# block 1

Figure 1. Clock nets (block 1).
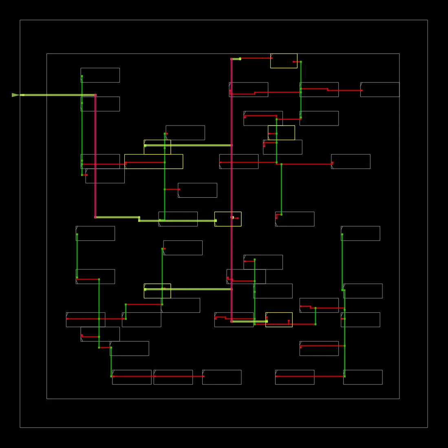

--- config.mk ---
export PLATFORM = sky130hd
export DESIGN_NAME = seq_adder
export DESIGN_NICKNAME = d
export VERILOG_FILES = /design/src/rtl/seq_adder.sv
export SDC_FILE = /design/constraint.sdc
export NUM_CORES = 1
export LEC_CHECK = 0
export CAP_MARGIN = 20
export CELL_PAD_IN_SITES_DETAIL_PLACEMENT = 0
export CELL_PAD_IN_SITES_GLOBAL_PLACEMENT = 1
export CORE_MARGIN = 5
export CORE_UTILIZATION = 38
export DETAILED_ROUTE_END_ITERATION = 12
export GPL_TIMING_DRIVEN = 0
export PLACE_DENSITY_LB_ADDON = 0.1
export SLEW_MARGIN = 10
export SYNTH_ARGS = -nofsm -noshare
export SYNTH_HDL_FRONTEND = slang
export SYNTH_SLANG_ARGS = --single-unit
export TNS_END_PERCENT = 20
--- constraint.sdc ---
create_clock -name clk -period 2.08 [get_ports clk]
set_input_delay 0.52 -clock clk [delete_from_list [all_inputs] [get_ports clk]]
set_output_delay 0.52 -clock clk [all_outputs]
set_load 0.1 [all_outputs]
--- src/rtl/seq_adder.sv ---
// ---------------------------------------------------------------------------
// seq_adder
//
// This block is a multi-cycle ripple adder and subtractor. Each clock it adds
// one DIGIT-bit slice of the operand pair. The carry between slices is kept
// in a register, so the design needs no WIDTH-bit combinational carry chain.
// A result takes STEPS = WIDTH/DIGIT cycles in RUN. The result is then held
// in DONE until the sink takes it.
//
// Subtraction is computed as a + ~b + ~cin:
//    a - b - cin = a + (2^WIDTH - 1 - b) + (1 - cin) - 2^WIDTH
// The raw carry-out is therefore the inverse of the borrow-out. The signed
// overflow flag is the same for both operations: carry into the MSB XOR carry
// out of the MSB.
//
// Parameters:
//    WIDTH      operand/result width (multiple of DIGIT)
//    DIGIT      bits added per clock (1 .. WIDTH)
//
// Ports:
//    clk        rising-edge clock
//    rst_n      synchronous active-low reset
//    in_valid   operand set present            (source -> adder)
//    in_ready   adder can accept operands      (adder -> source), high in IDLE
//    a, b       operands
//    cin        carry-in (add) / borrow-in (subtract)
//    sub        0 = add, 1 = subtract
//    out_valid  result present                 (adder -> sink), high in DONE
//    out_ready  sink accepts result            (sink -> adder)
//    sum        result, held from DONE until the next DONE
//    cout       carry-out (add) / borrow-out (subtract)
//    ovf        two's-complement signed overflow
// ---------------------------------------------------------------------------
module seq_adder #(
   parameter int WIDTH = 8,
   parameter int DIGIT = 2
) (
   input  logic             clk,
   input  logic             rst_n,
   input  logic             in_valid,
   output logic             in_ready,
   input  logic [WIDTH-1:0] a,
   input  logic [WIDTH-1:0] b,
   input  logic             cin,
   input  logic             sub,
   output logic             out_valid,
   input  logic             out_ready,
   output logic [WIDTH-1:0] sum,
   output logic             cout,
   output logic             ovf
);

   localparam int STEPS = WIDTH / DIGIT;
   // The counter keeps at least one bit so that STEPS = 1 still elaborates.
   localparam int CW = (STEPS > 1) ? $clog2(STEPS) : 1;
   localparam logic [CW-1:0] LAST_CNT = CW'(STEPS - 1);

   // Stop elaboration on an illegal WIDTH/DIGIT pairing.
   if ((DIGIT < 1) || (DIGIT > WIDTH) || ((WIDTH % DIGIT) != 0)) begin : g_param_guard
      $error("seq_adder: WIDTH must be a non-zero multiple of DIGIT");
   end

   typedef enum logic [1:0] {
      S_IDLE = 2'd0,
      S_RUN  = 2'd1,
      S_DONE = 2'd2
   } state_t;

   state_t           r_state;
   state_t           w_state_nxt;

   // Operands are consumed from the LSB end. Both operand registers shift
   // right by one digit per RUN cycle, so the active digit is always at
   // bit 0. This avoids a WIDTH-wide digit-select mux.
   logic [WIDTH-1:0] r_a;
   logic [WIDTH-1:0] r_b;         // already inverted for subtract
   logic             r_sub;
   logic             r_carry;
   logic [CW-1:0]    r_cnt;
   logic [WIDTH-1:0] r_acc;       // result under construction
   logic [WIDTH-1:0] r_sum;       // published result
   logic             r_cout;
   logic             r_ovf;

   logic             w_accept;
   logic             w_last;
   logic [DIGIT-1:0] w_a_dig;
   logic [DIGIT-1:0] w_b_dig;
   logic [DIGIT:0]   w_dsum;
   logic [WIDTH-1:0] w_acc_nxt;
   logic             w_raw_c;
   logic             w_c_msb_in;

   assign w_a_dig = r_a[DIGIT-1:0];
   assign w_b_dig = r_b[DIGIT-1:0];

   // One digit of the ripple: a_digit + b'_digit + carry, with a spare bit
   // that carries out to the next digit.
   assign w_dsum = {1'b0, w_a_dig} + {1'b0, w_b_dig} + {{DIGIT{1'b0}}, r_carry};

   // The accumulator shifts right, and each new digit enters at the top.
   // After STEPS digits the first digit has reached bit 0.
   assign w_acc_nxt = (r_acc >> DIGIT) | (WIDTH'(w_dsum[DIGIT-1:0]) << (WIDTH - DIGIT));

   // On the last digit, the carry into the MSB is recovered from the MSB sum
   // bit. Since s = a ^ b ^ c_in, we have c_in = s ^ a ^ b. This stays valid
   // when DIGIT = 1.
   assign w_raw_c    = w_dsum[DIGIT];
   assign w_c_msb_in = w_dsum[DIGIT-1] ^ w_a_dig[DIGIT-1] ^ w_b_dig[DIGIT-1];

   // Control state register.
   always_ff @(posedge clk) begin
      if (!rst_n) begin
         r_state <= S_IDLE;
      end else begin
         r_state <= w_state_nxt;
      end
   end

   // Next-state and handshake decode. in_ready and out_valid come straight
   // from the state register, so they hold steady for the whole cycle.
   always_comb begin
      w_state_nxt = r_state;
      in_ready    = 1'b0;
      out_valid   = 1'b0;
      w_accept    = 1'b0;
      w_last      = 1'b0;
      case (r_state)
         S_IDLE: begin
            in_ready = 1'b1;
            if (in_valid) begin
               w_accept    = 1'b1;
               w_state_nxt = S_RUN;
            end else begin
               w_state_nxt = S_IDLE;
            end
         end
         S_RUN: begin
            w_last = (r_cnt == LAST_CNT);
            if (w_last) begin
               w_state_nxt = S_DONE;
            end else begin
               w_state_nxt = S_RUN;
            end
         end
         S_DONE: begin
            out_valid = 1'b1;
            if (out_ready) begin
               w_state_nxt = S_IDLE;
            end else begin
               w_state_nxt = S_DONE;
            end
         end
         default: begin
            w_state_nxt = S_IDLE;
         end
      endcase
   end

   // Datapath: latch operands on accept, ripple one digit per RUN cycle, and
   // publish the result and flags on the last digit.
   always_ff @(posedge clk) begin
      if (!rst_n) begin
         r_a     <= {WIDTH{1'b0}};
         r_b     <= {WIDTH{1'b0}};
         r_sub   <= 1'b0;
         r_carry <= 1'b0;
         r_cnt   <= {CW{1'b0}};
         r_acc   <= {WIDTH{1'b0}};
         r_sum   <= {WIDTH{1'b0}};
         r_cout  <= 1'b0;
         r_ovf   <= 1'b0;
      end else begin
         case (r_state)
            S_IDLE: begin
               if (w_accept) begin
                  r_a     <= a;
                  r_b     <= sub ? ~b : b;
                  r_sub   <= sub;
                  r_carry <= sub ? ~cin : cin;
                  r_cnt   <= {CW{1'b0}};
                  r_acc   <= {WIDTH{1'b0}};
               end
            end
            S_RUN: begin
               r_a     <= r_a >> DIGIT;
               r_b     <= r_b >> DIGIT;
               r_acc   <= w_acc_nxt;
               r_carry <= w_raw_c;
               r_cnt   <= r_cnt + CW'(1);
               if (w_last) begin
                  r_sum  <= w_acc_nxt;
                  // For subtract, the borrow is the inverted raw carry.
                  r_cout <= r_sub ^ w_raw_c;
                  r_ovf  <= w_c_msb_in ^ w_raw_c;
               end
            end
            default: begin
               // DONE: everything holds while the sink decides.
            end
         endcase
      end
   end

   assign sum  = r_sum;
   assign cout = r_cout;
   assign ovf  = r_ovf;

endmodule

# block 2

[src/rtl/adc_scan_sequencer_pkg.sv]
// adc_scan_pkg: shared FSM encoding, channel field width and default parameters
package adc_scan_pkg;
  localparam int CH_W        = 5;
  localparam int DEF_NUM_CH  = 3;
  localparam int DEF_DATA_W  = 12;
  localparam int DEF_PERSIST = 4;
  localparam int DEF_TIMEOUT = 255;
  typedef enum logic [1:0] {IDLE, ISSUE, WAIT, EVAL} state_t;
endpackage

[src/rtl/adc_scan_sequencer_if.sv]
// adc_scan_sequencer_if: conversion request/response handshake between sequencer and ADC core
interface adc_scan_sequencer_if import adc_scan_pkg::*; #(parameter int DATA_W = DEF_DATA_W);
  logic              cmd_valid;
  logic [CH_W-1:0]   cmd_channel;
  logic              cmd_ready;
  logic              rsp_valid;
  logic [CH_W-1:0]   rsp_channel;
  logic [DATA_W-1:0] rsp_data;
  modport master (output cmd_valid, cmd_channel, input cmd_ready, rsp_valid, rsp_channel, rsp_data);
  modport slave  (input cmd_valid, cmd_channel, output cmd_ready, rsp_valid, rsp_channel, rsp_data);
endinterface

[src/rtl/adc_scan_sequencer_persist_cell.sv]
// adc_persist_cell: per-channel threshold compare, saturating persistence counter and sticky fault
module adc_persist_cell import adc_scan_pkg::*; #(
  parameter int DATA_W  = DEF_DATA_W,
  parameter int PERSIST = DEF_PERSIST
) (
  input  logic              clk,
  input  logic              reset,
  input  logic              i_eval,
  input  logic              i_clr,
  input  logic [DATA_W-1:0] i_data,
  input  logic [DATA_W-1:0] i_thr,
  output logic              o_fault
);
  logic [3:0] r_cnt;
  logic       r_fault;
  logic       w_over;
  logic [3:0] w_cnt_nxt;
  logic       w_set;
  // next counter value for an evaluated sample; strict unsigned compare
  always_comb begin
    w_over    = i_data > i_thr;
    w_cnt_nxt = !w_over ? 4'd0 : r_cnt == 4'(PERSIST) ? r_cnt : r_cnt + 4'd1;
    w_set     = i_eval && w_cnt_nxt == 4'(PERSIST);
  end
  // evaluation and fault set win over a coincident clear
  always_ff @(posedge clk) begin
    if (reset) begin
      r_cnt   <= '0;
      r_fault <= 1'b0;
    end else begin
      r_cnt   <= i_eval ? w_cnt_nxt : i_clr ? 4'd0 : r_cnt;
      r_fault <= w_set | (r_fault & ~i_clr);
    end
  end
  assign o_fault = r_fault;
endmodule

[src/rtl/adc_scan_sequencer.sv]
// adc_scan_sequencer: round-robin ADC channel scanner with persistence-filtered over-threshold faults
module adc_scan_sequencer import adc_scan_pkg::*; #(
  parameter int NUM_CH  = DEF_NUM_CH,
  parameter int DATA_W  = DEF_DATA_W,
  parameter int PERSIST = DEF_PERSIST,
  parameter int TIMEOUT = DEF_TIMEOUT
) (
  input  logic                     clk,
  input  logic                     reset,
  input  logic                     i_enable,
  adc_scan_sequencer_if.master     bus,
  input  logic [NUM_CH*DATA_W-1:0] i_thr_hi,
  input  logic                     i_fault_clr,
  output logic [NUM_CH-1:0]        o_fault,
  output logic                     o_fault_any,
  output logic                     o_timeout_err,
  output logic [NUM_CH*DATA_W-1:0] o_sample
);
  state_t            r_state;
  logic [CH_W-1:0]   r_ch;
  logic [CH_W-1:0]   r_cmd_channel;
  logic [9:0]        r_timer;
  logic [DATA_W-1:0] r_data;
  logic              r_cmd_valid;
  logic              r_timeout_err;
  logic [CH_W-1:0]   w_ch_nxt;
  logic              w_match;
  logic              w_timeout;
  logic              w_adv;
  // channel wrap, response match and end-of-transaction detection
  always_comb begin
    w_ch_nxt  = r_ch == CH_W'(NUM_CH - 1) ? '0 : r_ch + CH_W'(1);
    w_match   = bus.rsp_valid && bus.rsp_channel == r_ch;
    w_timeout = r_state == WAIT && !w_match && r_timer == 10'(TIMEOUT - 1);
    w_adv     = w_timeout || r_state == EVAL;
  end
  // scan FSM with registered command outputs; a transaction always finishes before IDLE
  always_ff @(posedge clk) begin
    if (reset) begin
      r_state       <= IDLE;
      r_ch          <= '0;
      r_timer       <= '0;
      r_data        <= '0;
      r_cmd_valid   <= 1'b0;
      r_cmd_channel <= '0;
    end else if (w_adv) begin
      r_ch          <= w_ch_nxt;
      r_state       <= i_enable ? ISSUE : IDLE;
      r_cmd_valid   <= i_enable;
      r_cmd_channel <= w_ch_nxt;
    end else begin
      case (r_state)
        IDLE: if (i_enable) begin
          r_state       <= ISSUE;
          r_cmd_valid   <= 1'b1;
          r_cmd_channel <= r_ch;
        end
        ISSUE: if (bus.cmd_ready) begin
          r_state     <= WAIT;
          r_cmd_valid <= 1'b0;
          r_timer     <= '0;
        end
        WAIT: if (w_match) begin
          r_state <= EVAL;
          r_data  <= bus.rsp_data;
        end else r_timer <= r_timer + 10'd1;
        EVAL: ;
      endcase
    end
  end
  // sticky missed-response flag; a new timeout wins over a coincident clear
  always_ff @(posedge clk) begin
    if (reset) r_timeout_err <= 1'b0;
    else r_timeout_err <= w_timeout | (r_timeout_err & ~i_fault_clr);
  end
  for (genvar k = 0; k < NUM_CH; k++) begin : g_ch
    logic              w_eval;
    logic [DATA_W-1:0] r_sample;
    assign w_eval = r_state == EVAL && r_ch == CH_W'(k);
    adc_persist_cell #(.DATA_W(DATA_W), .PERSIST(PERSIST)) u_cell (
      .clk     (clk),
      .reset   (reset),
      .i_eval  (w_eval),
      .i_clr   (i_fault_clr),
      .i_data  (r_data),
      .i_thr   (i_thr_hi[k*DATA_W +: DATA_W]),
      .o_fault (o_fault[k])
    );
    // last accepted sample for this channel
    always_ff @(posedge clk) begin
      if (reset) r_sample <= '0;
      else if (w_eval) r_sample <= r_data;
    end
    assign o_sample[k*DATA_W +: DATA_W] = r_sample;
  end
  assign bus.cmd_valid   = r_cmd_valid;
  assign bus.cmd_channel = r_cmd_channel;
  assign o_fault_any     = |o_fault;
  assign o_timeout_err   = r_timeout_err;
endmodule
[src/flat_wrapper.sv]
// flat-port wrapper written by rule: the top's interface ports become plain ports
module adc_scan_sequencer_flat import adc_scan_pkg::*;
#(
  parameter int NUM_CH  = DEF_NUM_CH,
  parameter int DATA_W  = DEF_DATA_W,
  parameter int PERSIST = DEF_PERSIST,
  parameter int TIMEOUT = DEF_TIMEOUT
)
  (clk, reset, i_enable, i_thr_hi, i_fault_clr, o_fault, o_fault_any, o_timeout_err, o_sample, bus_cmd_valid, bus_cmd_channel, bus_cmd_ready, bus_rsp_valid, bus_rsp_channel, bus_rsp_data);
  adc_scan_sequencer_if #(.DATA_W(DATA_W)) bus_i ();
  input  logic clk;
  input  logic reset;
  input  logic i_enable;
  input  logic [NUM_CH*DATA_W-1:0] i_thr_hi;
  input  logic i_fault_clr;
  output logic [NUM_CH-1:0] o_fault;
  output logic o_fault_any;
  output logic o_timeout_err;
  output logic [NUM_CH*DATA_W-1:0] o_sample;
  output wire logic [$bits(bus_i.cmd_valid)-1:0] bus_cmd_valid;
  output wire logic [$bits(bus_i.cmd_channel)-1:0] bus_cmd_channel;
  input wire logic [$bits(bus_i.cmd_ready)-1:0] bus_cmd_ready;
  input wire logic [$bits(bus_i.rsp_valid)-1:0] bus_rsp_valid;
  input wire logic [$bits(bus_i.rsp_channel)-1:0] bus_rsp_channel;
  input wire logic [$bits(bus_i.rsp_data)-1:0] bus_rsp_data;
  assign bus_cmd_valid = bus_i.cmd_valid;
  assign bus_cmd_channel = bus_i.cmd_channel;
  assign bus_i.cmd_ready = bus_cmd_ready;
  assign bus_i.rsp_valid = bus_rsp_valid;
  assign bus_i.rsp_channel = bus_rsp_channel;
  assign bus_i.rsp_data = bus_rsp_data;
  adc_scan_sequencer #(.NUM_CH(NUM_CH), .DATA_W(DATA_W), .PERSIST(PERSIST), .TIMEOUT(TIMEOUT)) u_core (.clk(clk), .reset(reset), .i_enable(i_enable), .bus(bus_i), .i_thr_hi(i_thr_hi), .i_fault_clr(i_fault_clr), .o_fault(o_fault), .o_fault_any(o_fault_any), .o_timeout_err(o_timeout_err), .o_sample(o_sample));
endmodule
[config.mk]
export PLATFORM = sky130hd
export DESIGN_NAME = adc_scan_sequencer_flat
export DESIGN_NICKNAME = d
export VERILOG_FILES = /design/src/rtl/adc_scan_sequencer_pkg.sv /design/src/rtl/adc_scan_sequencer_if.sv /design/src/rtl/adc_scan_sequencer_persist_cell.sv /design/src/rtl/adc_scan_sequencer.sv /design/src/flat_wrapper.sv
export SDC_FILE = /design/constraint.sdc
export NUM_CORES = 1
export LEC_CHECK = 0
export CAP_MARGIN = 30
export CORE_MARGIN = 4
export CORE_UTILIZATION = 45
export CTS_BUF_LIST = sky130_fd_sc_hd__clkbuf_8
export DETAILED_ROUTE_END_ITERATION = 7
export GPL_TIMING_DRIVEN = 1
export PLACE_DENSITY = 0.71
export SLEW_MARGIN = 0
export SYNTH_ARGS = -nofsm -noshare
export SYNTH_HDL_FRONTEND = slang
export SYNTH_SLANG_ARGS = --single-unit
[constraint.sdc]
create_clock -name clk -period 2.7 [get_ports clk]
set_input_delay 0.54 -clock clk [delete_from_list [all_inputs] [get_ports clk]]
set_output_delay 0.54 -clock clk [all_outputs]
set_load 0.005 [all_outputs]
# block 3

$ cat src/rtl/ddr4_cmd_encoder.sv
// DDR4 command/address initiator: turns a valid/ready request stream into CA-bus pin states,
// tracking per-bank open state, minimum command spacing and CA parity.
module ddr4_cmd_encoder #(
    parameter int unsigned AWIDTH = 17,
    parameter int unsigned BWIDTH = 2,
    parameter int unsigned GWIDTH = 2,
    parameter int unsigned T_INIT = 16,
    parameter int unsigned T_RCD  = 4,
    parameter int unsigned T_CCD  = 4,
    parameter int unsigned T_RP   = 4,
    parameter int unsigned T_RFC  = 32
) (
    input  logic              clk,
    input  logic              rst,
    input  logic              cmd_vld,
    output logic              cmd_rdy,
    input  logic [2:0]        cmd_op,
    input  logic [GWIDTH-1:0] cmd_bg,
    input  logic [BWIDTH-1:0] cmd_ba,
    input  logic [AWIDTH-1:0] cmd_row,
    input  logic [9:0]        cmd_col,
    input  logic              cmd_ap,
    input  logic              cmd_bc_n,
    output logic              ddr4_cke,
    output logic              ddr4_cs_n,
    output logic              ddr4_act_n,
    output logic [AWIDTH-1:0] ddr4_addr,
    output logic [GWIDTH-1:0] ddr4_bg,
    output logic [BWIDTH-1:0] ddr4_ba,
    output logic              ddr4_par,
    output logic              cmd_err
);
    localparam int unsigned IWIDTH = GWIDTH + BWIDTH;
    localparam int unsigned NBANK  = 1 << IWIDTH;
    localparam int unsigned TMAX0  = (T_INIT > T_RCD) ? T_INIT : T_RCD;
    localparam int unsigned TMAX1  = (T_CCD > T_RP) ? T_CCD : T_RP;
    localparam int unsigned TMAX2  = (TMAX0 > TMAX1) ? TMAX0 : TMAX1;
    localparam int unsigned TMAX   = (TMAX2 > T_RFC) ? TMAX2 : T_RFC;
    localparam int unsigned CWIDTH = $clog2(TMAX + 1);

    typedef enum logic [2:0] {
        OpDes  = 3'd0,
        OpAct  = 3'd1,
        OpRd   = 3'd2,
        OpWr   = 3'd3,
        OpPre  = 3'd4,
        OpPrea = 3'd5,
        OpRef  = 3'd6,
        OpRsvd = 3'd7
    } op_e;

    typedef enum logic [1:0] {
        StInit,
        StIdle,
        StWait
    } state_e;

    state_e              state;
    logic [CWIDTH-1:0]   cnt;
    logic [NBANK-1:0]    bank_open;

    op_e                 op;
    logic [IWIDTH-1:0]   bidx;
    logic                sel_open;
    logic                accept;
    logic                illegal;
    logic                issue;
    logic [CWIDTH-1:0]   nxt_wait;
    logic [NBANK-1:0]    nxt_banks;
    logic [AWIDTH-1:0]   enc_addr;
    logic                enc_act_n;
    logic                nxt_cs_n;
    logic                nxt_act_n;
    logic [AWIDTH-1:0]   nxt_addr;
    logic [GWIDTH-1:0]   nxt_bg;
    logic [BWIDTH-1:0]   nxt_ba;
    logic                nxt_par;

    assign op       = op_e'(cmd_op);
    assign bidx     = {cmd_bg, cmd_ba};
    assign sel_open = bank_open[bidx];
    assign accept   = cmd_vld & cmd_rdy;

    // Decode the offered request into legality, pin encoding, spacing and bank effect.
    always_comb begin
        illegal   = 1'b0;
        nxt_wait  = '0;
        nxt_banks = bank_open;
        enc_addr  = '0;
        enc_act_n = 1'b1;
        unique case (op)
            OpDes: ;
            OpAct: begin
                illegal          = sel_open;
                enc_act_n        = 1'b0;
                enc_addr         = cmd_row;
                nxt_wait         = CWIDTH'(T_RCD - 1);
                nxt_banks[bidx]  = 1'b1;
            end
            OpRd, OpWr: begin
                illegal          = ~sel_open;
                enc_addr[16:14]  = (op == OpRd) ? 3'b101 : 3'b100;
                enc_addr[12]     = cmd_bc_n;
                enc_addr[10]     = cmd_ap;
                enc_addr[9:0]    = cmd_col;
                nxt_wait         = CWIDTH'(T_CCD - 1);
                if (cmd_ap) begin
                    nxt_banks[bidx] = 1'b0;
                end
            end
            OpPre: begin
                enc_addr[16:14]  = 3'b010;
                nxt_wait         = CWIDTH'(T_RP - 1);
                nxt_banks[bidx]  = 1'b0;
            end
            OpPrea: begin
                enc_addr[16:14]  = 3'b010;
                enc_addr[10]     = 1'b1;
                nxt_wait         = CWIDTH'(T_RP - 1);
                nxt_banks        = '0;
            end
            OpRef: begin
                illegal          = |bank_open;
                enc_addr[16:14]  = 3'b001;
                nxt_wait         = CWIDTH'(T_RFC - 1);
            end
            OpRsvd: illegal = 1'b1;
        endcase
    end

    assign issue = accept & ~illegal & (op != OpDes);

    // Pins show DES unless a legal command is being issued this edge.
    always_comb begin
        nxt_cs_n  = 1'b1;
        nxt_act_n = 1'b1;
        nxt_addr  = '1;
        nxt_bg    = '0;
        nxt_ba    = '0;
        if (issue) begin
            nxt_cs_n  = 1'b0;
            nxt_act_n = enc_act_n;
            nxt_addr  = enc_addr;
            nxt_bg    = cmd_bg;
            nxt_ba    = cmd_ba;
        end
        nxt_par = ^{nxt_act_n, nxt_bg, nxt_ba, nxt_addr};
    end

    always_ff @(posedge clk) begin
        if (rst) begin
            state      <= StInit;
            cnt        <= '0;
            bank_open  <= '0;
            ddr4_cke   <= 1'b0;
            ddr4_cs_n  <= 1'b1;
            ddr4_act_n <= 1'b1;
            ddr4_addr  <= '0;
            ddr4_bg    <= '0;
            ddr4_ba    <= '0;
            ddr4_par   <= 1'b0;
            cmd_rdy    <= 1'b0;
            cmd_err    <= 1'b0;
        end else begin
            ddr4_cs_n  <= nxt_cs_n;
            ddr4_act_n <= nxt_act_n;
            ddr4_addr  <= nxt_addr;
            ddr4_bg    <= nxt_bg;
            ddr4_ba    <= nxt_ba;
            ddr4_par   <= nxt_par;
            cmd_err    <= accept & illegal;
            if (issue) begin
                bank_open <= nxt_banks;
            end
            case (state)
                StInit: begin
                    if (cnt == CWIDTH'(T_INIT - 1)) begin
                        state    <= StIdle;
                        cnt      <= '0;
                        ddr4_cke <= 1'b1;
                        cmd_rdy  <= 1'b1;
                    end else begin
                        cnt <= cnt + CWIDTH'(1);
                    end
                end
                StIdle: begin
                    if (issue) begin
                        state   <= StWait;
                        cnt     <= nxt_wait;
                        cmd_rdy <= 1'b0;
                    end
                end
                StWait: begin
                    // Counter reaches zero on the same edge that re-opens the request port.
                    if (cnt <= CWIDTH'(1)) begin
                        state   <= StIdle;
                        cnt     <= '0;
                        cmd_rdy <= 1'b1;
                    end else begin
                        cnt <= cnt - CWIDTH'(1);
                    end
                end
                default: begin
                    state   <= StInit;
                    cnt     <= '0;
                    cmd_rdy <= 1'b0;
                end
            endcase
        end
    end

endmodule

$ cat config.mk
export PLATFORM = sky130hd
export DESIGN_NAME = ddr4_cmd_encoder
export DESIGN_NICKNAME = d
export VERILOG_FILES = /design/src/rtl/ddr4_cmd_encoder.sv
export SDC_FILE = /design/constraint.sdc
export NUM_CORES = 1
export LEC_CHECK = 0
export CAP_MARGIN = 20
export CORE_ASPECT_RATIO = 1.75
export CORE_MARGIN = 10
export CORE_UTILIZATION = 45
export CTS_CLUSTER_DIAMETER = 80
export DETAILED_ROUTE_END_ITERATION = 10
export PLACE_DENSITY = 0.72
export SYNTH_ARGS = -nofsm -noshare
export SYNTH_HDL_FRONTEND = slang
export SYNTH_SLANG_ARGS = --single-unit
$ cat constraint.sdc
create_clock -name clk -period 5.1 [get_ports clk]
set_input_delay 1.53 -clock clk [delete_from_list [all_inputs] [get_ports clk]]
set_output_delay 1.53 -clock clk [all_outputs]
set_load 0.03 [all_outputs]
# block 4

`src/rtl/mem_unit.sv`:
```
// Load/store unit: aligns stores onto a word-wide bus, extracts and extends load data,
// and traps misaligned accesses, bus errors and bus timeouts.
module mem_unit #(
    parameter int XLEN    = 32,
    parameter int TIMEOUT = 256
) (
    input  logic                clk,
    input  logic                rstn,
    input  logic                enabled,
    input  logic                op_load,
    input  logic                op_store,
    input  logic [1:0]          size,
    input  logic                unsigned_ld,
    input  logic [XLEN-1:0]     addr_in,
    input  logic [XLEN-1:0]     store_data,
    input  logic [XLEN-1:0]     pass_value,
    output logic                completed,
    output logic [XLEN-1:0]     result,
    output logic                exc_misaligned,
    output logic                exc_fault,
    output logic [XLEN-1:0]     exc_addr,
    output logic                request_enable,
    output logic                mode,
    output logic [XLEN-1:0]     addr,
    output logic [XLEN-1:0]     wdata,
    output logic [XLEN/8-1:0]   wstrb,
    input  logic                response_enable,
    input  logic [XLEN-1:0]     rdata,
    input  logic                resp_error
);

    localparam int         NB = XLEN / 8;
    localparam int         OB = $clog2(NB);
    localparam logic [6:0] XW = 7'(XLEN);

    typedef enum logic {S_IDLE, S_WAIT} state_t;

    state_t          r_state;
    logic [15:0]     r_cnt;
    logic [OB-1:0]   r_off;
    logic [1:0]      r_size;
    logic            r_uns;
    logic            r_is_load;
    logic [XLEN-1:0] r_addr;

    logic [OB-1:0]   w_off;
    logic [OB-1:0]   w_amask;
    logic            w_misaligned;
    logic [NB-1:0]   w_strb_base;
    logic [NB-1:0]   w_strb;
    logic [XLEN-1:0] w_st_sh;
    logic [XLEN-1:0] w_wdata;
    logic [XLEN-1:0] w_ld_sh;
    logic [6:0]      w_width;
    logic [6:0]      w_shamt;
    logic [XLEN-1:0] w_left;
    logic signed [XLEN-1:0] w_sext;
    logic [XLEN-1:0] w_load;

    assign w_off        = addr_in[OB-1:0];
    assign w_amask      = OB'((4'd1 << size) - 4'd1);
    assign w_misaligned = (|(w_off & w_amask)) || (size == 2'd3 && XLEN == 32);
    assign w_strb       = w_strb_base << w_off;
    assign w_st_sh      = store_data << {w_off, 3'b000};

    always_comb begin
        w_strb_base = '0;
        case (size)
            2'd0:    w_strb_base = NB'(8'h01);
            2'd1:    w_strb_base = NB'(8'h03);
            2'd2:    w_strb_base = NB'(8'h0F);
            default: w_strb_base = NB'(8'hFF);
        endcase
    end

    // Lanes outside the strobe are forced to zero so stale upper store bits never reach the bus.
    always_comb begin
        w_wdata = '0;
        for (int b = 0; b < NB; b++)
            w_wdata[8*b +: 8] = w_strb[b] ? w_st_sh[8*b +: 8] : 8'h00;
    end

    // Extension by shifting the field to the MSB and back; a full-width load shifts by zero.
    assign w_ld_sh = rdata >> {r_off, 3'b000};
    assign w_width = 7'd8 << r_size;
    assign w_shamt = (w_width >= XW) ? 7'd0 : XW - w_width;
    assign w_left  = w_ld_sh << w_shamt;
    assign w_sext  = $signed(w_left) >>> w_shamt;
    assign w_load  = r_uns ? (w_left >> w_shamt) : w_sext;

    always_ff @(posedge clk or negedge rstn) begin
        if (!rstn) begin
            r_state        <= S_IDLE;
            r_cnt          <= '0;
            r_off          <= '0;
            r_size         <= '0;
            r_uns          <= 1'b0;
            r_is_load      <= 1'b0;
            r_addr         <= '0;
            completed      <= 1'b0;
            result         <= '0;
            exc_misaligned <= 1'b0;
            exc_fault      <= 1'b0;
            exc_addr       <= '0;
            request_enable <= 1'b0;
            mode           <= 1'b0;
            addr           <= '0;
            wdata          <= '0;
            wstrb          <= '0;
        end else begin
            completed      <= 1'b0;
            exc_misaligned <= 1'b0;
            exc_fault      <= 1'b0;
            request_enable <= 1'b0;
            case (r_state)
                S_IDLE: begin
                    if (enabled && !completed) begin
                        if (!op_load && !op_store) begin
                            completed <= 1'b1;
                            result    <= pass_value;
                        end else if (w_misaligned) begin
                            completed      <= 1'b1;
                            exc_misaligned <= 1'b1;
                            exc_addr       <= addr_in;
                        end else begin
                            request_enable <= 1'b1;
                            mode           <= op_store;
                            addr           <= {addr_in[XLEN-1:OB], OB'(0)};
                            wdata          <= op_store ? w_wdata : '0;
                            wstrb          <= op_store ? w_strb : '0;
                            r_off          <= w_off;
                            r_size         <= size;
                            r_uns          <= unsigned_ld;
                            r_is_load      <= !op_store;
                            r_addr         <= addr_in;
                            r_cnt          <= 16'(TIMEOUT - 1);
                            r_state        <= S_WAIT;
                        end
                    end
                end
                S_WAIT: begin
                    // A response on the terminal-count cycle still completes normally.
                    if (response_enable) begin
                        completed <= 1'b1;
                        r_state   <= S_IDLE;
                        if (resp_error) begin
                            exc_fault <= 1'b1;
                            exc_addr  <= r_addr;
                        end else if (r_is_load) begin
                            result <= w_load;
                        end
                    end else if (r_cnt == '0) begin
                        completed <= 1'b1;
                        exc_fault <= 1'b1;
                        exc_addr  <= r_addr;
                        r_state   <= S_IDLE;
                    end else begin
                        r_cnt <= r_cnt - 16'd1;
                    end
                end
                default: r_state <= S_IDLE;
            endcase
        end
    end

endmodule

```
`config.mk`:
```
export PLATFORM = sky130hd
export DESIGN_NAME = mem_unit
export DESIGN_NICKNAME = d
export VERILOG_FILES = /design/src/rtl/mem_unit.sv
export SDC_FILE = /design/constraint.sdc
export NUM_CORES = 1
export LEC_CHECK = 0
export ABC_CLOCK_PERIOD_IN_PS = 3000
export CAP_MARGIN = 20
export CELL_PAD_IN_SITES_DETAIL_PLACEMENT = 1
export CELL_PAD_IN_SITES_GLOBAL_PLACEMENT = 1
export CORE_AREA = 2 2 127 191
export CTS_BUF_LIST = sky130_fd_sc_hd__clkbuf_4 sky130_fd_sc_hd__clkbuf_8
export CTS_CLUSTER_DIAMETER = 50
export CTS_CLUSTER_SIZE = 14
export DETAILED_ROUTE_END_ITERATION = 8
export DIE_AREA = 0 0 129 193
export PLACE_DENSITY = 0.89
export SLEW_MARGIN = 20
export SYNTH_ARGS = -nofsm -noshare
export SYNTH_HDL_FRONTEND = slang
export SYNTH_SLANG_ARGS = --single-unit
```
`constraint.sdc`:
```
create_clock -name clk -period 3 [get_ports clk]
set_input_delay 0.6 -clock clk [delete_from_list [all_inputs] [get_ports clk]]
set_output_delay 0.6 -clock clk [all_outputs]
set_load 0.05 [all_outputs]
```
Figure 2. Metal layers overlaid (block 1).
Bar = 20 µm.
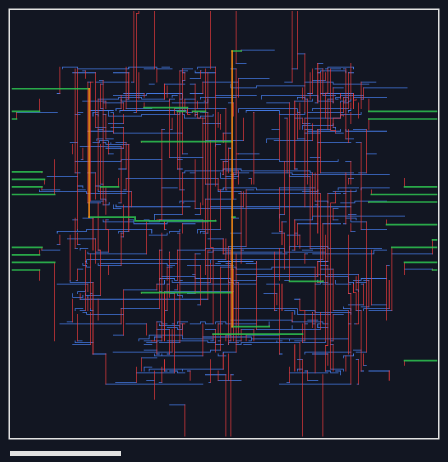
metal 4: drawn in orange, wire length 72.8 µm. metal 1: drawn in blue, wire length 1840 µm. metal 3: drawn in green, wire length 251 µm. metal 2: drawn in red, wire length 1980 µm.

About Figure 1:
clk ins delay skew pair: 290 ps
clock-net power: 0.000633 W
number of clock buffers in the layout: 6
flip-flops: 38
Inserted Clock Buffers: 5

==> results.txt, block 1 <==
Summary of the current implementation state.

- The flow ran to the end, and the final reports show no timing, DRC or antenna violations.
- The worst setup path is captured at an output port.
- Per the timing report, the achievable frequency comes out to roughly 500 MHz.
- The per-instance average area after synthesis is 8.908 µm², for reference.
- The worst path in the final design needs a cycle of 2033 ps, including I/O delays and setup.
- In the final layout, flip-flops and latches occupy about 760 µm².
- The clock input transition at the sequential cells of the worst setup and hold paths is 70 ps, for reference.
- The critical path launch point is cout, for reference.
- The yosys cell count is about 190, for reference.
- The total of cells resized after clock tree synthesis is 18, for reference.
- With fillers left out, the area of the finished cells amounts to 2178 µm².
- The count of max-cap constraint violations is 0, for reference.
- Cells with a size suffix above 1 make up 11.30% of the layout.
- The combined buffer and inverter count along the critical path is 1, for reference.
- The number of clock sinks is 38, for reference.
- STA lists the endpoint of the worst register-to-register path as ovf.
- The routed wire length on met3 is 251 µm, for reference.
- The startpoint identified for the worst register-to-register timing path is r_a[0].
- The kind of cell with the highest combined delay on the critical path is buffers and inverters, for reference.
- Of the post-synthesis cell area, the part taken by muxes is less than 1%.
- The main logic family after synthesis is simple AND/OR/NAND/NOR gates, for reference.
- The buffer_ports step reported a buffer count of 31.
- In the final report, the number of hold violations comes to 0.
- By area, the class that comes first in the final layout consists of logic gates.
- The Yosys step of the flow raised 0 warnings.
- Of the total power, the clock network draws 37.6%.
- The multi-input combinational cells in the finished layout cover a total of 838.3 µm².
- In this run the top signal layer used is met4.
- The layout report gives the register share of total cell area as 34.92%.
- The repair_antennas step left the layout with diodes totalling 0.
-- block 1: stage by stage --
step / setup slack (ps) / TNS (ps) / power, W / hold WS (ps) / std cells
2_1_floorplan: -246.6 / -246.6 / 0.0009820 / 432.2 / 192
3_3_place_gp: -278.3 / -483.9 / 0.001065 / 441.4 / 275
3_5_place_dp: -264.3 / -482.7 / 0.001073 / 445.5 / 275
4_1_cts: 22.82 / 0 / 0.001714 / 453.4 / 282
5_1_grt: 4.952 / 0 / 0.001774 / 470.9 / 282
6_report: 47.18 / 0 / 0.001686 / 451.5 / 282
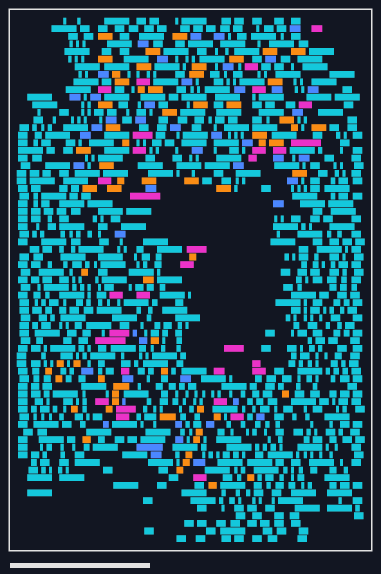
Figure 3: block 4, sizing map.
Bar = 50 µm.
_3 and _4 cells: drawn in orange, cells 63. _6 and larger: drawn in magenta, cells 31. _0 and _1 cells: drawn in cyan, cells 938. _2 cells: drawn in blue, cells 47.
Post-Layout Inst Area: 11550 µm²
final setup margin: 431.3 ps
Non-Clock Buffer Count: 300
post-synthesis to final-layout area growth: 40.24%

Figure 4. Clock nets (block 4).
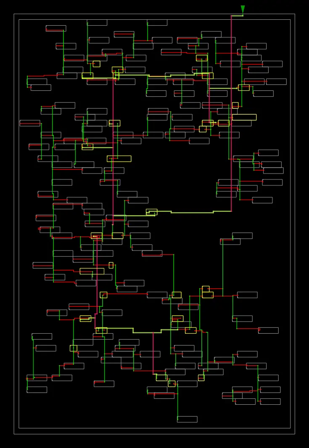
CTS Sinks: 158
clock-net power: 0.00177 W

==> results.txt, block 4 <==
Summary of the current implementation state.

- Sequential elements use 48.02% of the synthesized area.
- Per the cell usage report, the commonest logic cells after layout are sky130_fd_sc_hd__clkdlybuf4s50_1 (271), sky130_fd_sc_hd__nand2_1 (173), sky130_fd_sc_hd__dfrtp_1 (157).
- The flow ran to the end, and the final reports show no timing, DRC or antenna violations.
- The worst setup path is captured at a register.
- Listed in order, past its start point the critical path passes clkdlybuf4s50_1 > nor2_1 > inv_1 > ha_1 > nand2b_1 > o21a_1 > buf_4 > nand3_1 > a211oi_2 > a32o_1.
- The synthesized netlist devotes 16.16% of its cell area to simple gates.
- The share of the clock period used by the worst path is a little under nine tenths, for reference.
- After routing, the total negative slack on setup checks comes to 0 ps.
- The fraction of final cell area spent on non-clock buffers in this run is 25.95%.
- The final wirelength is 28740 µm, for reference.
- The power spent charging and discharging nets is 0.005469 W, for reference.
- The script computed a power per unit cell area of 990.1 nW/µm².
- The yosys cell count is 828, for reference.
- The final antenna diode tally reported by the flow is 1.
- The global-route usage over all layers is 23.23%, for reference.
- For the worst-skew pair, the clock arrives at the later sink with an insertion delay of 480 ps.
- The detailed router reports a met2 wire length of 15250 µm.
- The combined buffer and inverter count along the critical path is 3, for reference.
- The largest net degree at the start of global routing is 55, for reference.
- The count of flip-flops with a built-in enable after synthesis is 0, for reference.
- The number of hold-slack violations in the final timing report is 0, for reference.
- The H-tree generated during clock tree synthesis spans 4 levels.
- The number of synthesized register bits is 158, for reference.
- The synthesized netlist contains approximately 61 unique library cells.
- The clock network power share is 15.5%, for reference.
- The worst slew margin relative to its limit is 51.09%, for reference.
- The internal reg-to-reg setup slack is between 600 and 700 ps, for reference.
-- block 4: routing by layer --
metal,track usage [%],up-vias
li1,-,3323
met1,25.29,3557
met2,42.23,245
met3,5.574,59
met4,10.87,0
met5,0,-
-- block 4: worst register-to-register path: cells and delay by family, from the launching register on --
kind	cells	cell delay [ps]
AND-OR/OR-AND	2	370
AND/OR/NAND/NOR	2	880
buffers and inverters	1	230
multiplexers	1	320
flip-flops	1	420
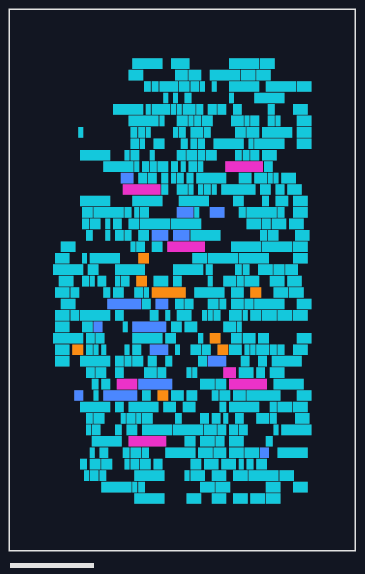
Figure 5: block 3, sizing map.
Bar = 20 µm.
_0 and _1 cells: drawn in cyan, cells 383. _6 and larger: drawn in magenta, cells 7. _2 cells: drawn in blue, cells 15. _3 and _4 cells: drawn in orange, cells 8.
Post-Layout Inst Area: 3819 µm²
Non-Clock Buffer Count: 72
post-synthesis to final-layout area growth: 26.48%

Figure 6. Metal layers overlaid (block 3).
Bar = 20 µm.
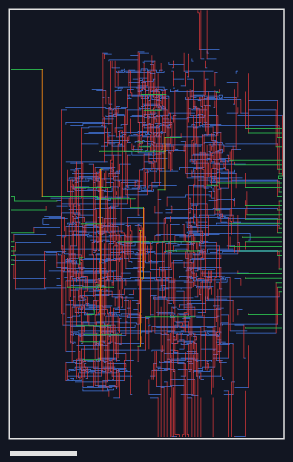
metal 2: drawn in red, wire length 4530 µm. metal 4: drawn in orange, wire length 167 µm. metal 3: drawn in green, wire length 488 µm. metal 1: drawn in blue, wire length 3470 µm.

==> results.txt, block 3 <==
Summary of the current implementation state.

- The static leakage is between 1 and 1.5 nW, for reference.
- The most common cell after layout, fill and taps aside is sky130_fd_sc_hd__clkdlybuf4s50_1, for reference.
- The maximum level of the CTS H-tree is 2, for reference.
- The net count after synthesis is 407.
- After synthesis, the share of flip-flops with an asynchronous set or reset is 0%.
- The number of standard cells after synthesis is about 370, for reference.
- The critical path in the final layout is reported with a setup slack of 785.4 ps.
- The final hold violation count recorded for this run is 0.
- The run finished with clean final reports.
- The share of cells above drive strength 1 is between 7 and 8%, for reference.
- The total count of max-transition violations in the final report is 0, for reference.
- The clock buffer instance count of the final layout is 6, for reference.
- In this run the maximum-capacitance check reported violations numbering 0.
- The most popular library cell in the synthesized design by count is sky130_fd_sc_hd__dfxtp_1, for reference.
- The number of DRC markers after the initial detailed-route iteration is 195, for reference.
- The setup TNS is 0 ps, for reference.
- The netlist uses 51 different library cells.
- The sequential cell area share is 26.74%, for reference.
- Per the post-CTS timing run, clock transition at the registers of the reported paths is 70 ps.
- Summed over all nets, wire length on met3 after detailed routing comes to 488 µm.
- In this build the clock could be raised as far as 231.8 MHz.
- The total die size is 10510 µm², for reference.
- The layout multi-input combinational cell count is 278, for reference.
- The final antenna diode count is 0, for reference.
- The length of the first detailed-routing pass in iterations is 4, for reference.
[block 3: worst min-delay path: stages, from the launching register on]
cell and delay, ps:
sky130_fd_sc_hd__dfxtp_1 360, sky130_fd_sc_hd__a21oi_1 50, sky130_fd_sc_hd__nor2_1 70
[block 3: worst paths after layout]
check	cells past startpoint	end	start	slack, ps
hold reg to reg	2	ddr4_cke	ddr4_cke	510
setup reg to reg	7	bank_open[5]	bank_open[3]	2520
hold / removal	2	ddr4_cke	ddr4_cke	510
setup / recovery	8	bank_open[5]	cmd_ba[0]	790
Figure 7. Sizing map (block 2).
Bar = 20 µm.
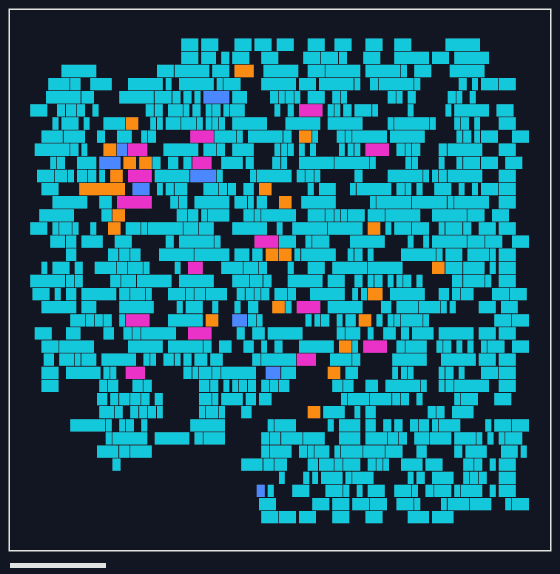
_0 and _1 cells: drawn in cyan, cells 674. _2 cells: drawn in blue, cells 8. _6 and larger: drawn in magenta, cells 15. _3 and _4 cells: drawn in orange, cells 23.

==> results.txt, block 2 <==
Summary of the current implementation state.

- The flow ran to the end, and the final reports show no timing, DRC or antenna violations.
- Looking at area per cell type in the netlist, the leader is sky130_fd_sc_hd__dfxtp_1.
- Across all layers, the routed design uses 4638 vias.
- The pre-CTS setup check shows a worst slack of -272.4 ps.
- For this design, Yosys synthesis ends with a cell count of around 600.
- For the completed layout, the total cell area is recorded as 6327 µm².
- The number of antenna diodes in the final layout is 0.
- The worst-path maximum fanout is 4, for reference.
- The worst voltage drop across the vdd grid is 409.1 µV, for reference.
- The die height is approximately 110 µm, for reference.
- The clock tree has to reach around 87 sinks.
- The fraction of the mapped netlist area in adder cells is 13.65%, for reference.
- Setup repair after global routing could not meet its margin everywhere.
- The beginning of the worst register-to-register path is u_core.r_data[10], for reference.
- The maximum frequency from static timing analysis is 379.9 MHz, for reference.
- The number of DRC markers after the initial detailed-route iteration is 254, for reference.
- The internal reg-to-reg setup slack is 260 ps, for reference.
- The required time of the critical path is 2960 ps, for reference.
- The most common cell after layout, fill and taps aside is sky130_fd_sc_hd__clkdlybuf4s50_1, for reference.
- Ranking logic cells in the layout by count gives the top entries sky130_fd_sc_hd__clkdlybuf4s50_1 (104), sky130_fd_sc_hd__nand2_1 (101), sky130_fd_sc_hd__dfxtp_1 (87).
- The routed wire length on met3 is slightly above 800 µm, for reference.
- Yosys reported a register bit count of 87.
- The clock insertion delay at the later pin of the skew report is 370 ps, for reference.
- The DRC violation count after routing is 0, for reference.
- The Yosys warning count is 0, for reference.
- On the final layout, the worst hold slack is 461.8 ps.
- The count of hold buffers inserted by post-cts repair is 0, for reference.
- The final timing report derives a shortest allowable period of between 2000 and 3000 ps.
- The global routing report lists met2 layer usage as between 30 and 40%.
[block 2: area by class of cell]
type | count | area (µm²)
Fill cell | 971 | 4089
Multi-Input combinational cell | 440 | 2818
Sequential cell | 87 | 1742
Timing Repair Buffer | 125 | 1209
Inverter | 52 | 195.2
Tap cell | 136 | 170.2
Clock buffer | 9 | 123.9
Clock inverter | 7 | 70.07
[block 2: power by group]
group          switching, W  internal, W  total [W]
Clock              0.000530     0.000365   0.000895
Combinational      0.000318     0.000295   0.000614
Sequential        0.0000449      0.00132    0.00137

## Gallery

Nets reached from selected ports.
shot_01.png
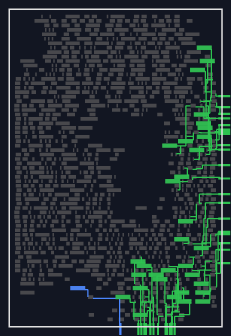
shot_02.png
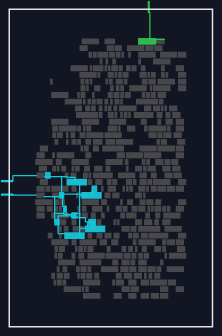
shot_03.png
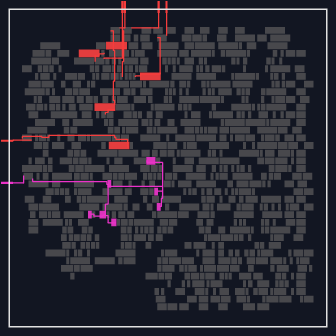
shot_04.png
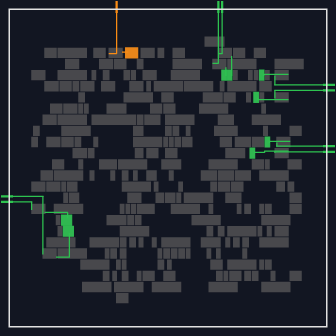
- fewest cells: shot_04.png
- block 4 = shot_01.png
- block 1 = shot_04.png
- block 2 = shot_03.png
- block 3 = shot_02.png

Key to shot_04.png:
a: drawn in green, bits 8, direction input, edge 4 right, 2 top, 2 left, end cells 8, buffers 8, wire 158 µm. cin: drawn in orange, bits 1, direction input, edge top, end cells 1, buffers 1, wire 13.6 µm.


# block 5

Figure 8. Nets reached from selected ports (block 5).
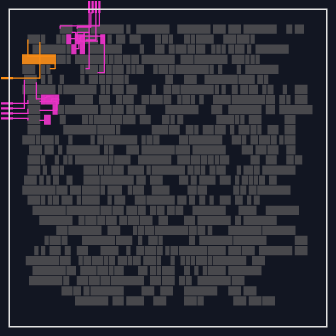

**config.mk**
```make
export PLATFORM = sky130hd
export DESIGN_NAME = pea_ctrl
export DESIGN_NICKNAME = d
export VERILOG_FILES = /design/src/rtl/pea_pkg.sv /design/src/rtl/pea_ctrl_dly.sv /design/src/rtl/pea_ctrl.sv
export SDC_FILE = /design/constraint.sdc
export NUM_CORES = 1
export LEC_CHECK = 0
export CAP_MARGIN = 30
export CORE_MARGIN = 3
export CORE_UTILIZATION = 56
export CTS_CLUSTER_SIZE = 12
export DETAILED_ROUTE_END_ITERATION = 10
export GPL_ROUTABILITY_DRIVEN = 0
export HOLD_SLACK_MARGIN = 0.12
export PLACE_DENSITY = 0.81
export SLEW_MARGIN = 20
export SYNTH_ARGS = -nofsm -noshare
export SYNTH_HDL_FRONTEND = slang
export SYNTH_SLANG_ARGS = --single-unit
```
**constraint.sdc**
```tcl
create_clock -name clk -period 3.2 [get_ports clk]
set_clock_uncertainty 0.1 [all_clocks]
set_input_delay 0.64 -clock clk [delete_from_list [all_inputs] [get_ports clk]]
set_output_delay 0.64 -clock clk [all_outputs]
set_load 0.02 [all_outputs]
```
**src/rtl/pea_pkg.sv**
```systemverilog
// Shared types for the PE-array sequencer.
// State encoding, latched pass config and delay-line tag.
package pea_pkg;

  localparam int CFG_W  = 8;
  localparam int KERNEL = 3;

  typedef enum logic [2:0] {
    S_IDLE,
    S_WLOAD,
    S_PRIME,
    S_RUN,
    S_DRAIN,
    S_DONE
  } pea_ctrl_state_e;

  typedef struct packed {
    logic             stride;
    logic [CFG_W-1:0] ic;
    logic [CFG_W-1:0] oc;
    logic [CFG_W-1:0] steps;
  } pea_cfg_t;

  typedef struct packed {
    logic step;
    logic ic_last;
    logic oc_last;
  } pea_tag_t;

  // A zero count means one pass, never 2^CFG_W.
  function automatic logic [CFG_W-1:0] nz(
    input logic [CFG_W-1:0] v
  );
    return (v == '0) ? CFG_W'(1) : v;
  endfunction

endpackage

```
**src/rtl/pea_ctrl_dly.sv**
```systemverilog
// Fixed-latency tag pipe from ifm_read to psum valid.
// pend flags beats not yet at the output stage.
module pea_ctrl_dly
  import pea_pkg::*;
#(
  parameter int LAT = 2
) (
  input  logic     clk,
  input  logic     rstn,
  input  pea_tag_t d,
  output pea_tag_t q,
  output logic     pend
);

  pea_tag_t sr [LAT];

  always_ff @(posedge clk or negedge rstn) begin
    if (!rstn) begin
      for (int i = 0; i < LAT; i++)
        sr[i] <= '0;
    end else begin
      sr[0] <= d;
      for (int i = 1; i < LAT; i++)
        sr[i] <= sr[i-1];
    end
  end

  assign q = sr[LAT-1];

  always_comb begin
    pend = 1'b0;
    for (int i = 0; i < LAT - 1; i++)
      pend = pend | sr[i].step;
  end

endmodule

```
**src/rtl/pea_ctrl.sv**
```systemverilog
// Sequencer for the 3x3 PE array: weights, ifm prime,
// ifm stream and drain, looping over ic and oc.
module pea_ctrl
  import pea_pkg::*;
#(
  parameter int COL    = 8,
  parameter int PE_LAT = 2,
  parameter int CNT_W  = 8
) (
  input  logic             clk,
  input  logic             rstn,
  input  logic             start,
  input  logic             cfg_stride,
  input  logic [CNT_W-1:0] cfg_ic,
  input  logic [CNT_W-1:0] cfg_oc,
  input  logic [CNT_W-1:0] cfg_steps,
  input  logic             wgt_avail,
  input  logic             ifm_avail,
  output logic             busy,
  output logic             done,
  output logic             stride,
  output logic             wgt_read,
  output logic             ifm_read,
  output logic [COL-1:0]   pvalid,
  output logic             ic_done,
  output logic             oc_done
);

  pea_ctrl_state_e  state;
  pea_cfg_t         cfg;
  logic [CNT_W-1:0] rd_cnt;
  logic [CNT_W-1:0] ic_cnt;
  logic [CNT_W-1:0] oc_cnt;

  logic     kern_last;
  logic     step_last;
  logic     ic_last;
  logic     oc_last;
  logic     step;
  logic     pend;
  pea_tag_t tag_in;
  pea_tag_t tag_out;

  assign wgt_read = (state == S_WLOAD) && wgt_avail;
  assign ifm_read = ((state == S_PRIME) || (state == S_RUN))
                    && ifm_avail;
  assign step     = (state == S_RUN) && ifm_avail;

  assign kern_last = rd_cnt == CNT_W'(KERNEL - 1);
  assign step_last = rd_cnt == CNT_W'(cfg.steps - CFG_W'(1));
  assign ic_last   = ic_cnt == CNT_W'(cfg.ic - CFG_W'(1));
  assign oc_last   = oc_cnt == CNT_W'(cfg.oc - CFG_W'(1));

  assign tag_in = '{
    step:    step,
    ic_last: step & ic_last,
    oc_last: step & ic_last & oc_last & step_last
  };

  pea_ctrl_dly #(
    .LAT (PE_LAT)
  ) u_dly (
    .clk  (clk),
    .rstn (rstn),
    .d    (tag_in),
    .q    (tag_out),
    .pend (pend)
  );

  assign pvalid  = {COL{tag_out.step}};
  assign ic_done = tag_out.ic_last;
  assign oc_done = tag_out.oc_last;
  assign stride  = cfg.stride;

  always_ff @(posedge clk or negedge rstn) begin
    if (!rstn) begin
      state  <= S_IDLE;
      cfg    <= '0;
      rd_cnt <= '0;
      ic_cnt <= '0;
      oc_cnt <= '0;
      busy   <= 1'b0;
      done   <= 1'b0;
    end else begin
      done <= 1'b0;
      unique case (state)
        S_IDLE: begin
          if (start) begin
            cfg <= '{
              stride: cfg_stride,
              ic:     nz(CFG_W'(cfg_ic)),
              oc:     nz(CFG_W'(cfg_oc)),
              steps:  nz(CFG_W'(cfg_steps))
            };
            busy   <= 1'b1;
            rd_cnt <= '0;
            ic_cnt <= '0;
            oc_cnt <= '0;
            state  <= S_WLOAD;
          end
        end
        S_WLOAD: begin
          if (wgt_read) begin
            if (kern_last) begin
              rd_cnt <= '0;
              state  <= S_PRIME;
            end else begin
              rd_cnt <= rd_cnt + 1'b1;
            end
          end
        end
        S_PRIME: begin
          if (ifm_read) begin
            if (kern_last) begin
              rd_cnt <= '0;
              state  <= S_RUN;
            end else begin
              rd_cnt <= rd_cnt + 1'b1;
            end
          end
        end
        S_RUN: begin
          if (ifm_read) begin
            if (step_last) begin
              rd_cnt <= '0;
              if (ic_last && oc_last) begin
                state <= S_DRAIN;
              end else begin
                state <= S_WLOAD;
                if (ic_last) begin
                  ic_cnt <= '0;
                  oc_cnt <= oc_cnt + 1'b1;
                end else begin
                  ic_cnt <= ic_cnt + 1'b1;
                end
              end
            end else begin
              rd_cnt <= rd_cnt + 1'b1;
            end
          end
        end
        // Leave once only the output stage can still hold a beat.
        S_DRAIN: begin
          if (!pend) begin
            done  <= 1'b1;
            state <= S_DONE;
          end
        end
        S_DONE: begin
          busy  <= 1'b0;
          state <= S_IDLE;
        end
        default: state <= S_IDLE;
      endcase
    end
  end

endmodule

```
# block 6

==> src/rtl/ifetch_ctrl.sv <==
// rtl/ifetch_ctrl.sv - instruction fetch controller with prefetch queue, redirect flush and halt
module ifetch_ctrl #(
    parameter logic [31:0] RESET_PC   = 32'h0000_0000,
    parameter int          DEPTH      = 4,
    parameter int          IMEM_WORDS = 16384,
    parameter logic [31:0] NOP_INSN   = 32'h0000_0013
) (
    input  logic                       clk,
    input  logic                       rst_n,
    output logic [31:0]                imem_addr,
    input  logic [31:0]                imem_instr,
    input  logic                       redirect_valid,
    input  logic [31:0]                redirect_pc,
    input  logic                       halt,
    output logic                       out_valid,
    input  logic                       out_ready,
    output logic [31:0]                out_pc,
    output logic [31:0]                out_instr,
    output logic                       out_fault,
    output logic [$clog2(DEPTH):0]     count,
    output logic                       idle
);

    localparam int AW = $clog2(DEPTH);
    localparam int CW = AW + 1;

    typedef enum logic [1:0] {
        S_BOOT   = 2'd0,
        S_FETCH  = 2'd1,
        S_HALTED = 2'd2
    } state_t;

    state_t          r_state;
    state_t          w_next_state;
    logic [31:0]     r_fetch_pc;
    logic [CW-1:0]   r_count;
    logic [AW-1:0]   r_rd_ptr;
    logic [AW-1:0]   r_wr_ptr;
    logic [31:0]     r_q_pc    [DEPTH];
    logic [31:0]     r_q_instr [DEPTH];
    logic            r_q_fault [DEPTH];

    logic            w_out_valid;
    logic            w_pop;
    logic            w_push;
    logic            w_full;
    logic            w_in_range;

    // A redirect hides the head in its own cycle, so it can never be consumed
    assign w_out_valid = (r_count != '0) & ~redirect_valid;
    assign w_pop       = w_out_valid & out_ready;
    assign w_full      = (r_count == CW'(DEPTH));
    assign w_push      = (r_state == S_FETCH) & ~halt & ~redirect_valid & (~w_full | w_pop);
    assign w_in_range  = ({2'b00, r_fetch_pc[31:2]} < 32'(IMEM_WORDS));

    // Next state only depends on halt; BOOT exists to spend one cycle without fetching
    always_comb begin
        w_next_state = r_state;
        case (r_state)
            S_BOOT:   w_next_state = halt ? S_HALTED : S_FETCH;
            S_FETCH:  w_next_state = halt ? S_HALTED : S_FETCH;
            S_HALTED: w_next_state = halt ? S_HALTED : S_FETCH;
            default:  w_next_state = S_BOOT;
        endcase
    end

    // State register
    always_ff @(posedge clk or negedge rst_n) begin
        if (!rst_n) begin
            r_state <= S_BOOT;
        end else begin
            r_state <= w_next_state;
        end
    end

    // Fetch PC, queue pointers and occupancy; redirect flushes and wins over push/pop
    always_ff @(posedge clk or negedge rst_n) begin
        if (!rst_n) begin
            r_fetch_pc <= RESET_PC;
            r_count    <= '0;
            r_rd_ptr   <= '0;
            r_wr_ptr   <= '0;
        end else if (redirect_valid) begin
            r_fetch_pc <= {redirect_pc[31:2], 2'b00};
            r_count    <= '0;
            r_rd_ptr   <= '0;
            r_wr_ptr   <= '0;
        end else begin
            if (w_push) begin
                r_fetch_pc <= r_fetch_pc + 32'd4;
                r_wr_ptr   <= r_wr_ptr + 1'b1;
            end
            if (w_pop) begin
                r_rd_ptr <= r_rd_ptr + 1'b1;
            end
            case ({w_push, w_pop})
                2'b10:   r_count <= r_count + 1'b1;
                2'b01:   r_count <= r_count - 1'b1;
                default: r_count <= r_count;
            endcase
        end
    end

    // Queue storage; out-of-range fetches are replaced by a NOP and flagged
    always_ff @(posedge clk) begin
        if (w_push) begin
            r_q_pc[r_wr_ptr]    <= r_fetch_pc;
            r_q_instr[r_wr_ptr] <= w_in_range ? imem_instr : NOP_INSN;
            r_q_fault[r_wr_ptr] <= ~w_in_range;
        end
    end

    assign imem_addr = r_fetch_pc;
    assign out_valid = w_out_valid;
    assign out_pc    = w_out_valid ? r_q_pc[r_rd_ptr]    : 32'd0;
    assign out_instr = w_out_valid ? r_q_instr[r_rd_ptr] : 32'd0;
    assign out_fault = w_out_valid ? r_q_fault[r_rd_ptr] : 1'b0;
    assign count     = r_count;
    assign idle      = (r_state == S_HALTED) & (r_count == '0);

endmodule

==> config.mk <==
export PLATFORM = sky130hd
export DESIGN_NAME = ifetch_ctrl
export DESIGN_NICKNAME = d
export VERILOG_FILES = /design/src/rtl/ifetch_ctrl.sv
export SDC_FILE = /design/constraint.sdc
export NUM_CORES = 1
export LEC_CHECK = 0
export CAP_MARGIN = 25
export CORE_ASPECT_RATIO = 0.9
export CORE_MARGIN = 2
export CORE_UTILIZATION = 40
export CTS_CLUSTER_DIAMETER = 80
export DETAILED_ROUTE_END_ITERATION = 16
export GPL_TIMING_DRIVEN = 0
export PLACE_DENSITY = 0.63
export SLEW_MARGIN = 20
export SYNTH_ARGS = -nofsm -noshare
export SYNTH_HDL_FRONTEND = slang
export SYNTH_SLANG_ARGS = --single-unit
export TNS_END_PERCENT = 5
==> constraint.sdc <==
create_clock -name clk -period 4.7 [get_ports clk]
set_clock_uncertainty 0.2 [all_clocks]
set_input_delay 1.175 -clock clk [delete_from_list [all_inputs] [get_ports clk]]
set_output_delay 1.175 -clock clk [all_outputs]
set_load 0.03 [all_outputs]
# block 7

File: config.mk
export PLATFORM = sky130hd
export DESIGN_NAME = riscv_chk_compare
export DESIGN_NICKNAME = d
export VERILOG_FILES = /design/src/rtl/riscv_result_checker_pkg.sv /design/src/rtl/riscv_chk_compare.sv
export SDC_FILE = /design/constraint.sdc
export NUM_CORES = 1
export LEC_CHECK = 0
export CAP_MARGIN = 20
export CORE_MARGIN = 4
export CORE_UTILIZATION = 43
export DETAILED_ROUTE_END_ITERATION = 16
export PLACE_DENSITY = 0.95
export SKIP_LAST_GASP = 1
export SLEW_MARGIN = 20
export SYNTH_ARGS = -nofsm -noshare
export SYNTH_HDL_FRONTEND = slang
export SYNTH_SLANG_ARGS = --single-unit
File: constraint.sdc
create_clock -name i_clock -period 7.6 [get_ports i_clock]
set_input_delay 1.14 -clock i_clock [delete_from_list [all_inputs] [get_ports i_clock]]
set_output_delay 1.14 -clock i_clock [all_outputs]
set_load 0.03 [all_outputs]
File: src/rtl/riscv_result_checker_pkg.sv
// Shared types and constants for the end-of-test result checker.
// The first-error record is sized for the widest supported configuration.
package riscv_result_checker_pkg;

  typedef enum logic [2:0] {
    CHK_IDLE     = 3'd0,
    CHK_RUN      = 3'd1,
    CHK_SCAN_RF  = 3'd2,
    CHK_SCAN_MEM = 3'd3,
    CHK_DONE     = 3'd4
  } checker_state_t;

  localparam logic REGION_RF  = 1'b0;
  localparam logic REGION_MEM = 1'b1;

  localparam int CHK_TIMEOUT   = 500;
  localparam int CHK_NB_ERRCNT = 16;

  // Upper bounds for NB_DATA / NB_MADDR; narrower configurations zero-extend.
  localparam int CHK_MAX_DATA  = 64;
  localparam int CHK_MAX_MADDR = 32;

  typedef struct packed {
    logic                     region;
    logic [CHK_MAX_MADDR-1:0] addr;
    logic [CHK_MAX_DATA-1:0]  exp;
    logic [CHK_MAX_DATA-1:0]  got;
  } chk_ferr_t;

endpackage

File: src/rtl/riscv_chk_compare.sv
// One-stage compare pipeline: registered issue tag, comparator,
// saturating mismatch counter and first-mismatch capture.
module riscv_chk_compare
  import riscv_result_checker_pkg::*;
#(
  parameter int NB_DATA   = 32,
  parameter int NB_MADDR  = 8,
  parameter int NB_ERRCNT = CHK_NB_ERRCNT
) (
  input  logic                 i_clock,
  input  logic                 i_reset,
  input  logic                 i_clear,
  input  logic                 i_issue_valid,
  input  logic                 i_issue_region,
  input  logic [NB_MADDR-1:0]  i_issue_addr,
  input  logic [NB_DATA-1:0]   i_rf_data,
  input  logic [7:0]           i_mem_data,
  input  logic [NB_DATA-1:0]   i_exp_data,
  output logic [NB_ERRCNT-1:0] o_err_count,
  output logic [NB_ERRCNT-1:0] o_err_count_next,
  output logic                 o_ferr_valid,
  output chk_ferr_t            o_ferr
);

  logic                 tag_valid_q, tag_valid_d;
  logic                 tag_region_q, tag_region_d;
  logic [NB_MADDR-1:0]  tag_addr_q, tag_addr_d;
  logic [NB_ERRCNT-1:0] err_q, err_d;
  logic                 ferr_valid_q, ferr_valid_d;
  chk_ferr_t            ferr_q, ferr_d;

  logic [NB_DATA-1:0]   got_word;
  logic [NB_DATA-1:0]   exp_word;
  logic                 mismatch;

  // Memory entries are bytes: only the low expected byte takes part.
  always_comb begin
    got_word = i_rf_data;
    exp_word = i_exp_data;
    if (tag_region_q == REGION_MEM) begin
      got_word = NB_DATA'(i_mem_data);
      exp_word = NB_DATA'(i_exp_data[7:0]);
    end
    mismatch = tag_valid_q && (got_word != exp_word);
  end

  always_comb begin
    tag_valid_d  = i_issue_valid;
    tag_region_d = i_issue_region;
    tag_addr_d   = i_issue_addr;
    err_d        = err_q;
    ferr_valid_d = ferr_valid_q;
    ferr_d       = ferr_q;
    if (mismatch) begin
      if (err_q != '1) err_d = err_q + NB_ERRCNT'(1);
      if (!ferr_valid_q) begin
        ferr_valid_d  = 1'b1;
        ferr_d.region = tag_region_q;
        ferr_d.addr   = CHK_MAX_MADDR'(tag_addr_q);
        ferr_d.exp    = CHK_MAX_DATA'(exp_word);
        ferr_d.got    = CHK_MAX_DATA'(got_word);
      end
    end
    if (i_clear) begin
      tag_valid_d  = 1'b0;
      err_d        = '0;
      ferr_valid_d = 1'b0;
      ferr_d       = '0;
    end
  end

  always_ff @(posedge i_clock or negedge i_reset) begin
    if (!i_reset) begin
      tag_valid_q  <= 1'b0;
      tag_region_q <= REGION_RF;
      tag_addr_q   <= '0;
      err_q        <= '0;
      ferr_valid_q <= 1'b0;
      ferr_q       <= '0;
    end else begin
      tag_valid_q  <= tag_valid_d;
      tag_region_q <= tag_region_d;
      tag_addr_q   <= tag_addr_d;
      err_q        <= err_d;
      ferr_valid_q <= ferr_valid_d;
      ferr_q       <= ferr_d;
    end
  end

  assign o_err_count      = err_q;
  assign o_err_count_next = err_d;
  assign o_ferr_valid     = ferr_valid_q;
  assign o_ferr           = ferr_q;

endmodule

Figure 9. Nets reached from selected ports (block 7).
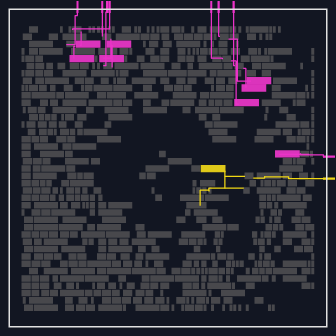
i_issue_addr: drawn in magenta, bits 8, direction input, edge 7 top, 1 right, end cells 8, buffers 8, wire 223 µm. o_ferr_valid: drawn in yellow, bits 1, direction output, edge right, end cells 1, buffers 1, wire 64.7 µm.
Top Ports: 279
number of input and output port buffers inserted: 190

==> results.txt, block 7 <==
Summary of the current implementation state.

- The share of power burned in registers is between 40 and 50%, for reference.
- The yosys-reported design area after synthesis is ~5100 µm², for reference.
- The tally of OpenROAD warnings is 26, for reference.
- The iteration count recorded for the first detailed-route pass is 4.
- Hold analysis lists the worst path endpoint as o_ferr[135].
- The critical path launch point is i_exp_data[11], for reference.
- According to the timing report, the arrival time at the worst endpoint equals 4960 ps.
- The yosys cell count is 453, for reference.
- Of the total standard cell area in the layout, the sequential portion is a little over a third.
- The post-synth count of flops with an enable pin is 0.
- In this run the number of H-tree levels came out at 3.
- Per the layout area report, the register area comes to between 2000 and 3000 µm².
- The share of synthesized area in the top cell type comes to between 40% and 50%.
- The run finished with clean final reports.
- Summed over all combinational cells, the power is 0.000283 W.
- The worst setup path is launched from an input port.
- The number of filler instances in the final layout is 919, for reference.
- The portion of synthesized area spent on multiplexers is 1.776%.
- The most used cell along the critical path is sky130_fd_sc_hd__clkdlybuf4s50_1, for reference.
[block 7: registers in the layout (all words and copies together), names as in the netlist]
register,flops
tag_valid_q,1
o_err_count,16
o_ferr,73
o_ferr_valid,1
tag_addr_q,8
tag_region_q,1
[block 7: cells by family (layout without fill, tap and decap cells)]
logic type / count (synthesis) / after routing
other: 1 / 88
DFF: 100 / 100
AOI/OAI and AO/OA: 112 / 112
adders and majority gates: 1 / 1
buffers and inverters: 136 / 234
muxes: 9 / 9
and+or+nand+nor: 74 / 74
xor gates and xnor gates: 20 / 20
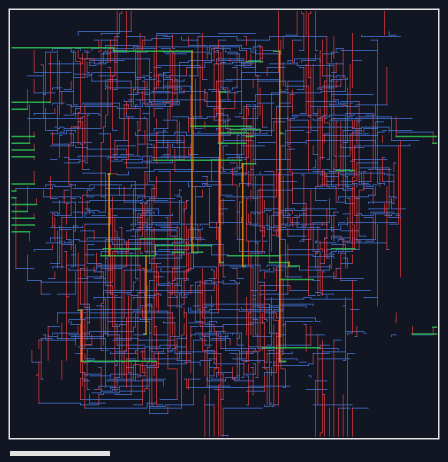
Figure 10: block 5, metal layers overlaid.
Bar = 20 µm.
metal 2: drawn in red, wire length 3840 µm. metal 4: drawn in orange, wire length 199 µm. metal 3: drawn in green, wire length 265 µm. metal 1: drawn in blue, wire length 3370 µm.
global routing usage summed across all routing layers: 22.69%
DR vias: 2992

Figure 11. Clock nets (block 5).
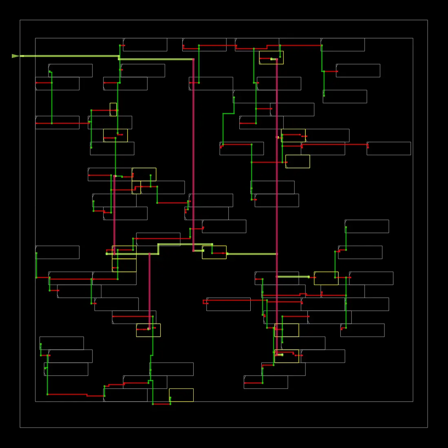
Inserted Clock Buffers: 9
flip-flops: 60
clk ins delay skew pair: 330 ps
number of clock buffers in the layout: 14
clock-net power: 0.000638 W

Notes on Figure 8 above:
cfg_oc: drawn in magenta, bits 8, direction input, edge 4 left, 4 top, end cells 10, buffers 8, wire 145 µm. stride: drawn in orange, bits 1, direction output, edge left, end cells 1, buffers 1, wire 32.1 µm.

==> results.txt, block 5 <==
Summary of the current implementation state.

- The number of antenna violations at the first check in global routing is 0.
- Summed over all combinational cells, the power is 0.00135 W.
- The worst voltage drop across the vdd grid is 504.2 µV, for reference.
- The total count of max-transition violations in the final report is 0, for reference.
- The flow ran to the end, and the final reports show no timing, DRC or antenna violations.
- The largest register by flop count is cfg.
- Of the total power, combinational logic draws around 41%.
- The final standard cell utilization of the core is 70.00%, for reference.
- The completed layout was analyzed and its total power is 0.003296 W.
- The portion of the layout cell area used by clock cells is under 10%, for reference.
- The biggest slice of the total power is consumed by combinational cells.
- The count of input and output buffers is 44, for reference.
- The remaining antenna violation count is 0, for reference.
- The aoi/oai-family share of the synthesized area is 13.93%, for reference.
- In the detailed route, the total length drawn on met3 is 265 µm.
- The signal on the critical path passes through inv_1 > ha_1 > nor3b_2 > mux2i_1 > o22a_1 > a22o_1 > o31ai_4 > o31ai_4 > or4_1 > a21oi_1.
- During I/O placement, the number of pins put on the boundary was 45.
- The data arrival time reported for the critical path is roughly 3100 ps.
- The core area is 6026 µm², for reference.
- The count of flip-flops with a built-in enable after synthesis is 0, for reference.
- The number of buffers inserted to repair setup after CTS is 0, for reference.
- The buffering overhead is 12.28%, for reference.
- The final non-filler cell total is 520, for reference.
- Net switching is 38.83% of the power.
- Summing all placed instances gives a cell area of between 4000 and 5000 µm².
- The final wirelength is 7673 µm, for reference.
- met1 track demand over resource after global routing is between 20% and 30%.
- After the first detailed-routing iteration, the DRC count stood at 151.
- The clock net in this run drives a total of 60 sinks.
- The script extracted a net switching power of 0.001280 W.
-- block 5: worst paths after layout --
check | slack [ps] | cells after the start | startpoint | to
max | 240 | 10 | cfg[0] | ic_cnt[7]
min | 250 | 0 | u_dly.sr[4] | u_dly.q[1]
max reg2reg | 240 | 10 | cfg[0] | ic_cnt[7]
min reg2reg | 250 | 0 | u_dly.sr[4] | u_dly.q[1]
max in group asynchronous | 2150 | 2 | rstn | cfg[6]
min in group asynchronous | 350 | 2 | rstn | cfg[20]
Figure 12. Nets reached from selected ports (block 6).
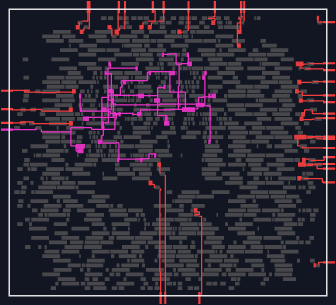
out_pc: drawn in red, bits 32, direction output, edge 16 right, 10 top, 3 bottom, 3 left, end cells 32, buffers 32, wire 690 µm. redirect_valid: drawn in magenta, bits 1, direction input, edge left, end cells 41, buffers 5, wire 705 µm.
Top Ports: 171
number of input and output port buffers inserted: 163

==> results.txt, block 6 <==
Summary of the current implementation state.

- Once detail routing completed, the nets flagged for antenna violations numbered 0.
- The leakage power in the latest report is between 5 and 6 nW.
- The most common logic cells in the final layout are sky130_fd_sc_hd__edfxtp_1 (252), sky130_fd_sc_hd__clkdlybuf4s50_1 (114), sky130_fd_sc_hd__and3_1 (69).
- In this design, the critical path's most frequently occurring cell is sky130_fd_sc_hd__clkdlybuf4s50_1.
- The endpoint of the worst hold path is r_state[0], for reference.
- The largest register by flop count is r_q_instr.
- The number of buffers on the longest clock path is 3, for reference.
- The setup check on the worst reg-to-reg path leaves a slack of 1370 ps.
- The layout has 217 buffers outside the clock class.
- The run finished with clean final reports.
- Per the slew report, the remaining headroom to the max-slew limit stands at 47.42%.
- Per the final report, the share of cell area in non-clock buffers is 12.75%.
- The tally of OpenROAD warnings is 33, for reference.
- The first global-routing pass estimated 45230 µm of wire.
- For the worst min-delay path, the startpoint reported by OpenROAD is r_state[0].
- In this run the maximum-capacitance check reported violations numbering 0.
- The number of antenna violations at the first check in global routing is 1, for reference.
- The internal power of the cells is ~0.0044 W, for reference.
- Per the post-place timing report, worst setup slack is -702.6 ps.
- The final wirelength is 29850 µm, for reference.
block 6: repair_timing:
action,CTS,global route
gates resized,42,17
buffers inserted,0,0
endpoints found under the setup margin,64,22
block 6: logic make-up (layout without fill, tap and decap cells):
group                    Yosys count  after routing  synth area share [%]
XOR/XNOR                           6              6                0.4325
AND/OR/NAND/NOR                  227            227                 10.53
adder cells (fa/ha/maj)            6              6                0.6796
flip-flops                       291            291                 70.31
AND-OR/OR-AND                     69             69                 3.913
buffers and inverters             58            285                 2.008
multiplexers                      68             68                 12.09
other                              1              5               0.03086

# block 8

Figure 13. Metal layers overlaid (block 8).
Bar = 20 µm.
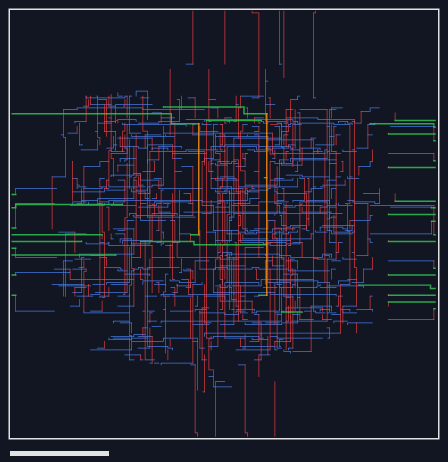

==> src/rtl/spi_pkg.sv <==
// spi_pkg: shared FSM states and SPI mode encodings for the SPI receive master.
package spi_pkg;
   typedef enum logic [1:0] {IDLE = 2'd0, SETUP = 2'd1, SHIFT = 2'd2, GAP = 2'd3} state_e;
   localparam int CPOL = 1;
   localparam int CPHA = 0;
   localparam logic [1:0] MODE0 = 2'b00;
   localparam logic [1:0] MODE1 = 2'b01;
   localparam logic [1:0] MODE2 = 2'b10;
   localparam logic [1:0] MODE3 = 2'b11;
endpackage

==> src/rtl/spi_sck_gen.sv <==
// spi_sck_gen: divides clk into sck half-periods and flags leading/trailing/final edges.
module spi_sck_gen #(
   parameter int FRAME_W = 16,
   parameter int CLK_DIV = 4
) (
   input  logic clk,
   input  logic rst,
   input  logic en,
   input  logic cpol,
   output logic sck,
   output logic lead_stb,
   output logic trail_stb,
   output logic done_stb
);
   localparam int DW = CLK_DIV > 1 ? $clog2(CLK_DIV) : 1;
   localparam int HW = $clog2(2 * FRAME_W);
   logic [DW-1:0] div_cnt;
   logic [HW-1:0] half_cnt;
   logic bnd;
   assign bnd       = en && div_cnt == DW'(CLK_DIV - 1);
   assign lead_stb  = bnd && !half_cnt[0];
   assign trail_stb = bnd && half_cnt[0];
   assign done_stb  = bnd && half_cnt == HW'(2 * FRAME_W - 1);
   // Strobes coincide with the clk edge that registers the sck toggle.
   always_ff @(posedge clk)
      if (rst) begin
         div_cnt  <= '0;
         half_cnt <= '0;
         sck      <= 1'b0;
      end else if (!en) begin
         div_cnt  <= '0;
         half_cnt <= '0;
         sck      <= cpol;
      end else begin
         div_cnt  <= bnd ? '0 : div_cnt + 1'b1;
         half_cnt <= bnd ? half_cnt + 1'b1 : half_cnt;
         sck      <= bnd ? ~sck : sck;
      end
endmodule

==> src/rtl/spi_rx_master.sv <==
// spi_rx_master: SPI receive master with runtime mode, multiple chip selects,
// continuous conversion and a valid/ready output register with overrun detection.
module spi_rx_master
   import spi_pkg::*;
#(
   parameter int FRAME_W  = 16,
   parameter int DATA_W   = 8,
   parameter int DATA_LSB = 5,
   parameter int CLK_DIV  = 4,
   parameter int N_CS     = 1,
   parameter int CS_GAP   = 2
) (
   input  logic                                     clk,
   input  logic                                     rst,
   input  logic                                     start_i,
   input  logic                                     cont_i,
   input  logic [1:0]                               mode_i,
   input  logic [$clog2(N_CS > 1 ? N_CS : 2)-1:0]   cs_sel_i,
   input  logic                                     sdo_i,
   output logic                                     sck_o,
   output logic [N_CS-1:0]                          cs_o,
   output logic                                     busy_o,
   output logic [FRAME_W-1:0]                       frame_o,
   output logic [DATA_W-1:0]                        data_o,
   output logic                                     valid_o,
   input  logic                                     ready_i,
   output logic                                     overrun_o
);
   localparam int CSW = $clog2(N_CS > 1 ? N_CS : 2);
   localparam int CW  = $clog2(CLK_DIV + CS_GAP + 1) + 1;
   if (FRAME_W < 2 || DATA_LSB + DATA_W > FRAME_W || CLK_DIV < 1 || N_CS < 1 || CS_GAP < 1) begin : g_bad_cfg
      $error("spi_rx_master: illegal parameter combination");
   end
   state_e state;
   logic [CW-1:0] cnt;
   logic [1:0] mode_q;
   logic [CSW-1:0] sel_q;
   logic cont_q;
   logic [FRAME_W-1:0] sh;
   logic [N_CS-1:0] dec_i, dec_q;
   logic go, setup_end, load, gap_end, again, lead, trail, done, smp;
   assign go        = state == IDLE && start_i;
   assign setup_end = state == SETUP && cnt == CW'(CLK_DIV - 1);
   assign load      = state == GAP && cnt == '0;
   assign gap_end   = state == GAP && cnt == CW'(CS_GAP);
   assign again     = gap_end && cont_q && cont_i;
   assign smp       = mode_q[CPHA] ? trail : lead;
   assign busy_o    = state != IDLE;
   assign data_o    = frame_o[DATA_LSB +: DATA_W];
   // Out-of-range selects decode to no line at all.
   always_comb begin
      dec_i = '0;
      dec_q = '0;
      for (int i = 0; i < N_CS; i++) begin
         dec_i[i] = cs_sel_i == CSW'(i);
         dec_q[i] = sel_q == CSW'(i);
      end
   end
   spi_sck_gen #(.FRAME_W(FRAME_W), .CLK_DIV(CLK_DIV)) u_sck (
      .clk      (clk),
      .rst      (rst),
      .en       (state == SHIFT),
      .cpol     (go ? mode_i[CPOL] : mode_q[CPOL]),
      .sck      (sck_o),
      .lead_stb (lead),
      .trail_stb(trail),
      .done_stb (done)
   );
   always_ff @(posedge clk)
      if (rst) begin
         state     <= IDLE;
         cnt       <= '0;
         mode_q    <= '0;
         sel_q     <= '0;
         cont_q    <= 1'b0;
         sh        <= '0;
         cs_o      <= '1;
         frame_o   <= '0;
         valid_o   <= 1'b0;
         overrun_o <= 1'b0;
      end else begin
         state     <= go ? SETUP : setup_end ? SHIFT : done ? GAP : gap_end ? (again ? SETUP : IDLE) : state;
         cnt       <= (state == IDLE || state == SHIFT || setup_end || gap_end) ? '0 : cnt + 1'b1;
         if (go) begin
            mode_q <= mode_i;
            sel_q  <= cs_sel_i;
            cont_q <= cont_i;
            cs_o   <= ~dec_i;
         end
         if (smp) sh <= {sh[FRAME_W-2:0], sdo_i};
         if (load) begin
            cs_o    <= '1;
            frame_o <= sh;
         end
         if (again) cs_o <= ~dec_q;
         valid_o   <= load || (valid_o && !ready_i);
         overrun_o <= load && valid_o && !ready_i;
      end
endmodule

==> config.mk <==
export PLATFORM = sky130hd
export DESIGN_NAME = spi_rx_master
export DESIGN_NICKNAME = d
export VERILOG_FILES = /design/src/rtl/spi_pkg.sv /design/src/rtl/spi_sck_gen.sv /design/src/rtl/spi_rx_master.sv
export SDC_FILE = /design/constraint.sdc
export NUM_CORES = 1
export LEC_CHECK = 0
export CORE_MARGIN = 8
export CORE_UTILIZATION = 45
export DETAILED_ROUTE_END_ITERATION = 8
export GPL_ROUTABILITY_DRIVEN = 1
export GPL_TIMING_DRIVEN = 0
export PLACE_DENSITY = 0.76
export REMOVE_ABC_BUFFERS = 1
export SETUP_SLACK_MARGIN = 0.5
export SYNTH_ARGS = -nofsm -noshare
export SYNTH_HDL_FRONTEND = slang
export SYNTH_SLANG_ARGS = --single-unit
==> constraint.sdc <==
create_clock -name clk -period 3.8 [get_ports clk]
set_input_delay 0.57 -clock clk [delete_from_list [all_inputs] [get_ports clk]]
set_output_delay 0.57 -clock clk [all_outputs]
set_load 0.005 [all_outputs]
# block 9

==> src/rtl/pwr_phase_sequencer_pkg.sv <==
// Shared types and default sizing for the phase sequencer: FSM states,
// per-phase configuration record and the divider clamp limit.
package pwr_seq_pkg;

    localparam int NUM_PHASES = 4;
    localparam int PH_W       = 2;
    localparam int DIV_W      = 5;
    localparam int MAX_DIV    = 26;
    localparam int EDGE_W     = 16;

    typedef enum logic [1:0] {
        ST_IDLE = 2'd0,
        ST_LOAD = 2'd1,
        ST_RUN  = 2'd2,
        ST_DONE = 2'd3
    } seq_state_e;

    typedef struct packed {
        logic [DIV_W-1:0]  div_bit;
        logic [EDGE_W-1:0] edges;
    } phase_cfg_t;

endpackage

==> src/rtl/pwr_phase_sequencer_if.sv <==
// Configuration/control inputs and status outputs of the phase sequencer.
interface pwr_phase_sequencer_if #(
    parameter int PH_W   = pwr_seq_pkg::PH_W,
    parameter int DIV_W  = pwr_seq_pkg::DIV_W,
    parameter int EDGE_W = pwr_seq_pkg::EDGE_W
);
    logic              cfg_we;
    logic [PH_W-1:0]   cfg_idx;
    logic [DIV_W-1:0]  cfg_div_bit;
    logic [EDGE_W-1:0] cfg_edges;
    logic [PH_W-1:0]   last_phase;
    logic              start;
    logic              abort;
    logic              alive;
    logic              blink_out;
    logic              edge_pulse;
    logic [PH_W-1:0]   phase_idx;
    logic              busy;
    logic              done;

    modport master (
        output cfg_we, cfg_idx, cfg_div_bit, cfg_edges, last_phase, start, abort,
        input  alive, blink_out, edge_pulse, phase_idx, busy, done
    );

    modport slave (
        input  cfg_we, cfg_idx, cfg_div_bit, cfg_edges, last_phase, start, abort,
        output alive, blink_out, edge_pulse, phase_idx, busy, done
    );

endinterface

==> src/rtl/pwr_phase_sequencer_timer.sv <==
// Loadable down-counter; tc_o flags the zero count while enabled, and the
// counter reloads itself on that cycle so toggles stay exactly evenly spaced.
module pwr_rate_timer #(
    parameter int W = 26
) (
    input  logic         clk,
    input  logic         rst_n,
    input  logic         load_i,
    input  logic         en_i,
    input  logic [W-1:0] load_val_i,
    output logic         tc_o
);

    logic [W-1:0] cnt_q, cnt_d;

    assign tc_o = en_i && (cnt_q == '0);

    always_comb begin
        cnt_d = cnt_q;
        if (load_i) begin
            cnt_d = load_val_i;
        end else if (en_i) begin
            cnt_d = (cnt_q == '0) ? load_val_i : cnt_q - 1'b1;
        end
    end

    always_ff @(posedge clk or negedge rst_n) begin
        if (!rst_n) begin
            cnt_q <= '0;
        end else begin
            cnt_q <= cnt_d;
        end
    end

endmodule

==> src/rtl/pwr_phase_sequencer.sv <==
// Programmable activity sequencer: walks phase slots, toggling blink_out at a
// per-phase power-of-two rate for a per-phase number of edges.
module pwr_phase_sequencer #(
    parameter int NUM_PHASES = pwr_seq_pkg::NUM_PHASES,
    parameter int PH_W       = pwr_seq_pkg::PH_W,
    parameter int MAX_DIV    = pwr_seq_pkg::MAX_DIV
) (
    input  logic                  clk,
    input  logic                  rst_n,
    pwr_phase_sequencer_if.slave  bus
);
    import pwr_seq_pkg::*;

    seq_state_e        state_q, state_d;
    phase_cfg_t        slot_q [NUM_PHASES];
    phase_cfg_t        cur_cfg;
    logic [PH_W-1:0]   phase_q, phase_d;
    logic [PH_W-1:0]   last_q, last_d;
    logic [EDGE_W-1:0] edges_left_q, edges_left_d;
    logic              blink_q, blink_d;
    logic              edge_q, edge_d;
    logic              done_q, done_d;
    logic              busy_q, alive_q;
    logic              tmr_load, tmr_en, tmr_tc;
    logic [MAX_DIV-1:0] reload_val;

    // Counter reload for a half-period of 2^min(d, MAX_DIV) cycles.
    function automatic logic [MAX_DIV-1:0] half_period_m1(input logic [DIV_W-1:0] d);
        int dc;
        dc = (int'(d) > MAX_DIV) ? MAX_DIV : int'(d);
        return {MAX_DIV{1'b1}} >> (MAX_DIV - dc);
    endfunction

    assign cur_cfg    = slot_q[phase_q];
    assign reload_val = half_period_m1(cur_cfg.div_bit);

    pwr_rate_timer #(.W(MAX_DIV)) u_timer (
        .clk        (clk),
        .rst_n      (rst_n),
        .load_i     (tmr_load),
        .en_i       (tmr_en),
        .load_val_i (reload_val),
        .tc_o       (tmr_tc)
    );

    always_ff @(posedge clk or negedge rst_n) begin
        if (!rst_n) begin
            for (int i = 0; i < NUM_PHASES; i++) slot_q[i] <= '0;
        end else if (bus.cfg_we && state_q == ST_IDLE) begin
            slot_q[bus.cfg_idx] <= '{div_bit: bus.cfg_div_bit, edges: bus.cfg_edges};
        end
    end

    always_comb begin
        state_d      = state_q;
        phase_d      = phase_q;
        last_d       = last_q;
        edges_left_d = edges_left_q;
        blink_d      = blink_q;
        edge_d       = 1'b0;
        done_d       = 1'b0;
        tmr_load     = 1'b0;
        tmr_en       = 1'b0;

        unique case (state_q)
            ST_IDLE: begin
                if (bus.start && !bus.abort) begin
                    last_d  = bus.last_phase;
                    phase_d = '0;
                    state_d = ST_LOAD;
                end
            end
            ST_LOAD: begin
                tmr_load     = 1'b1;
                edges_left_d = cur_cfg.edges;
                if (cur_cfg.edges == '0) begin
                    if (phase_q == last_q) state_d = ST_DONE;
                    else                   phase_d = phase_q + 1'b1;
                end else begin
                    state_d = ST_RUN;
                end
            end
            ST_RUN: begin
                tmr_en = 1'b1;
                if (tmr_tc) begin
                    blink_d      = ~blink_q;
                    edge_d       = 1'b1;
                    edges_left_d = edges_left_q - 1'b1;
                    if (edges_left_q == EDGE_W'(1)) begin
                        if (phase_q == last_q) begin
                            state_d = ST_DONE;
                        end else begin
                            phase_d = phase_q + 1'b1;
                            state_d = ST_LOAD;
                        end
                    end
                end
            end
            ST_DONE: begin
                done_d  = 1'b1;
                blink_d = 1'b0;
                state_d = ST_IDLE;
            end
            default: state_d = ST_IDLE;
        endcase

        // Abort cancels the run outright; phase_idx keeps its last value.
        if (state_q != ST_IDLE && bus.abort) begin
            state_d      = ST_IDLE;
            phase_d      = phase_q;
            edges_left_d = edges_left_q;
            blink_d      = 1'b0;
            edge_d       = 1'b0;
            done_d       = 1'b0;
            tmr_load     = 1'b0;
            tmr_en       = 1'b0;
        end
    end

    always_ff @(posedge clk or negedge rst_n) begin
        if (!rst_n) begin
            state_q      <= ST_IDLE;
            phase_q      <= '0;
            last_q       <= '0;
            edges_left_q <= '0;
            blink_q      <= 1'b0;
            edge_q       <= 1'b0;
            done_q       <= 1'b0;
            busy_q       <= 1'b0;
            alive_q      <= 1'b0;
        end else begin
            state_q      <= state_d;
            phase_q      <= phase_d;
            last_q       <= last_d;
            edges_left_q <= edges_left_d;
            blink_q      <= blink_d;
            edge_q       <= edge_d;
            done_q       <= done_d;
            busy_q       <= (state_d != ST_IDLE);
            alive_q      <= 1'b1;
        end
    end

    assign bus.alive      = alive_q;
    assign bus.blink_out  = blink_q;
    assign bus.edge_pulse = edge_q;
    assign bus.phase_idx  = phase_q;
    assign bus.busy       = busy_q;
    assign bus.done       = done_q;

endmodule

==> src/flat_wrapper.sv <==
// flat-port wrapper written by rule: the top's interface ports become plain ports
module pwr_phase_sequencer_flat import pwr_seq_pkg::*;
#(
    parameter int NUM_PHASES = pwr_seq_pkg::NUM_PHASES,
    parameter int PH_W       = pwr_seq_pkg::PH_W,
    parameter int MAX_DIV    = pwr_seq_pkg::MAX_DIV
)
  (clk, rst_n, bus_cfg_we, bus_cfg_idx, bus_cfg_div_bit, bus_cfg_edges, bus_last_phase, bus_start, bus_abort, bus_alive, bus_blink_out, bus_edge_pulse, bus_phase_idx, bus_busy, bus_done);
  pwr_phase_sequencer_if #(.PH_W(PH_W), .DIV_W(5), .EDGE_W(16)) bus_i ();
  input  logic clk;
  input  logic rst_n;
  input wire logic [$bits(bus_i.cfg_we)-1:0] bus_cfg_we;
  input wire logic [$bits(bus_i.cfg_idx)-1:0] bus_cfg_idx;
  input wire logic [$bits(bus_i.cfg_div_bit)-1:0] bus_cfg_div_bit;
  input wire logic [$bits(bus_i.cfg_edges)-1:0] bus_cfg_edges;
  input wire logic [$bits(bus_i.last_phase)-1:0] bus_last_phase;
  input wire logic [$bits(bus_i.start)-1:0] bus_start;
  input wire logic [$bits(bus_i.abort)-1:0] bus_abort;
  output wire logic [$bits(bus_i.alive)-1:0] bus_alive;
  output wire logic [$bits(bus_i.blink_out)-1:0] bus_blink_out;
  output wire logic [$bits(bus_i.edge_pulse)-1:0] bus_edge_pulse;
  output wire logic [$bits(bus_i.phase_idx)-1:0] bus_phase_idx;
  output wire logic [$bits(bus_i.busy)-1:0] bus_busy;
  output wire logic [$bits(bus_i.done)-1:0] bus_done;
  assign bus_i.cfg_we = bus_cfg_we;
  assign bus_i.cfg_idx = bus_cfg_idx;
  assign bus_i.cfg_div_bit = bus_cfg_div_bit;
  assign bus_i.cfg_edges = bus_cfg_edges;
  assign bus_i.last_phase = bus_last_phase;
  assign bus_i.start = bus_start;
  assign bus_i.abort = bus_abort;
  assign bus_alive = bus_i.alive;
  assign bus_blink_out = bus_i.blink_out;
  assign bus_edge_pulse = bus_i.edge_pulse;
  assign bus_phase_idx = bus_i.phase_idx;
  assign bus_busy = bus_i.busy;
  assign bus_done = bus_i.done;
  pwr_phase_sequencer #(.NUM_PHASES(NUM_PHASES), .PH_W(PH_W), .MAX_DIV(MAX_DIV)) u_core (.clk(clk), .rst_n(rst_n), .bus(bus_i));
endmodule
==> config.mk <==
export PLATFORM = sky130hd
export DESIGN_NAME = pwr_phase_sequencer_flat
export DESIGN_NICKNAME = d
export VERILOG_FILES = /design/src/rtl/pwr_phase_sequencer_pkg.sv /design/src/rtl/pwr_phase_sequencer_if.sv /design/src/rtl/pwr_phase_sequencer_timer.sv /design/src/rtl/pwr_phase_sequencer.sv /design/src/flat_wrapper.sv
export SDC_FILE = /design/constraint.sdc
export NUM_CORES = 1
export LEC_CHECK = 0
export ABC_AREA = 1
export CAP_MARGIN = 20
export CORE_UTILIZATION = 40
export CTS_BUF_LIST = sky130_fd_sc_hd__clkbuf_8
export CTS_CLUSTER_SIZE = 30
export DETAILED_ROUTE_END_ITERATION = 8
export DONT_BUFFER_PORTS = 1
export SLEW_MARGIN = 20
export SYNTH_ARGS = -nofsm -noshare
export SYNTH_HDL_FRONTEND = slang
export SYNTH_HIERARCHICAL = 1
export SYNTH_SLANG_ARGS = --single-unit
==> constraint.sdc <==
create_clock -name clk -period 6.65 [get_ports clk]
set_input_delay 1.33 -clock clk [delete_from_list [all_inputs] [get_ports clk]]
set_output_delay 1.33 -clock clk [all_outputs]
set_load 0.02 [all_outputs]
# block 10

### src/rtl/uart_pkg.sv
// uart_pkg: shared UART frame states and parity helper for the tx/rx pair.
package uart_pkg;
   typedef enum logic [2:0] {IDLE, LOAD, START, DATA, PARITY, STOP} tx_state_t;
   // Narrower words are zero-extended by the caller; zeros leave the XOR unchanged.
   function automatic logic calc_parity(input logic [8:0] data, input logic odd);
      return ^data ^ odd;
   endfunction
endpackage

### src/rtl/uart_baud_tick_detect.sv
// baud_tick_detect: one-clk pulse on each rising edge of an already-registered baud square wave.
module baud_tick_detect (
   input  logic clk_i,
   input  logic rst_i,
   input  logic baud_i,
   output logic tick_o
);
   logic r_baud_prev;
   always_ff @(posedge clk_i or posedge rst_i)
      if (rst_i) r_baud_prev <= 1'b0;
      else r_baud_prev <= baud_i;
   assign tick_o = baud_i & ~r_baud_prev;
endmodule

### src/rtl/uart_tx.sv
// uart_tx: valid/ready byte in, LSB-first start/data/parity/stop frame out, paced by baud ticks.
module uart_tx
   import uart_pkg::*;
#(
   parameter int DATA_BITS  = 8,
   parameter int PARITY_EN  = 0,
   parameter int PARITY_ODD = 0,
   parameter int STOP_BITS  = 1
) (
   input  logic                 clk_i,
   input  logic                 rst_i,
   input  logic                 baudClk_i,
   input  logic [DATA_BITS-1:0] data_i,
   input  logic                 valid_i,
   output logic                 ready_o,
   output logic                 tx_o,
   output logic                 busy_o,
   output logic                 done_o
);
   localparam int BW = $clog2(DATA_BITS);
   localparam logic [BW-1:0] LAST = BW'(DATA_BITS - 1);
   tx_state_t r_state;
   logic [DATA_BITS-1:0] r_shift;
   logic [BW-1:0] r_bit_cnt;
   logic r_stop_cnt, r_parity, w_tick;
   baud_tick_detect u_tick (.clk_i(clk_i), .rst_i(rst_i), .baud_i(baudClk_i), .tick_o(w_tick));
   always_ff @(posedge clk_i or posedge rst_i) begin
      if (rst_i) begin
         r_state    <= IDLE;
         r_shift    <= '0;
         r_bit_cnt  <= '0;
         r_stop_cnt <= 1'b0;
         r_parity   <= 1'b0;
         tx_o       <= 1'b1;
         ready_o    <= 1'b1;
         busy_o     <= 1'b0;
         done_o     <= 1'b0;
      end else begin
         done_o <= 1'b0;
         case (r_state)
            // An accept wins over a coincident tick, so the start bit waits for the next one.
            IDLE: if (valid_i && ready_o) begin
               r_shift  <= data_i;
               r_parity <= calc_parity(9'(data_i), PARITY_ODD != 0);
               ready_o  <= 1'b0;
               busy_o   <= 1'b1;
               r_state  <= LOAD;
            end
            LOAD: if (w_tick) begin
               tx_o    <= 1'b0;
               r_state <= START;
            end
            START: if (w_tick) begin
               tx_o      <= r_shift[0];
               r_bit_cnt <= '0;
               r_state   <= DATA;
            end
            DATA: if (w_tick) begin
               if (r_bit_cnt == LAST) begin
                  if (PARITY_EN != 0) begin
                     tx_o    <= r_parity;
                     r_state <= PARITY;
                  end else begin
                     tx_o       <= 1'b1;
                     r_stop_cnt <= 1'b0;
                     r_state    <= STOP;
                  end
               end else begin
                  r_shift   <= r_shift >> 1;
                  tx_o      <= r_shift[1];
                  r_bit_cnt <= r_bit_cnt + 1'b1;
               end
            end
            PARITY: if (w_tick) begin
               tx_o       <= 1'b1;
               r_stop_cnt <= 1'b0;
               r_state    <= STOP;
            end
            STOP: if (w_tick) begin
               if (r_stop_cnt == 1'(STOP_BITS - 1)) begin
                  done_o  <= 1'b1;
                  ready_o <= 1'b1;
                  busy_o  <= 1'b0;
                  r_state <= IDLE;
               end else r_stop_cnt <= 1'b1;
            end
            default: r_state <= IDLE;
         endcase
      end
   end
endmodule

### config.mk
export PLATFORM = sky130hd
export DESIGN_NAME = uart_tx
export DESIGN_NICKNAME = d
export VERILOG_FILES = /design/src/rtl/uart_pkg.sv /design/src/rtl/uart_baud_tick_detect.sv /design/src/rtl/uart_tx.sv
export SDC_FILE = /design/constraint.sdc
export NUM_CORES = 1
export LEC_CHECK = 0
export CORE_AREA = 4 4 51 53
export CTS_CLUSTER_DIAMETER = 60
export DETAILED_ROUTE_END_ITERATION = 8
export DIE_AREA = 0 0 55 57
export DONT_BUFFER_PORTS = 1
export PLACE_DENSITY = 0.74
export SLEW_MARGIN = 15
export SYNTH_ARGS = -nofsm -noshare
export SYNTH_HDL_FRONTEND = slang
export SYNTH_HIERARCHICAL = 1
export SYNTH_SLANG_ARGS = --single-unit
export TNS_END_PERCENT = 100
### constraint.sdc
create_clock -name clk_i -period 5.08 [get_ports clk_i]
set_input_delay 0.508 -clock clk_i [delete_from_list [all_inputs] [get_ports clk_i]]
set_output_delay 0.508 -clock clk_i [all_outputs]
set_load 0.02 [all_outputs]
# block 11

### src/rtl/stim_seq_pkg.sv
// Shared state encoding and helpers for the stimulus vector sequencer.
package stim_seq_pkg;

  localparam int SETTLE_W = 8;

  typedef enum logic [2:0] {
    IDLE,
    APPLY,
    SETTLE,
    CAPTURE,
    DONE
  } seq_state_t;

  // Highest vector value for an n_width-bit sweep.
  function automatic int unsigned last_vec(input int unsigned n_width);
    return (32'd1 << n_width) - 32'd1;
  endfunction

endpackage

### src/rtl/stim_settle_timer.sv
// Loadable down-counter that flags the final cycle of a settle interval.
module stim_settle_timer
  import stim_seq_pkg::*;
(
  input  logic                CK,
  input  logic                reset,
  input  logic                load,
  input  logic [SETTLE_W-1:0] load_val,
  input  logic                dec,
  output logic                expire
);

  logic [SETTLE_W-1:0] cnt_reg;
  logic [SETTLE_W-1:0] cnt_next;

  always_comb begin
    cnt_next = cnt_reg;
    if (load) begin
      cnt_next = load_val;
    end else if (dec && (cnt_reg != '0)) begin
      cnt_next = cnt_reg - SETTLE_W'(1);
    end
  end

  always_ff @(posedge CK or negedge reset) begin
    if (!reset) begin
      cnt_reg <= '0;
    end else begin
      cnt_reg <= cnt_next;
    end
  end

  // A zero load expires at once instead of stalling the sweep forever.
  assign expire = (cnt_reg <= SETTLE_W'(1));

endmodule

### src/rtl/stim_vector_sequencer.sv
// Exhaustive stimulus sequencer: sweeps N_out over every vector, waits a settle
// time, then offers {vector, response} records on a valid/ready port.
module stim_vector_sequencer
  import stim_seq_pkg::*;
#(
  parameter int N_WIDTH       = 3,
  parameter int OUT_WIDTH     = 1,
  parameter int SETTLE_CYCLES = 1
) (
  input  logic                 CK,
  input  logic                 reset,
  input  logic                 start,
  input  logic                 abort,
  output logic [N_WIDTH-1:0]   N_out,
  input  logic [OUT_WIDTH-1:0] dut_out,
  output logic                 rec_valid,
  input  logic                 rec_ready,
  output logic [N_WIDTH-1:0]   rec_vector,
  output logic [OUT_WIDTH-1:0] rec_response,
  output logic                 busy,
  output logic                 done
);

  localparam int                  CNT_W       = N_WIDTH + 1;
  localparam logic [N_WIDTH-1:0]  LAST_VEC    = N_WIDTH'(last_vec(N_WIDTH));
  localparam logic [SETTLE_W-1:0] SETTLE_LOAD = SETTLE_W'(SETTLE_CYCLES);

  seq_state_t           state_reg, state_next;
  logic [CNT_W-1:0]     count_reg, count_next;
  logic [N_WIDTH-1:0]   n_out_reg, n_out_next;
  logic                 rec_valid_reg, rec_valid_next;
  logic [N_WIDTH-1:0]   rec_vector_reg, rec_vector_next;
  logic [OUT_WIDTH-1:0] rec_response_reg, rec_response_next;
  logic                 busy_reg, busy_next;
  logic                 done_reg, done_next;

  logic timer_load;
  logic timer_dec;
  logic timer_expire;
  logic last_hit;

  stim_settle_timer u_settle_timer (
    .CK       (CK),
    .reset    (reset),
    .load     (timer_load),
    .load_val (SETTLE_LOAD),
    .dec      (timer_dec),
    .expire   (timer_expire)
  );

  // The spare count bit never sets within a run; it guards the terminal match.
  assign last_hit = !count_reg[N_WIDTH] && (count_reg[N_WIDTH-1:0] == LAST_VEC);

  always_comb begin
    state_next        = state_reg;
    count_next        = count_reg;
    n_out_next        = n_out_reg;
    rec_valid_next    = rec_valid_reg;
    rec_vector_next   = rec_vector_reg;
    rec_response_next = rec_response_reg;
    done_next         = done_reg;
    timer_load        = 1'b0;
    timer_dec         = 1'b0;

    if (abort) begin
      state_next     = IDLE;
      rec_valid_next = 1'b0;
    end else begin
      case (state_reg)
        IDLE, DONE: begin
          if (start) begin
            state_next = APPLY;
            count_next = '0;
            n_out_next = '0;
            done_next  = 1'b0;
          end
        end
        APPLY: begin
          timer_load = 1'b1;
          state_next = SETTLE;
        end
        SETTLE: begin
          timer_dec = 1'b1;
          if (timer_expire) begin
            state_next        = CAPTURE;
            rec_response_next = dut_out;
            rec_vector_next   = count_reg[N_WIDTH-1:0];
            rec_valid_next    = 1'b1;
          end
        end
        CAPTURE: begin
          if (rec_ready) begin
            rec_valid_next = 1'b0;
            if (last_hit) begin
              state_next = DONE;
              done_next  = 1'b1;
            end else begin
              count_next = count_reg + CNT_W'(1);
              n_out_next = count_next[N_WIDTH-1:0];
              state_next = APPLY;
            end
          end
        end
        default: begin
          state_next = IDLE;
        end
      endcase
    end

    busy_next = (state_next == APPLY) || (state_next == SETTLE) || (state_next == CAPTURE);
  end

  always_ff @(posedge CK or negedge reset) begin
    if (!reset) begin
      state_reg        <= IDLE;
      count_reg        <= '0;
      n_out_reg        <= '0;
      rec_valid_reg    <= 1'b0;
      rec_vector_reg   <= '0;
      rec_response_reg <= '0;
      busy_reg         <= 1'b0;
      done_reg         <= 1'b0;
    end else begin
      state_reg        <= state_next;
      count_reg        <= count_next;
      n_out_reg        <= n_out_next;
      rec_valid_reg    <= rec_valid_next;
      rec_vector_reg   <= rec_vector_next;
      rec_response_reg <= rec_response_next;
      busy_reg         <= busy_next;
      done_reg         <= done_next;
    end
  end

  assign N_out        = n_out_reg;
  assign rec_valid    = rec_valid_reg;
  assign rec_vector   = rec_vector_reg;
  assign rec_response = rec_response_reg;
  assign busy         = busy_reg;
  assign done         = done_reg;

endmodule

### config.mk
export PLATFORM = sky130hd
export DESIGN_NAME = stim_vector_sequencer
export DESIGN_NICKNAME = d
export VERILOG_FILES = /design/src/rtl/stim_seq_pkg.sv /design/src/rtl/stim_settle_timer.sv /design/src/rtl/stim_vector_sequencer.sv
export SDC_FILE = /design/constraint.sdc
export NUM_CORES = 1
export LEC_CHECK = 0
export ABC_AREA = 1
export CAP_MARGIN = 15
export CORE_ASPECT_RATIO = 1.25
export CORE_MARGIN = 4
export CORE_UTILIZATION = 54
export CTS_CLUSTER_DIAMETER = 40
export DETAILED_ROUTE_END_ITERATION = 8
export PLACE_DENSITY = 0.78
export SLEW_MARGIN = 0
export SYNTH_ARGS = -nofsm -noshare
export SYNTH_HDL_FRONTEND = slang
export SYNTH_SLANG_ARGS = --single-unit
### constraint.sdc
create_clock -name CK -period 1.6 [get_ports CK]
set_input_delay 0.32 -clock CK [delete_from_list [all_inputs] [get_ports CK]]
set_output_delay 0.32 -clock CK [all_outputs]
set_load 0.01 [all_outputs]

==> gallery <==
Metal layers overlaid.
(a)
Bar = 20 µm.
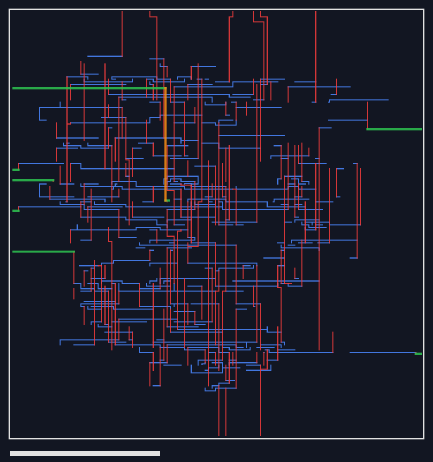
(b)
Bar = 20 µm.
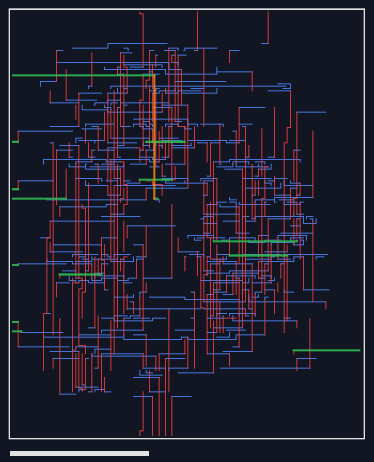
(c)
Bar = 50 µm.
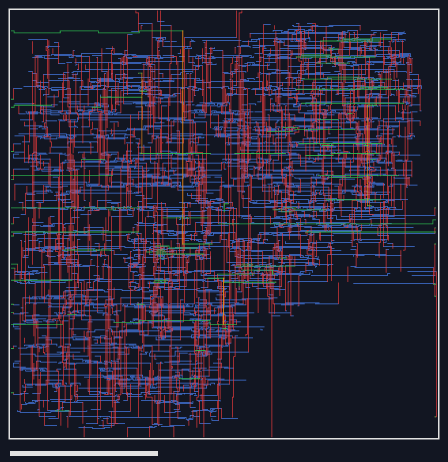
(b) is block 11.
(a) is block 10.
(c) is block 9.

Key to (a):
metal 3: drawn in green, wire length 43.0 µm. metal 1: drawn in blue, wire length 958 µm. metal 4: drawn in orange, wire length 15.0 µm. metal 2: drawn in red, wire length 926 µm.

Figure 14. Sizing map (block 9).
Bar = 50 µm.
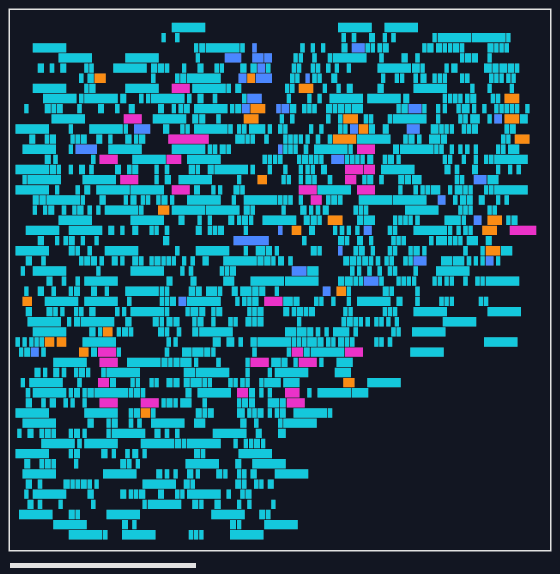
_0 and _1 cells: drawn in cyan, cells 1047. _2 cells: drawn in blue, cells 35. _3 and _4 cells: drawn in orange, cells 26. _6 and larger: drawn in magenta, cells 28.

==> results.txt, block 9 <==
Summary of the current implementation state.

- The number of placement rows is 51, for reference.
- Max-cap violations in this run came to 0.
- The number of buffers on the longest clock path is 2, for reference.
- The layout multi-input combinational cell count is 848, for reference.
- Synthesis produced approximately 1100 cells.
- TritonCTS built the clock tree.
- The critical path is of the reg -> reg type.
- During I/O placement, the number of pins put on the boundary was 37.
- The largest single stage delay on the critical path is 640 ps.
- After detailed routing, the met2 layer carries 9203 µm of wire.
- The biggest cell category by area in the final layout is logic gates, for reference.
- The final layout net count is 1161, for reference.
- The run finished with clean final reports.
- The async set-or-reset flop fraction in the synthesized netlist is 100.0%, for reference.
- The main logic family after synthesis is simple AND/OR/NAND/NOR gates, for reference.
- The proportion of netlist area held by the largest area contributor is between 40 and 50%, for reference.
block 9: stage by stage:
| stage | instances | area [µm²] | power [W] |
|---|---|---|---|
| after floorplan | 1144 | 8154 | 0.003608 |
| after global placement | 1369 | 8243 | 0.004065 |
| after detailed placement | 1369 | 8243 | 0.004112 |
| after CTS | 1401 | 8628 | 0.004811 |
| after global routing | 1401 | 8628 | 0.005285 |
| final | 1401 | 8628 | 0.004795 |
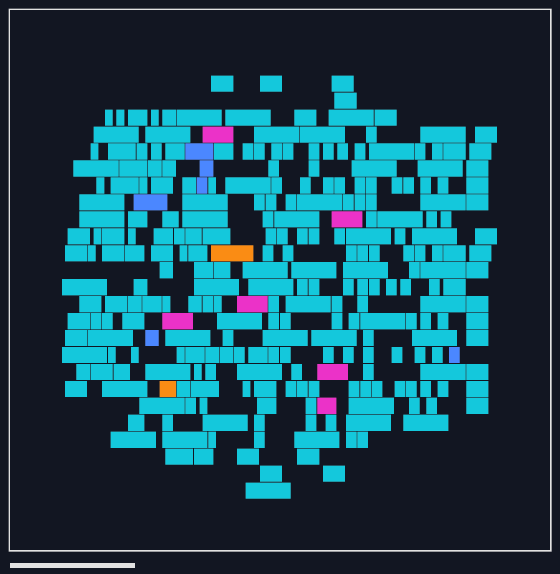
Figure 15: block 8, sizing map.
Bar = 20 µm.
_0 and _1 cells: drawn in cyan, cells 257. _6 and larger: drawn in magenta, cells 6. _2 cells: drawn in blue, cells 6. _3 and _4 cells: drawn in orange, cells 2.

Figure 16. Nets reached from selected ports (block 8).
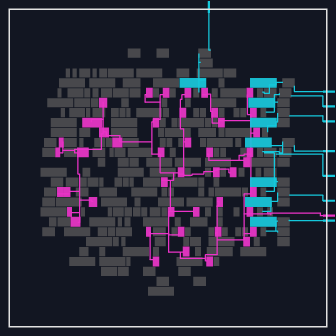
rst: drawn in magenta, bits 1, direction input, edge right, end cells 45, buffers 1, wire 363 µm. data_o: drawn in cyan, bits 8, direction output, edge 7 right, 1 top, end cells 8, buffers 8, wire 177 µm.
number of input and output port buffers inserted: 37
Top Ports: 38

## Picture notes: Figure 13
metal 3: drawn in green, wire length 301 µm. metal 1: drawn in blue, wire length 2010 µm. metal 2: drawn in red, wire length 2160 µm. metal 4: drawn in orange, wire length 59.2 µm.
DR vias: 1789
global routing usage summed across all routing layers: 12.53%
post-DR wirelength/cell: 13.40 µm

==> results.txt, block 8 <==
Summary of the current implementation state.

- The busiest metal layer after global routing is met2, for reference.
- The post-route total power is about 0.00094 W, for reference.
- The run finished with clean final reports.
- The placed wire-length estimate after detailed placement is 3076 µm, for reference.
- Of the total synthesized cell area, the portion taken by XOR and XNOR cells is under 10%.
- The yosys cell count is 254, for reference.
- The via count of the first global-routing pass is roughly 1700.
- Relative to the synthesized area, the layout overhead comes to 16.78%.
- In this run, the number of DRC markers left after iteration 0 of detailed routing was 150.
- The total count of max-transition violations in the final report is 0, for reference.
- The most common cell after layout, fill and taps aside is sky130_fd_sc_hd__dfxtp_1, for reference.
- The endpoint of the worst hold path is u_sck.div_cnt[0], for reference.
- In this run, the synthesized area fraction spent on adder and majority cells is recorded as 3.344%.
- The multi-input logic portion of the cell area is 38.38%, for reference.
- Looking at the clock tree report, the root buffer type is sky130_fd_sc_hd__clkbuf_8.
- The final layout net count is 285, for reference.
- The final estimated routing congestion in global placement is 0.7475, for reference.
- The critical path launch point is state[1], for reference.
-- block 8: sequential cells by signal, summed over array words and instances (netlist names) --
signal and flops:
cnt 4, cont_q 1, cs_o 1, frame_o 16, mode_q 2, overrun_o 1, sel_q 1, sh 16
state 2, u_sck.div_cnt 2, u_sck.half_cnt 5, u_sck.sck 1, valid_o 1
-- block 8: worst max-delay path, delay by kind of cell, from the launching register on --
| kind | cells | cell delay [ps] |
|---|---|---|
| flops | 1 | 590 |
| simple gates | 1 | 190 |
| buf+inv | 1 | 490 |
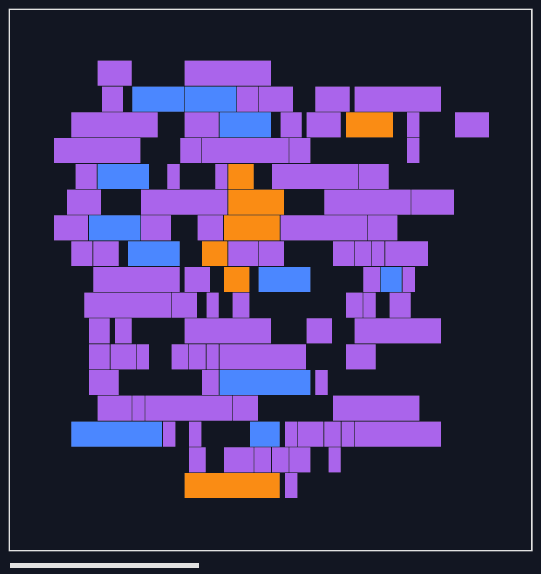
Figure 17: block 10, sizing map.
Bar = 20 µm.
_3 and _4 cells: drawn in orange, cells 7. _0 and _1 cells: drawn in purple, cells 86. _2 cells: drawn in blue, cells 11.

==> results.txt, block 10 <==
Summary of the current implementation state.

- The final report gives the standard cell area, fillers excluded, as approximately 1200 µm².
- After layout, the worst setup slack is around 3300 ps.
- The routed wire length on met3 is 43 µm, for reference.
- The number of hold-slack violations in the final timing report is 0, for reference.
- The clock arrives with ~5.2 ps of skew.
- The total count of max-transition violations in the final report is 0, for reference.
- Looking at the clock tree report, the H-tree level count equals 1.
- The run finished with clean final reports.
- The number of DRC markers after the initial detailed-route iteration is 17, for reference.
- The beginning of the worst register-to-register path is r_bit_cnt[0], for reference.
- Of the cells placed in the final design, the portion with a size suffix greater than 1 is 17.31%.
- The worst VDD IR drop from the latest analysis is 140.4 µV.
- The timing report gives the clock slew at the launch and capture registers of the worst setup and hold paths as 110 ps.
- The global routing report lists met3 layer usage as 2.611%.
- The library cells used most frequently in the layout, excluding fill and tap cells, are sky130_fd_sc_hd__dfrtp_1 (17), sky130_fd_sc_hd__nand2b_1 (10), sky130_fd_sc_hd__mux2i_1 (7), sky130_fd_sc_hd__a2bb2oi_2 (7).
- The worst setup path is launched from a register.
- The placed wire-length estimate after detailed placement is 1393 µm, for reference.
- The yosys-reported design area after synthesis is about 1200 µm², for reference.
- The kind of cell with the highest combined delay on the critical path is adder cells, for reference.
- The floorplan-stage core utilization is 53.76%, for reference.
- The number of buffers on the longest clock path is 2, for reference.
- The repair_antennas step left the layout with diodes totalling 0.
- The type of the tightest min-delay check is in -> async, for reference.
- Dividing the detail-routed via count by the number of cells gives 5.773.
- The number of vias in the routed layout is 762, for reference.
- The setup TNS is 0 ps, for reference.
- The post-CTS hold buffer count recorded in the log is 1.
block 10: final cells by class:
class / instances / area (µm²) / area share, %
Multi-Input combinational cell: 74 / 604.3 / 51.38
Timing Repair Buffer: 1 / 10.01 / 0.8511
Clock buffer: 4 / 26.28 / 2.234
Tap cell: 28 / 35.03 / 2.979
Inverter: 6 / 22.52 / 1.915
Sequential cell: 19 / 478.0 / 40.64
block 10: where the power goes:
group | internal, W | leakage [nW] | switching, W
clock | 0.0000305 | 0.0150 | 0.0000440
sequential | 0.000152 | 0.251 | 0.000000345
combinational | 0.00000374 | 0.259 | 0.00000716
Figure 18. Sizing map (block 11).
Bar = 20 µm.
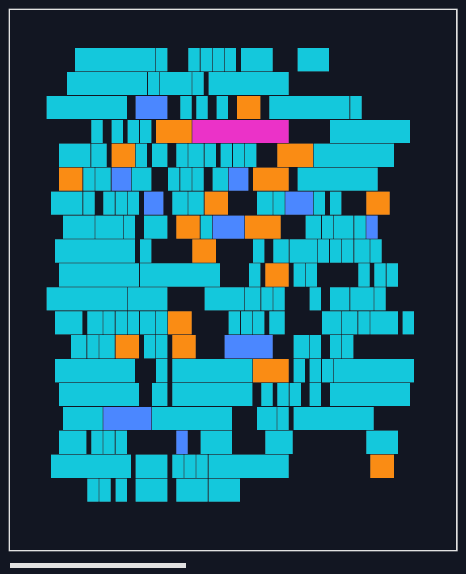
_6 and larger: drawn in magenta, cells 1. _0 and _1 cells: drawn in cyan, cells 155. _2 cells: drawn in blue, cells 10. _3 and _4 cells: drawn in orange, cells 17.

==> results.txt, block 11 <==
Summary of the current implementation state.

- The flow ran to the end, and the final reports show no timing, DRC or antenna violations.
- Summing the sequential cell areas from Yosys gives about 45% of the chip area.
- The setup path with the least slack is of type reg -> out.
- The area fraction of the largest cell type after synthesis is 44.67%.
- The global-route usage over all layers is 17.63%, for reference.
- The share of the clock period used by the worst path is between 90% and 100%, for reference.
- Per the CTS log, the root buffer master is sky130_fd_sc_hd__clkbuf_4.
- The final report lists the setup-violating endpoint count as 0.
- Once layout is complete, the utilization of the core stands at 69.79%.
- The kind of cell with the highest combined delay on the critical path is buffers and inverters, for reference.
- The number of clock sinks is 22, for reference.
- The worst slew margin relative to its limit is 81.61%, for reference.
- The slowest stage of the critical path belongs to the cell sky130_fd_sc_hd__clkdlybuf4s50_1.
- The DRC violation count after routing is 0, for reference.
- Counting every net in the synthesized netlist gives 168.
- Clock-pin slew was measured on the worst setup and hold paths at 130 ps.
- The global-route wire length before repair is between 4000 and 5000 µm, for reference.
- Looking at the max-slew report, the worst-margin pin has a slew of approximately 280 ps.
- The layout report gives the multi-input gate share of total cell area as approximately two fifths.
## block 11: timing repair
action / 4_1_cts / 5_1_grt
buffers inserted: 1 / 0
gates resized: 2 / 6
pin swaps: 0 / 3
endpoints found under the setup margin: 3 / 8
## block 11: report_power, final
group	internal [W]	leakage (nW)	switching [W]
Combinational	0.000438	0.483	0.000584
Sequential	0.000695	0.297	0.000141
Clock	0.000253	0.0279	0.000167
Total	0.00139	0.807	0.000893


==> notes/layouts.md <==
Pictures saved along the way, in no particular order.

Clock nets.
image #1
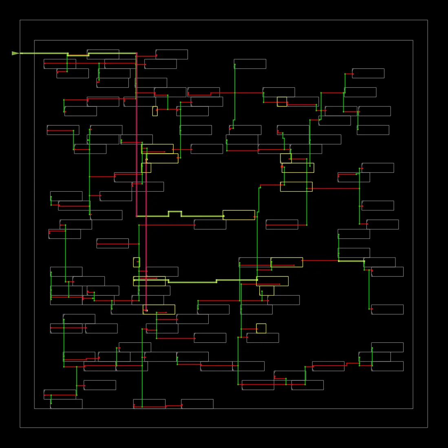
image #2
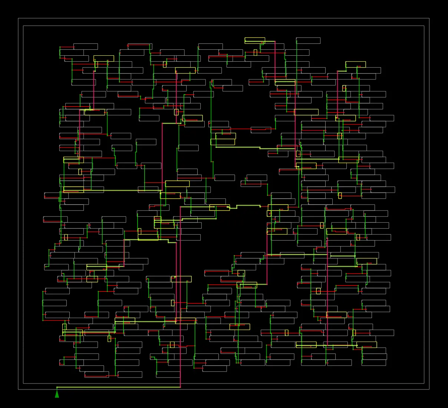
image #3
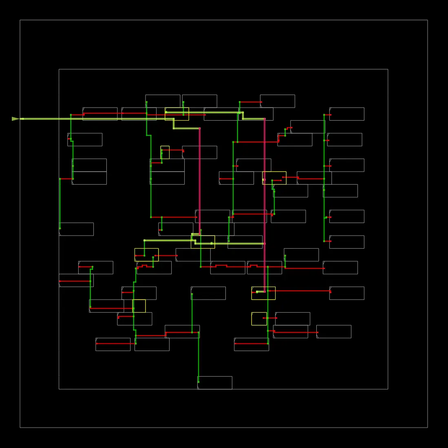
image #4
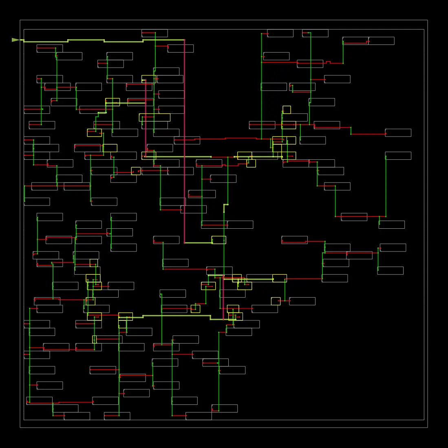
image #5
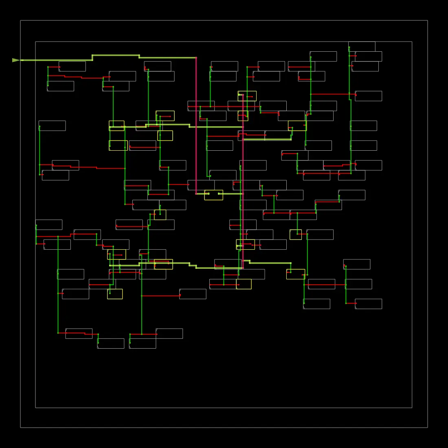
image #6
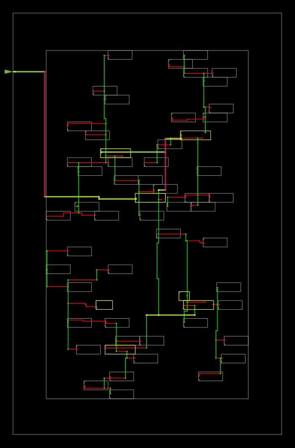
block 7 -> image #1
block 6 -> image #2
block 3 -> image #6
block 8 -> image #3
block 9 -> image #4
block 2 -> image #5
- most clock buffers: image #2
- most sequential cells: image #2


==> gallery <==
Metal layers overlaid.
Plate I
Bar = 20 µm.
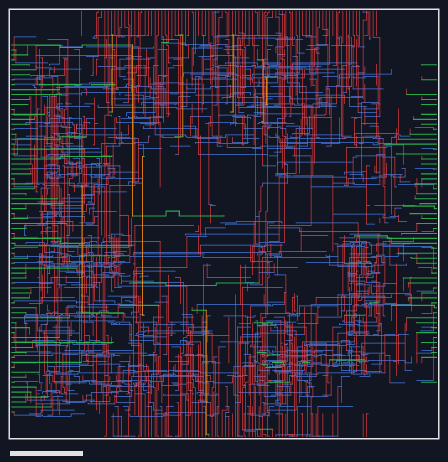
Plate II
Bar = 50 µm.
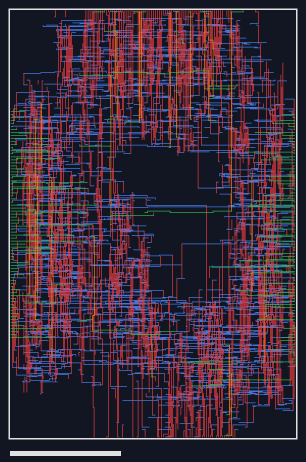
Plate III
Bar = 50 µm.
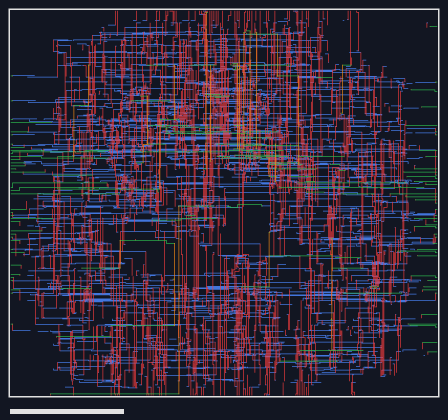
Plate IV
Bar = 20 µm.
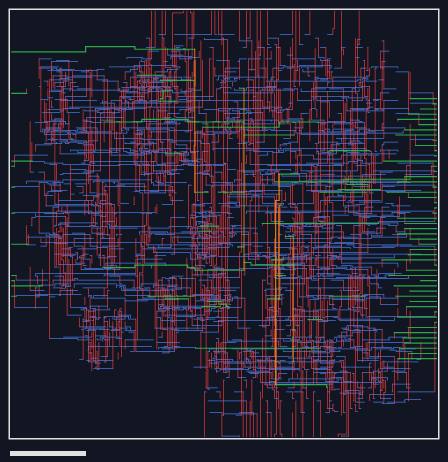
- largest die: Plate III
block 7 -> Plate I
block 6 -> Plate III
block 4 -> Plate II
block 2 -> Plate IV

Key to Plate III:
metal 1: drawn in blue, wire length 12900 µm. metal 3: drawn in green, wire length 1810 µm. metal 2: drawn in red, wire length 14400 µm. metal 4: drawn in orange, wire length 772 µm.

Power is estimated from default activity; no workload was simulated.
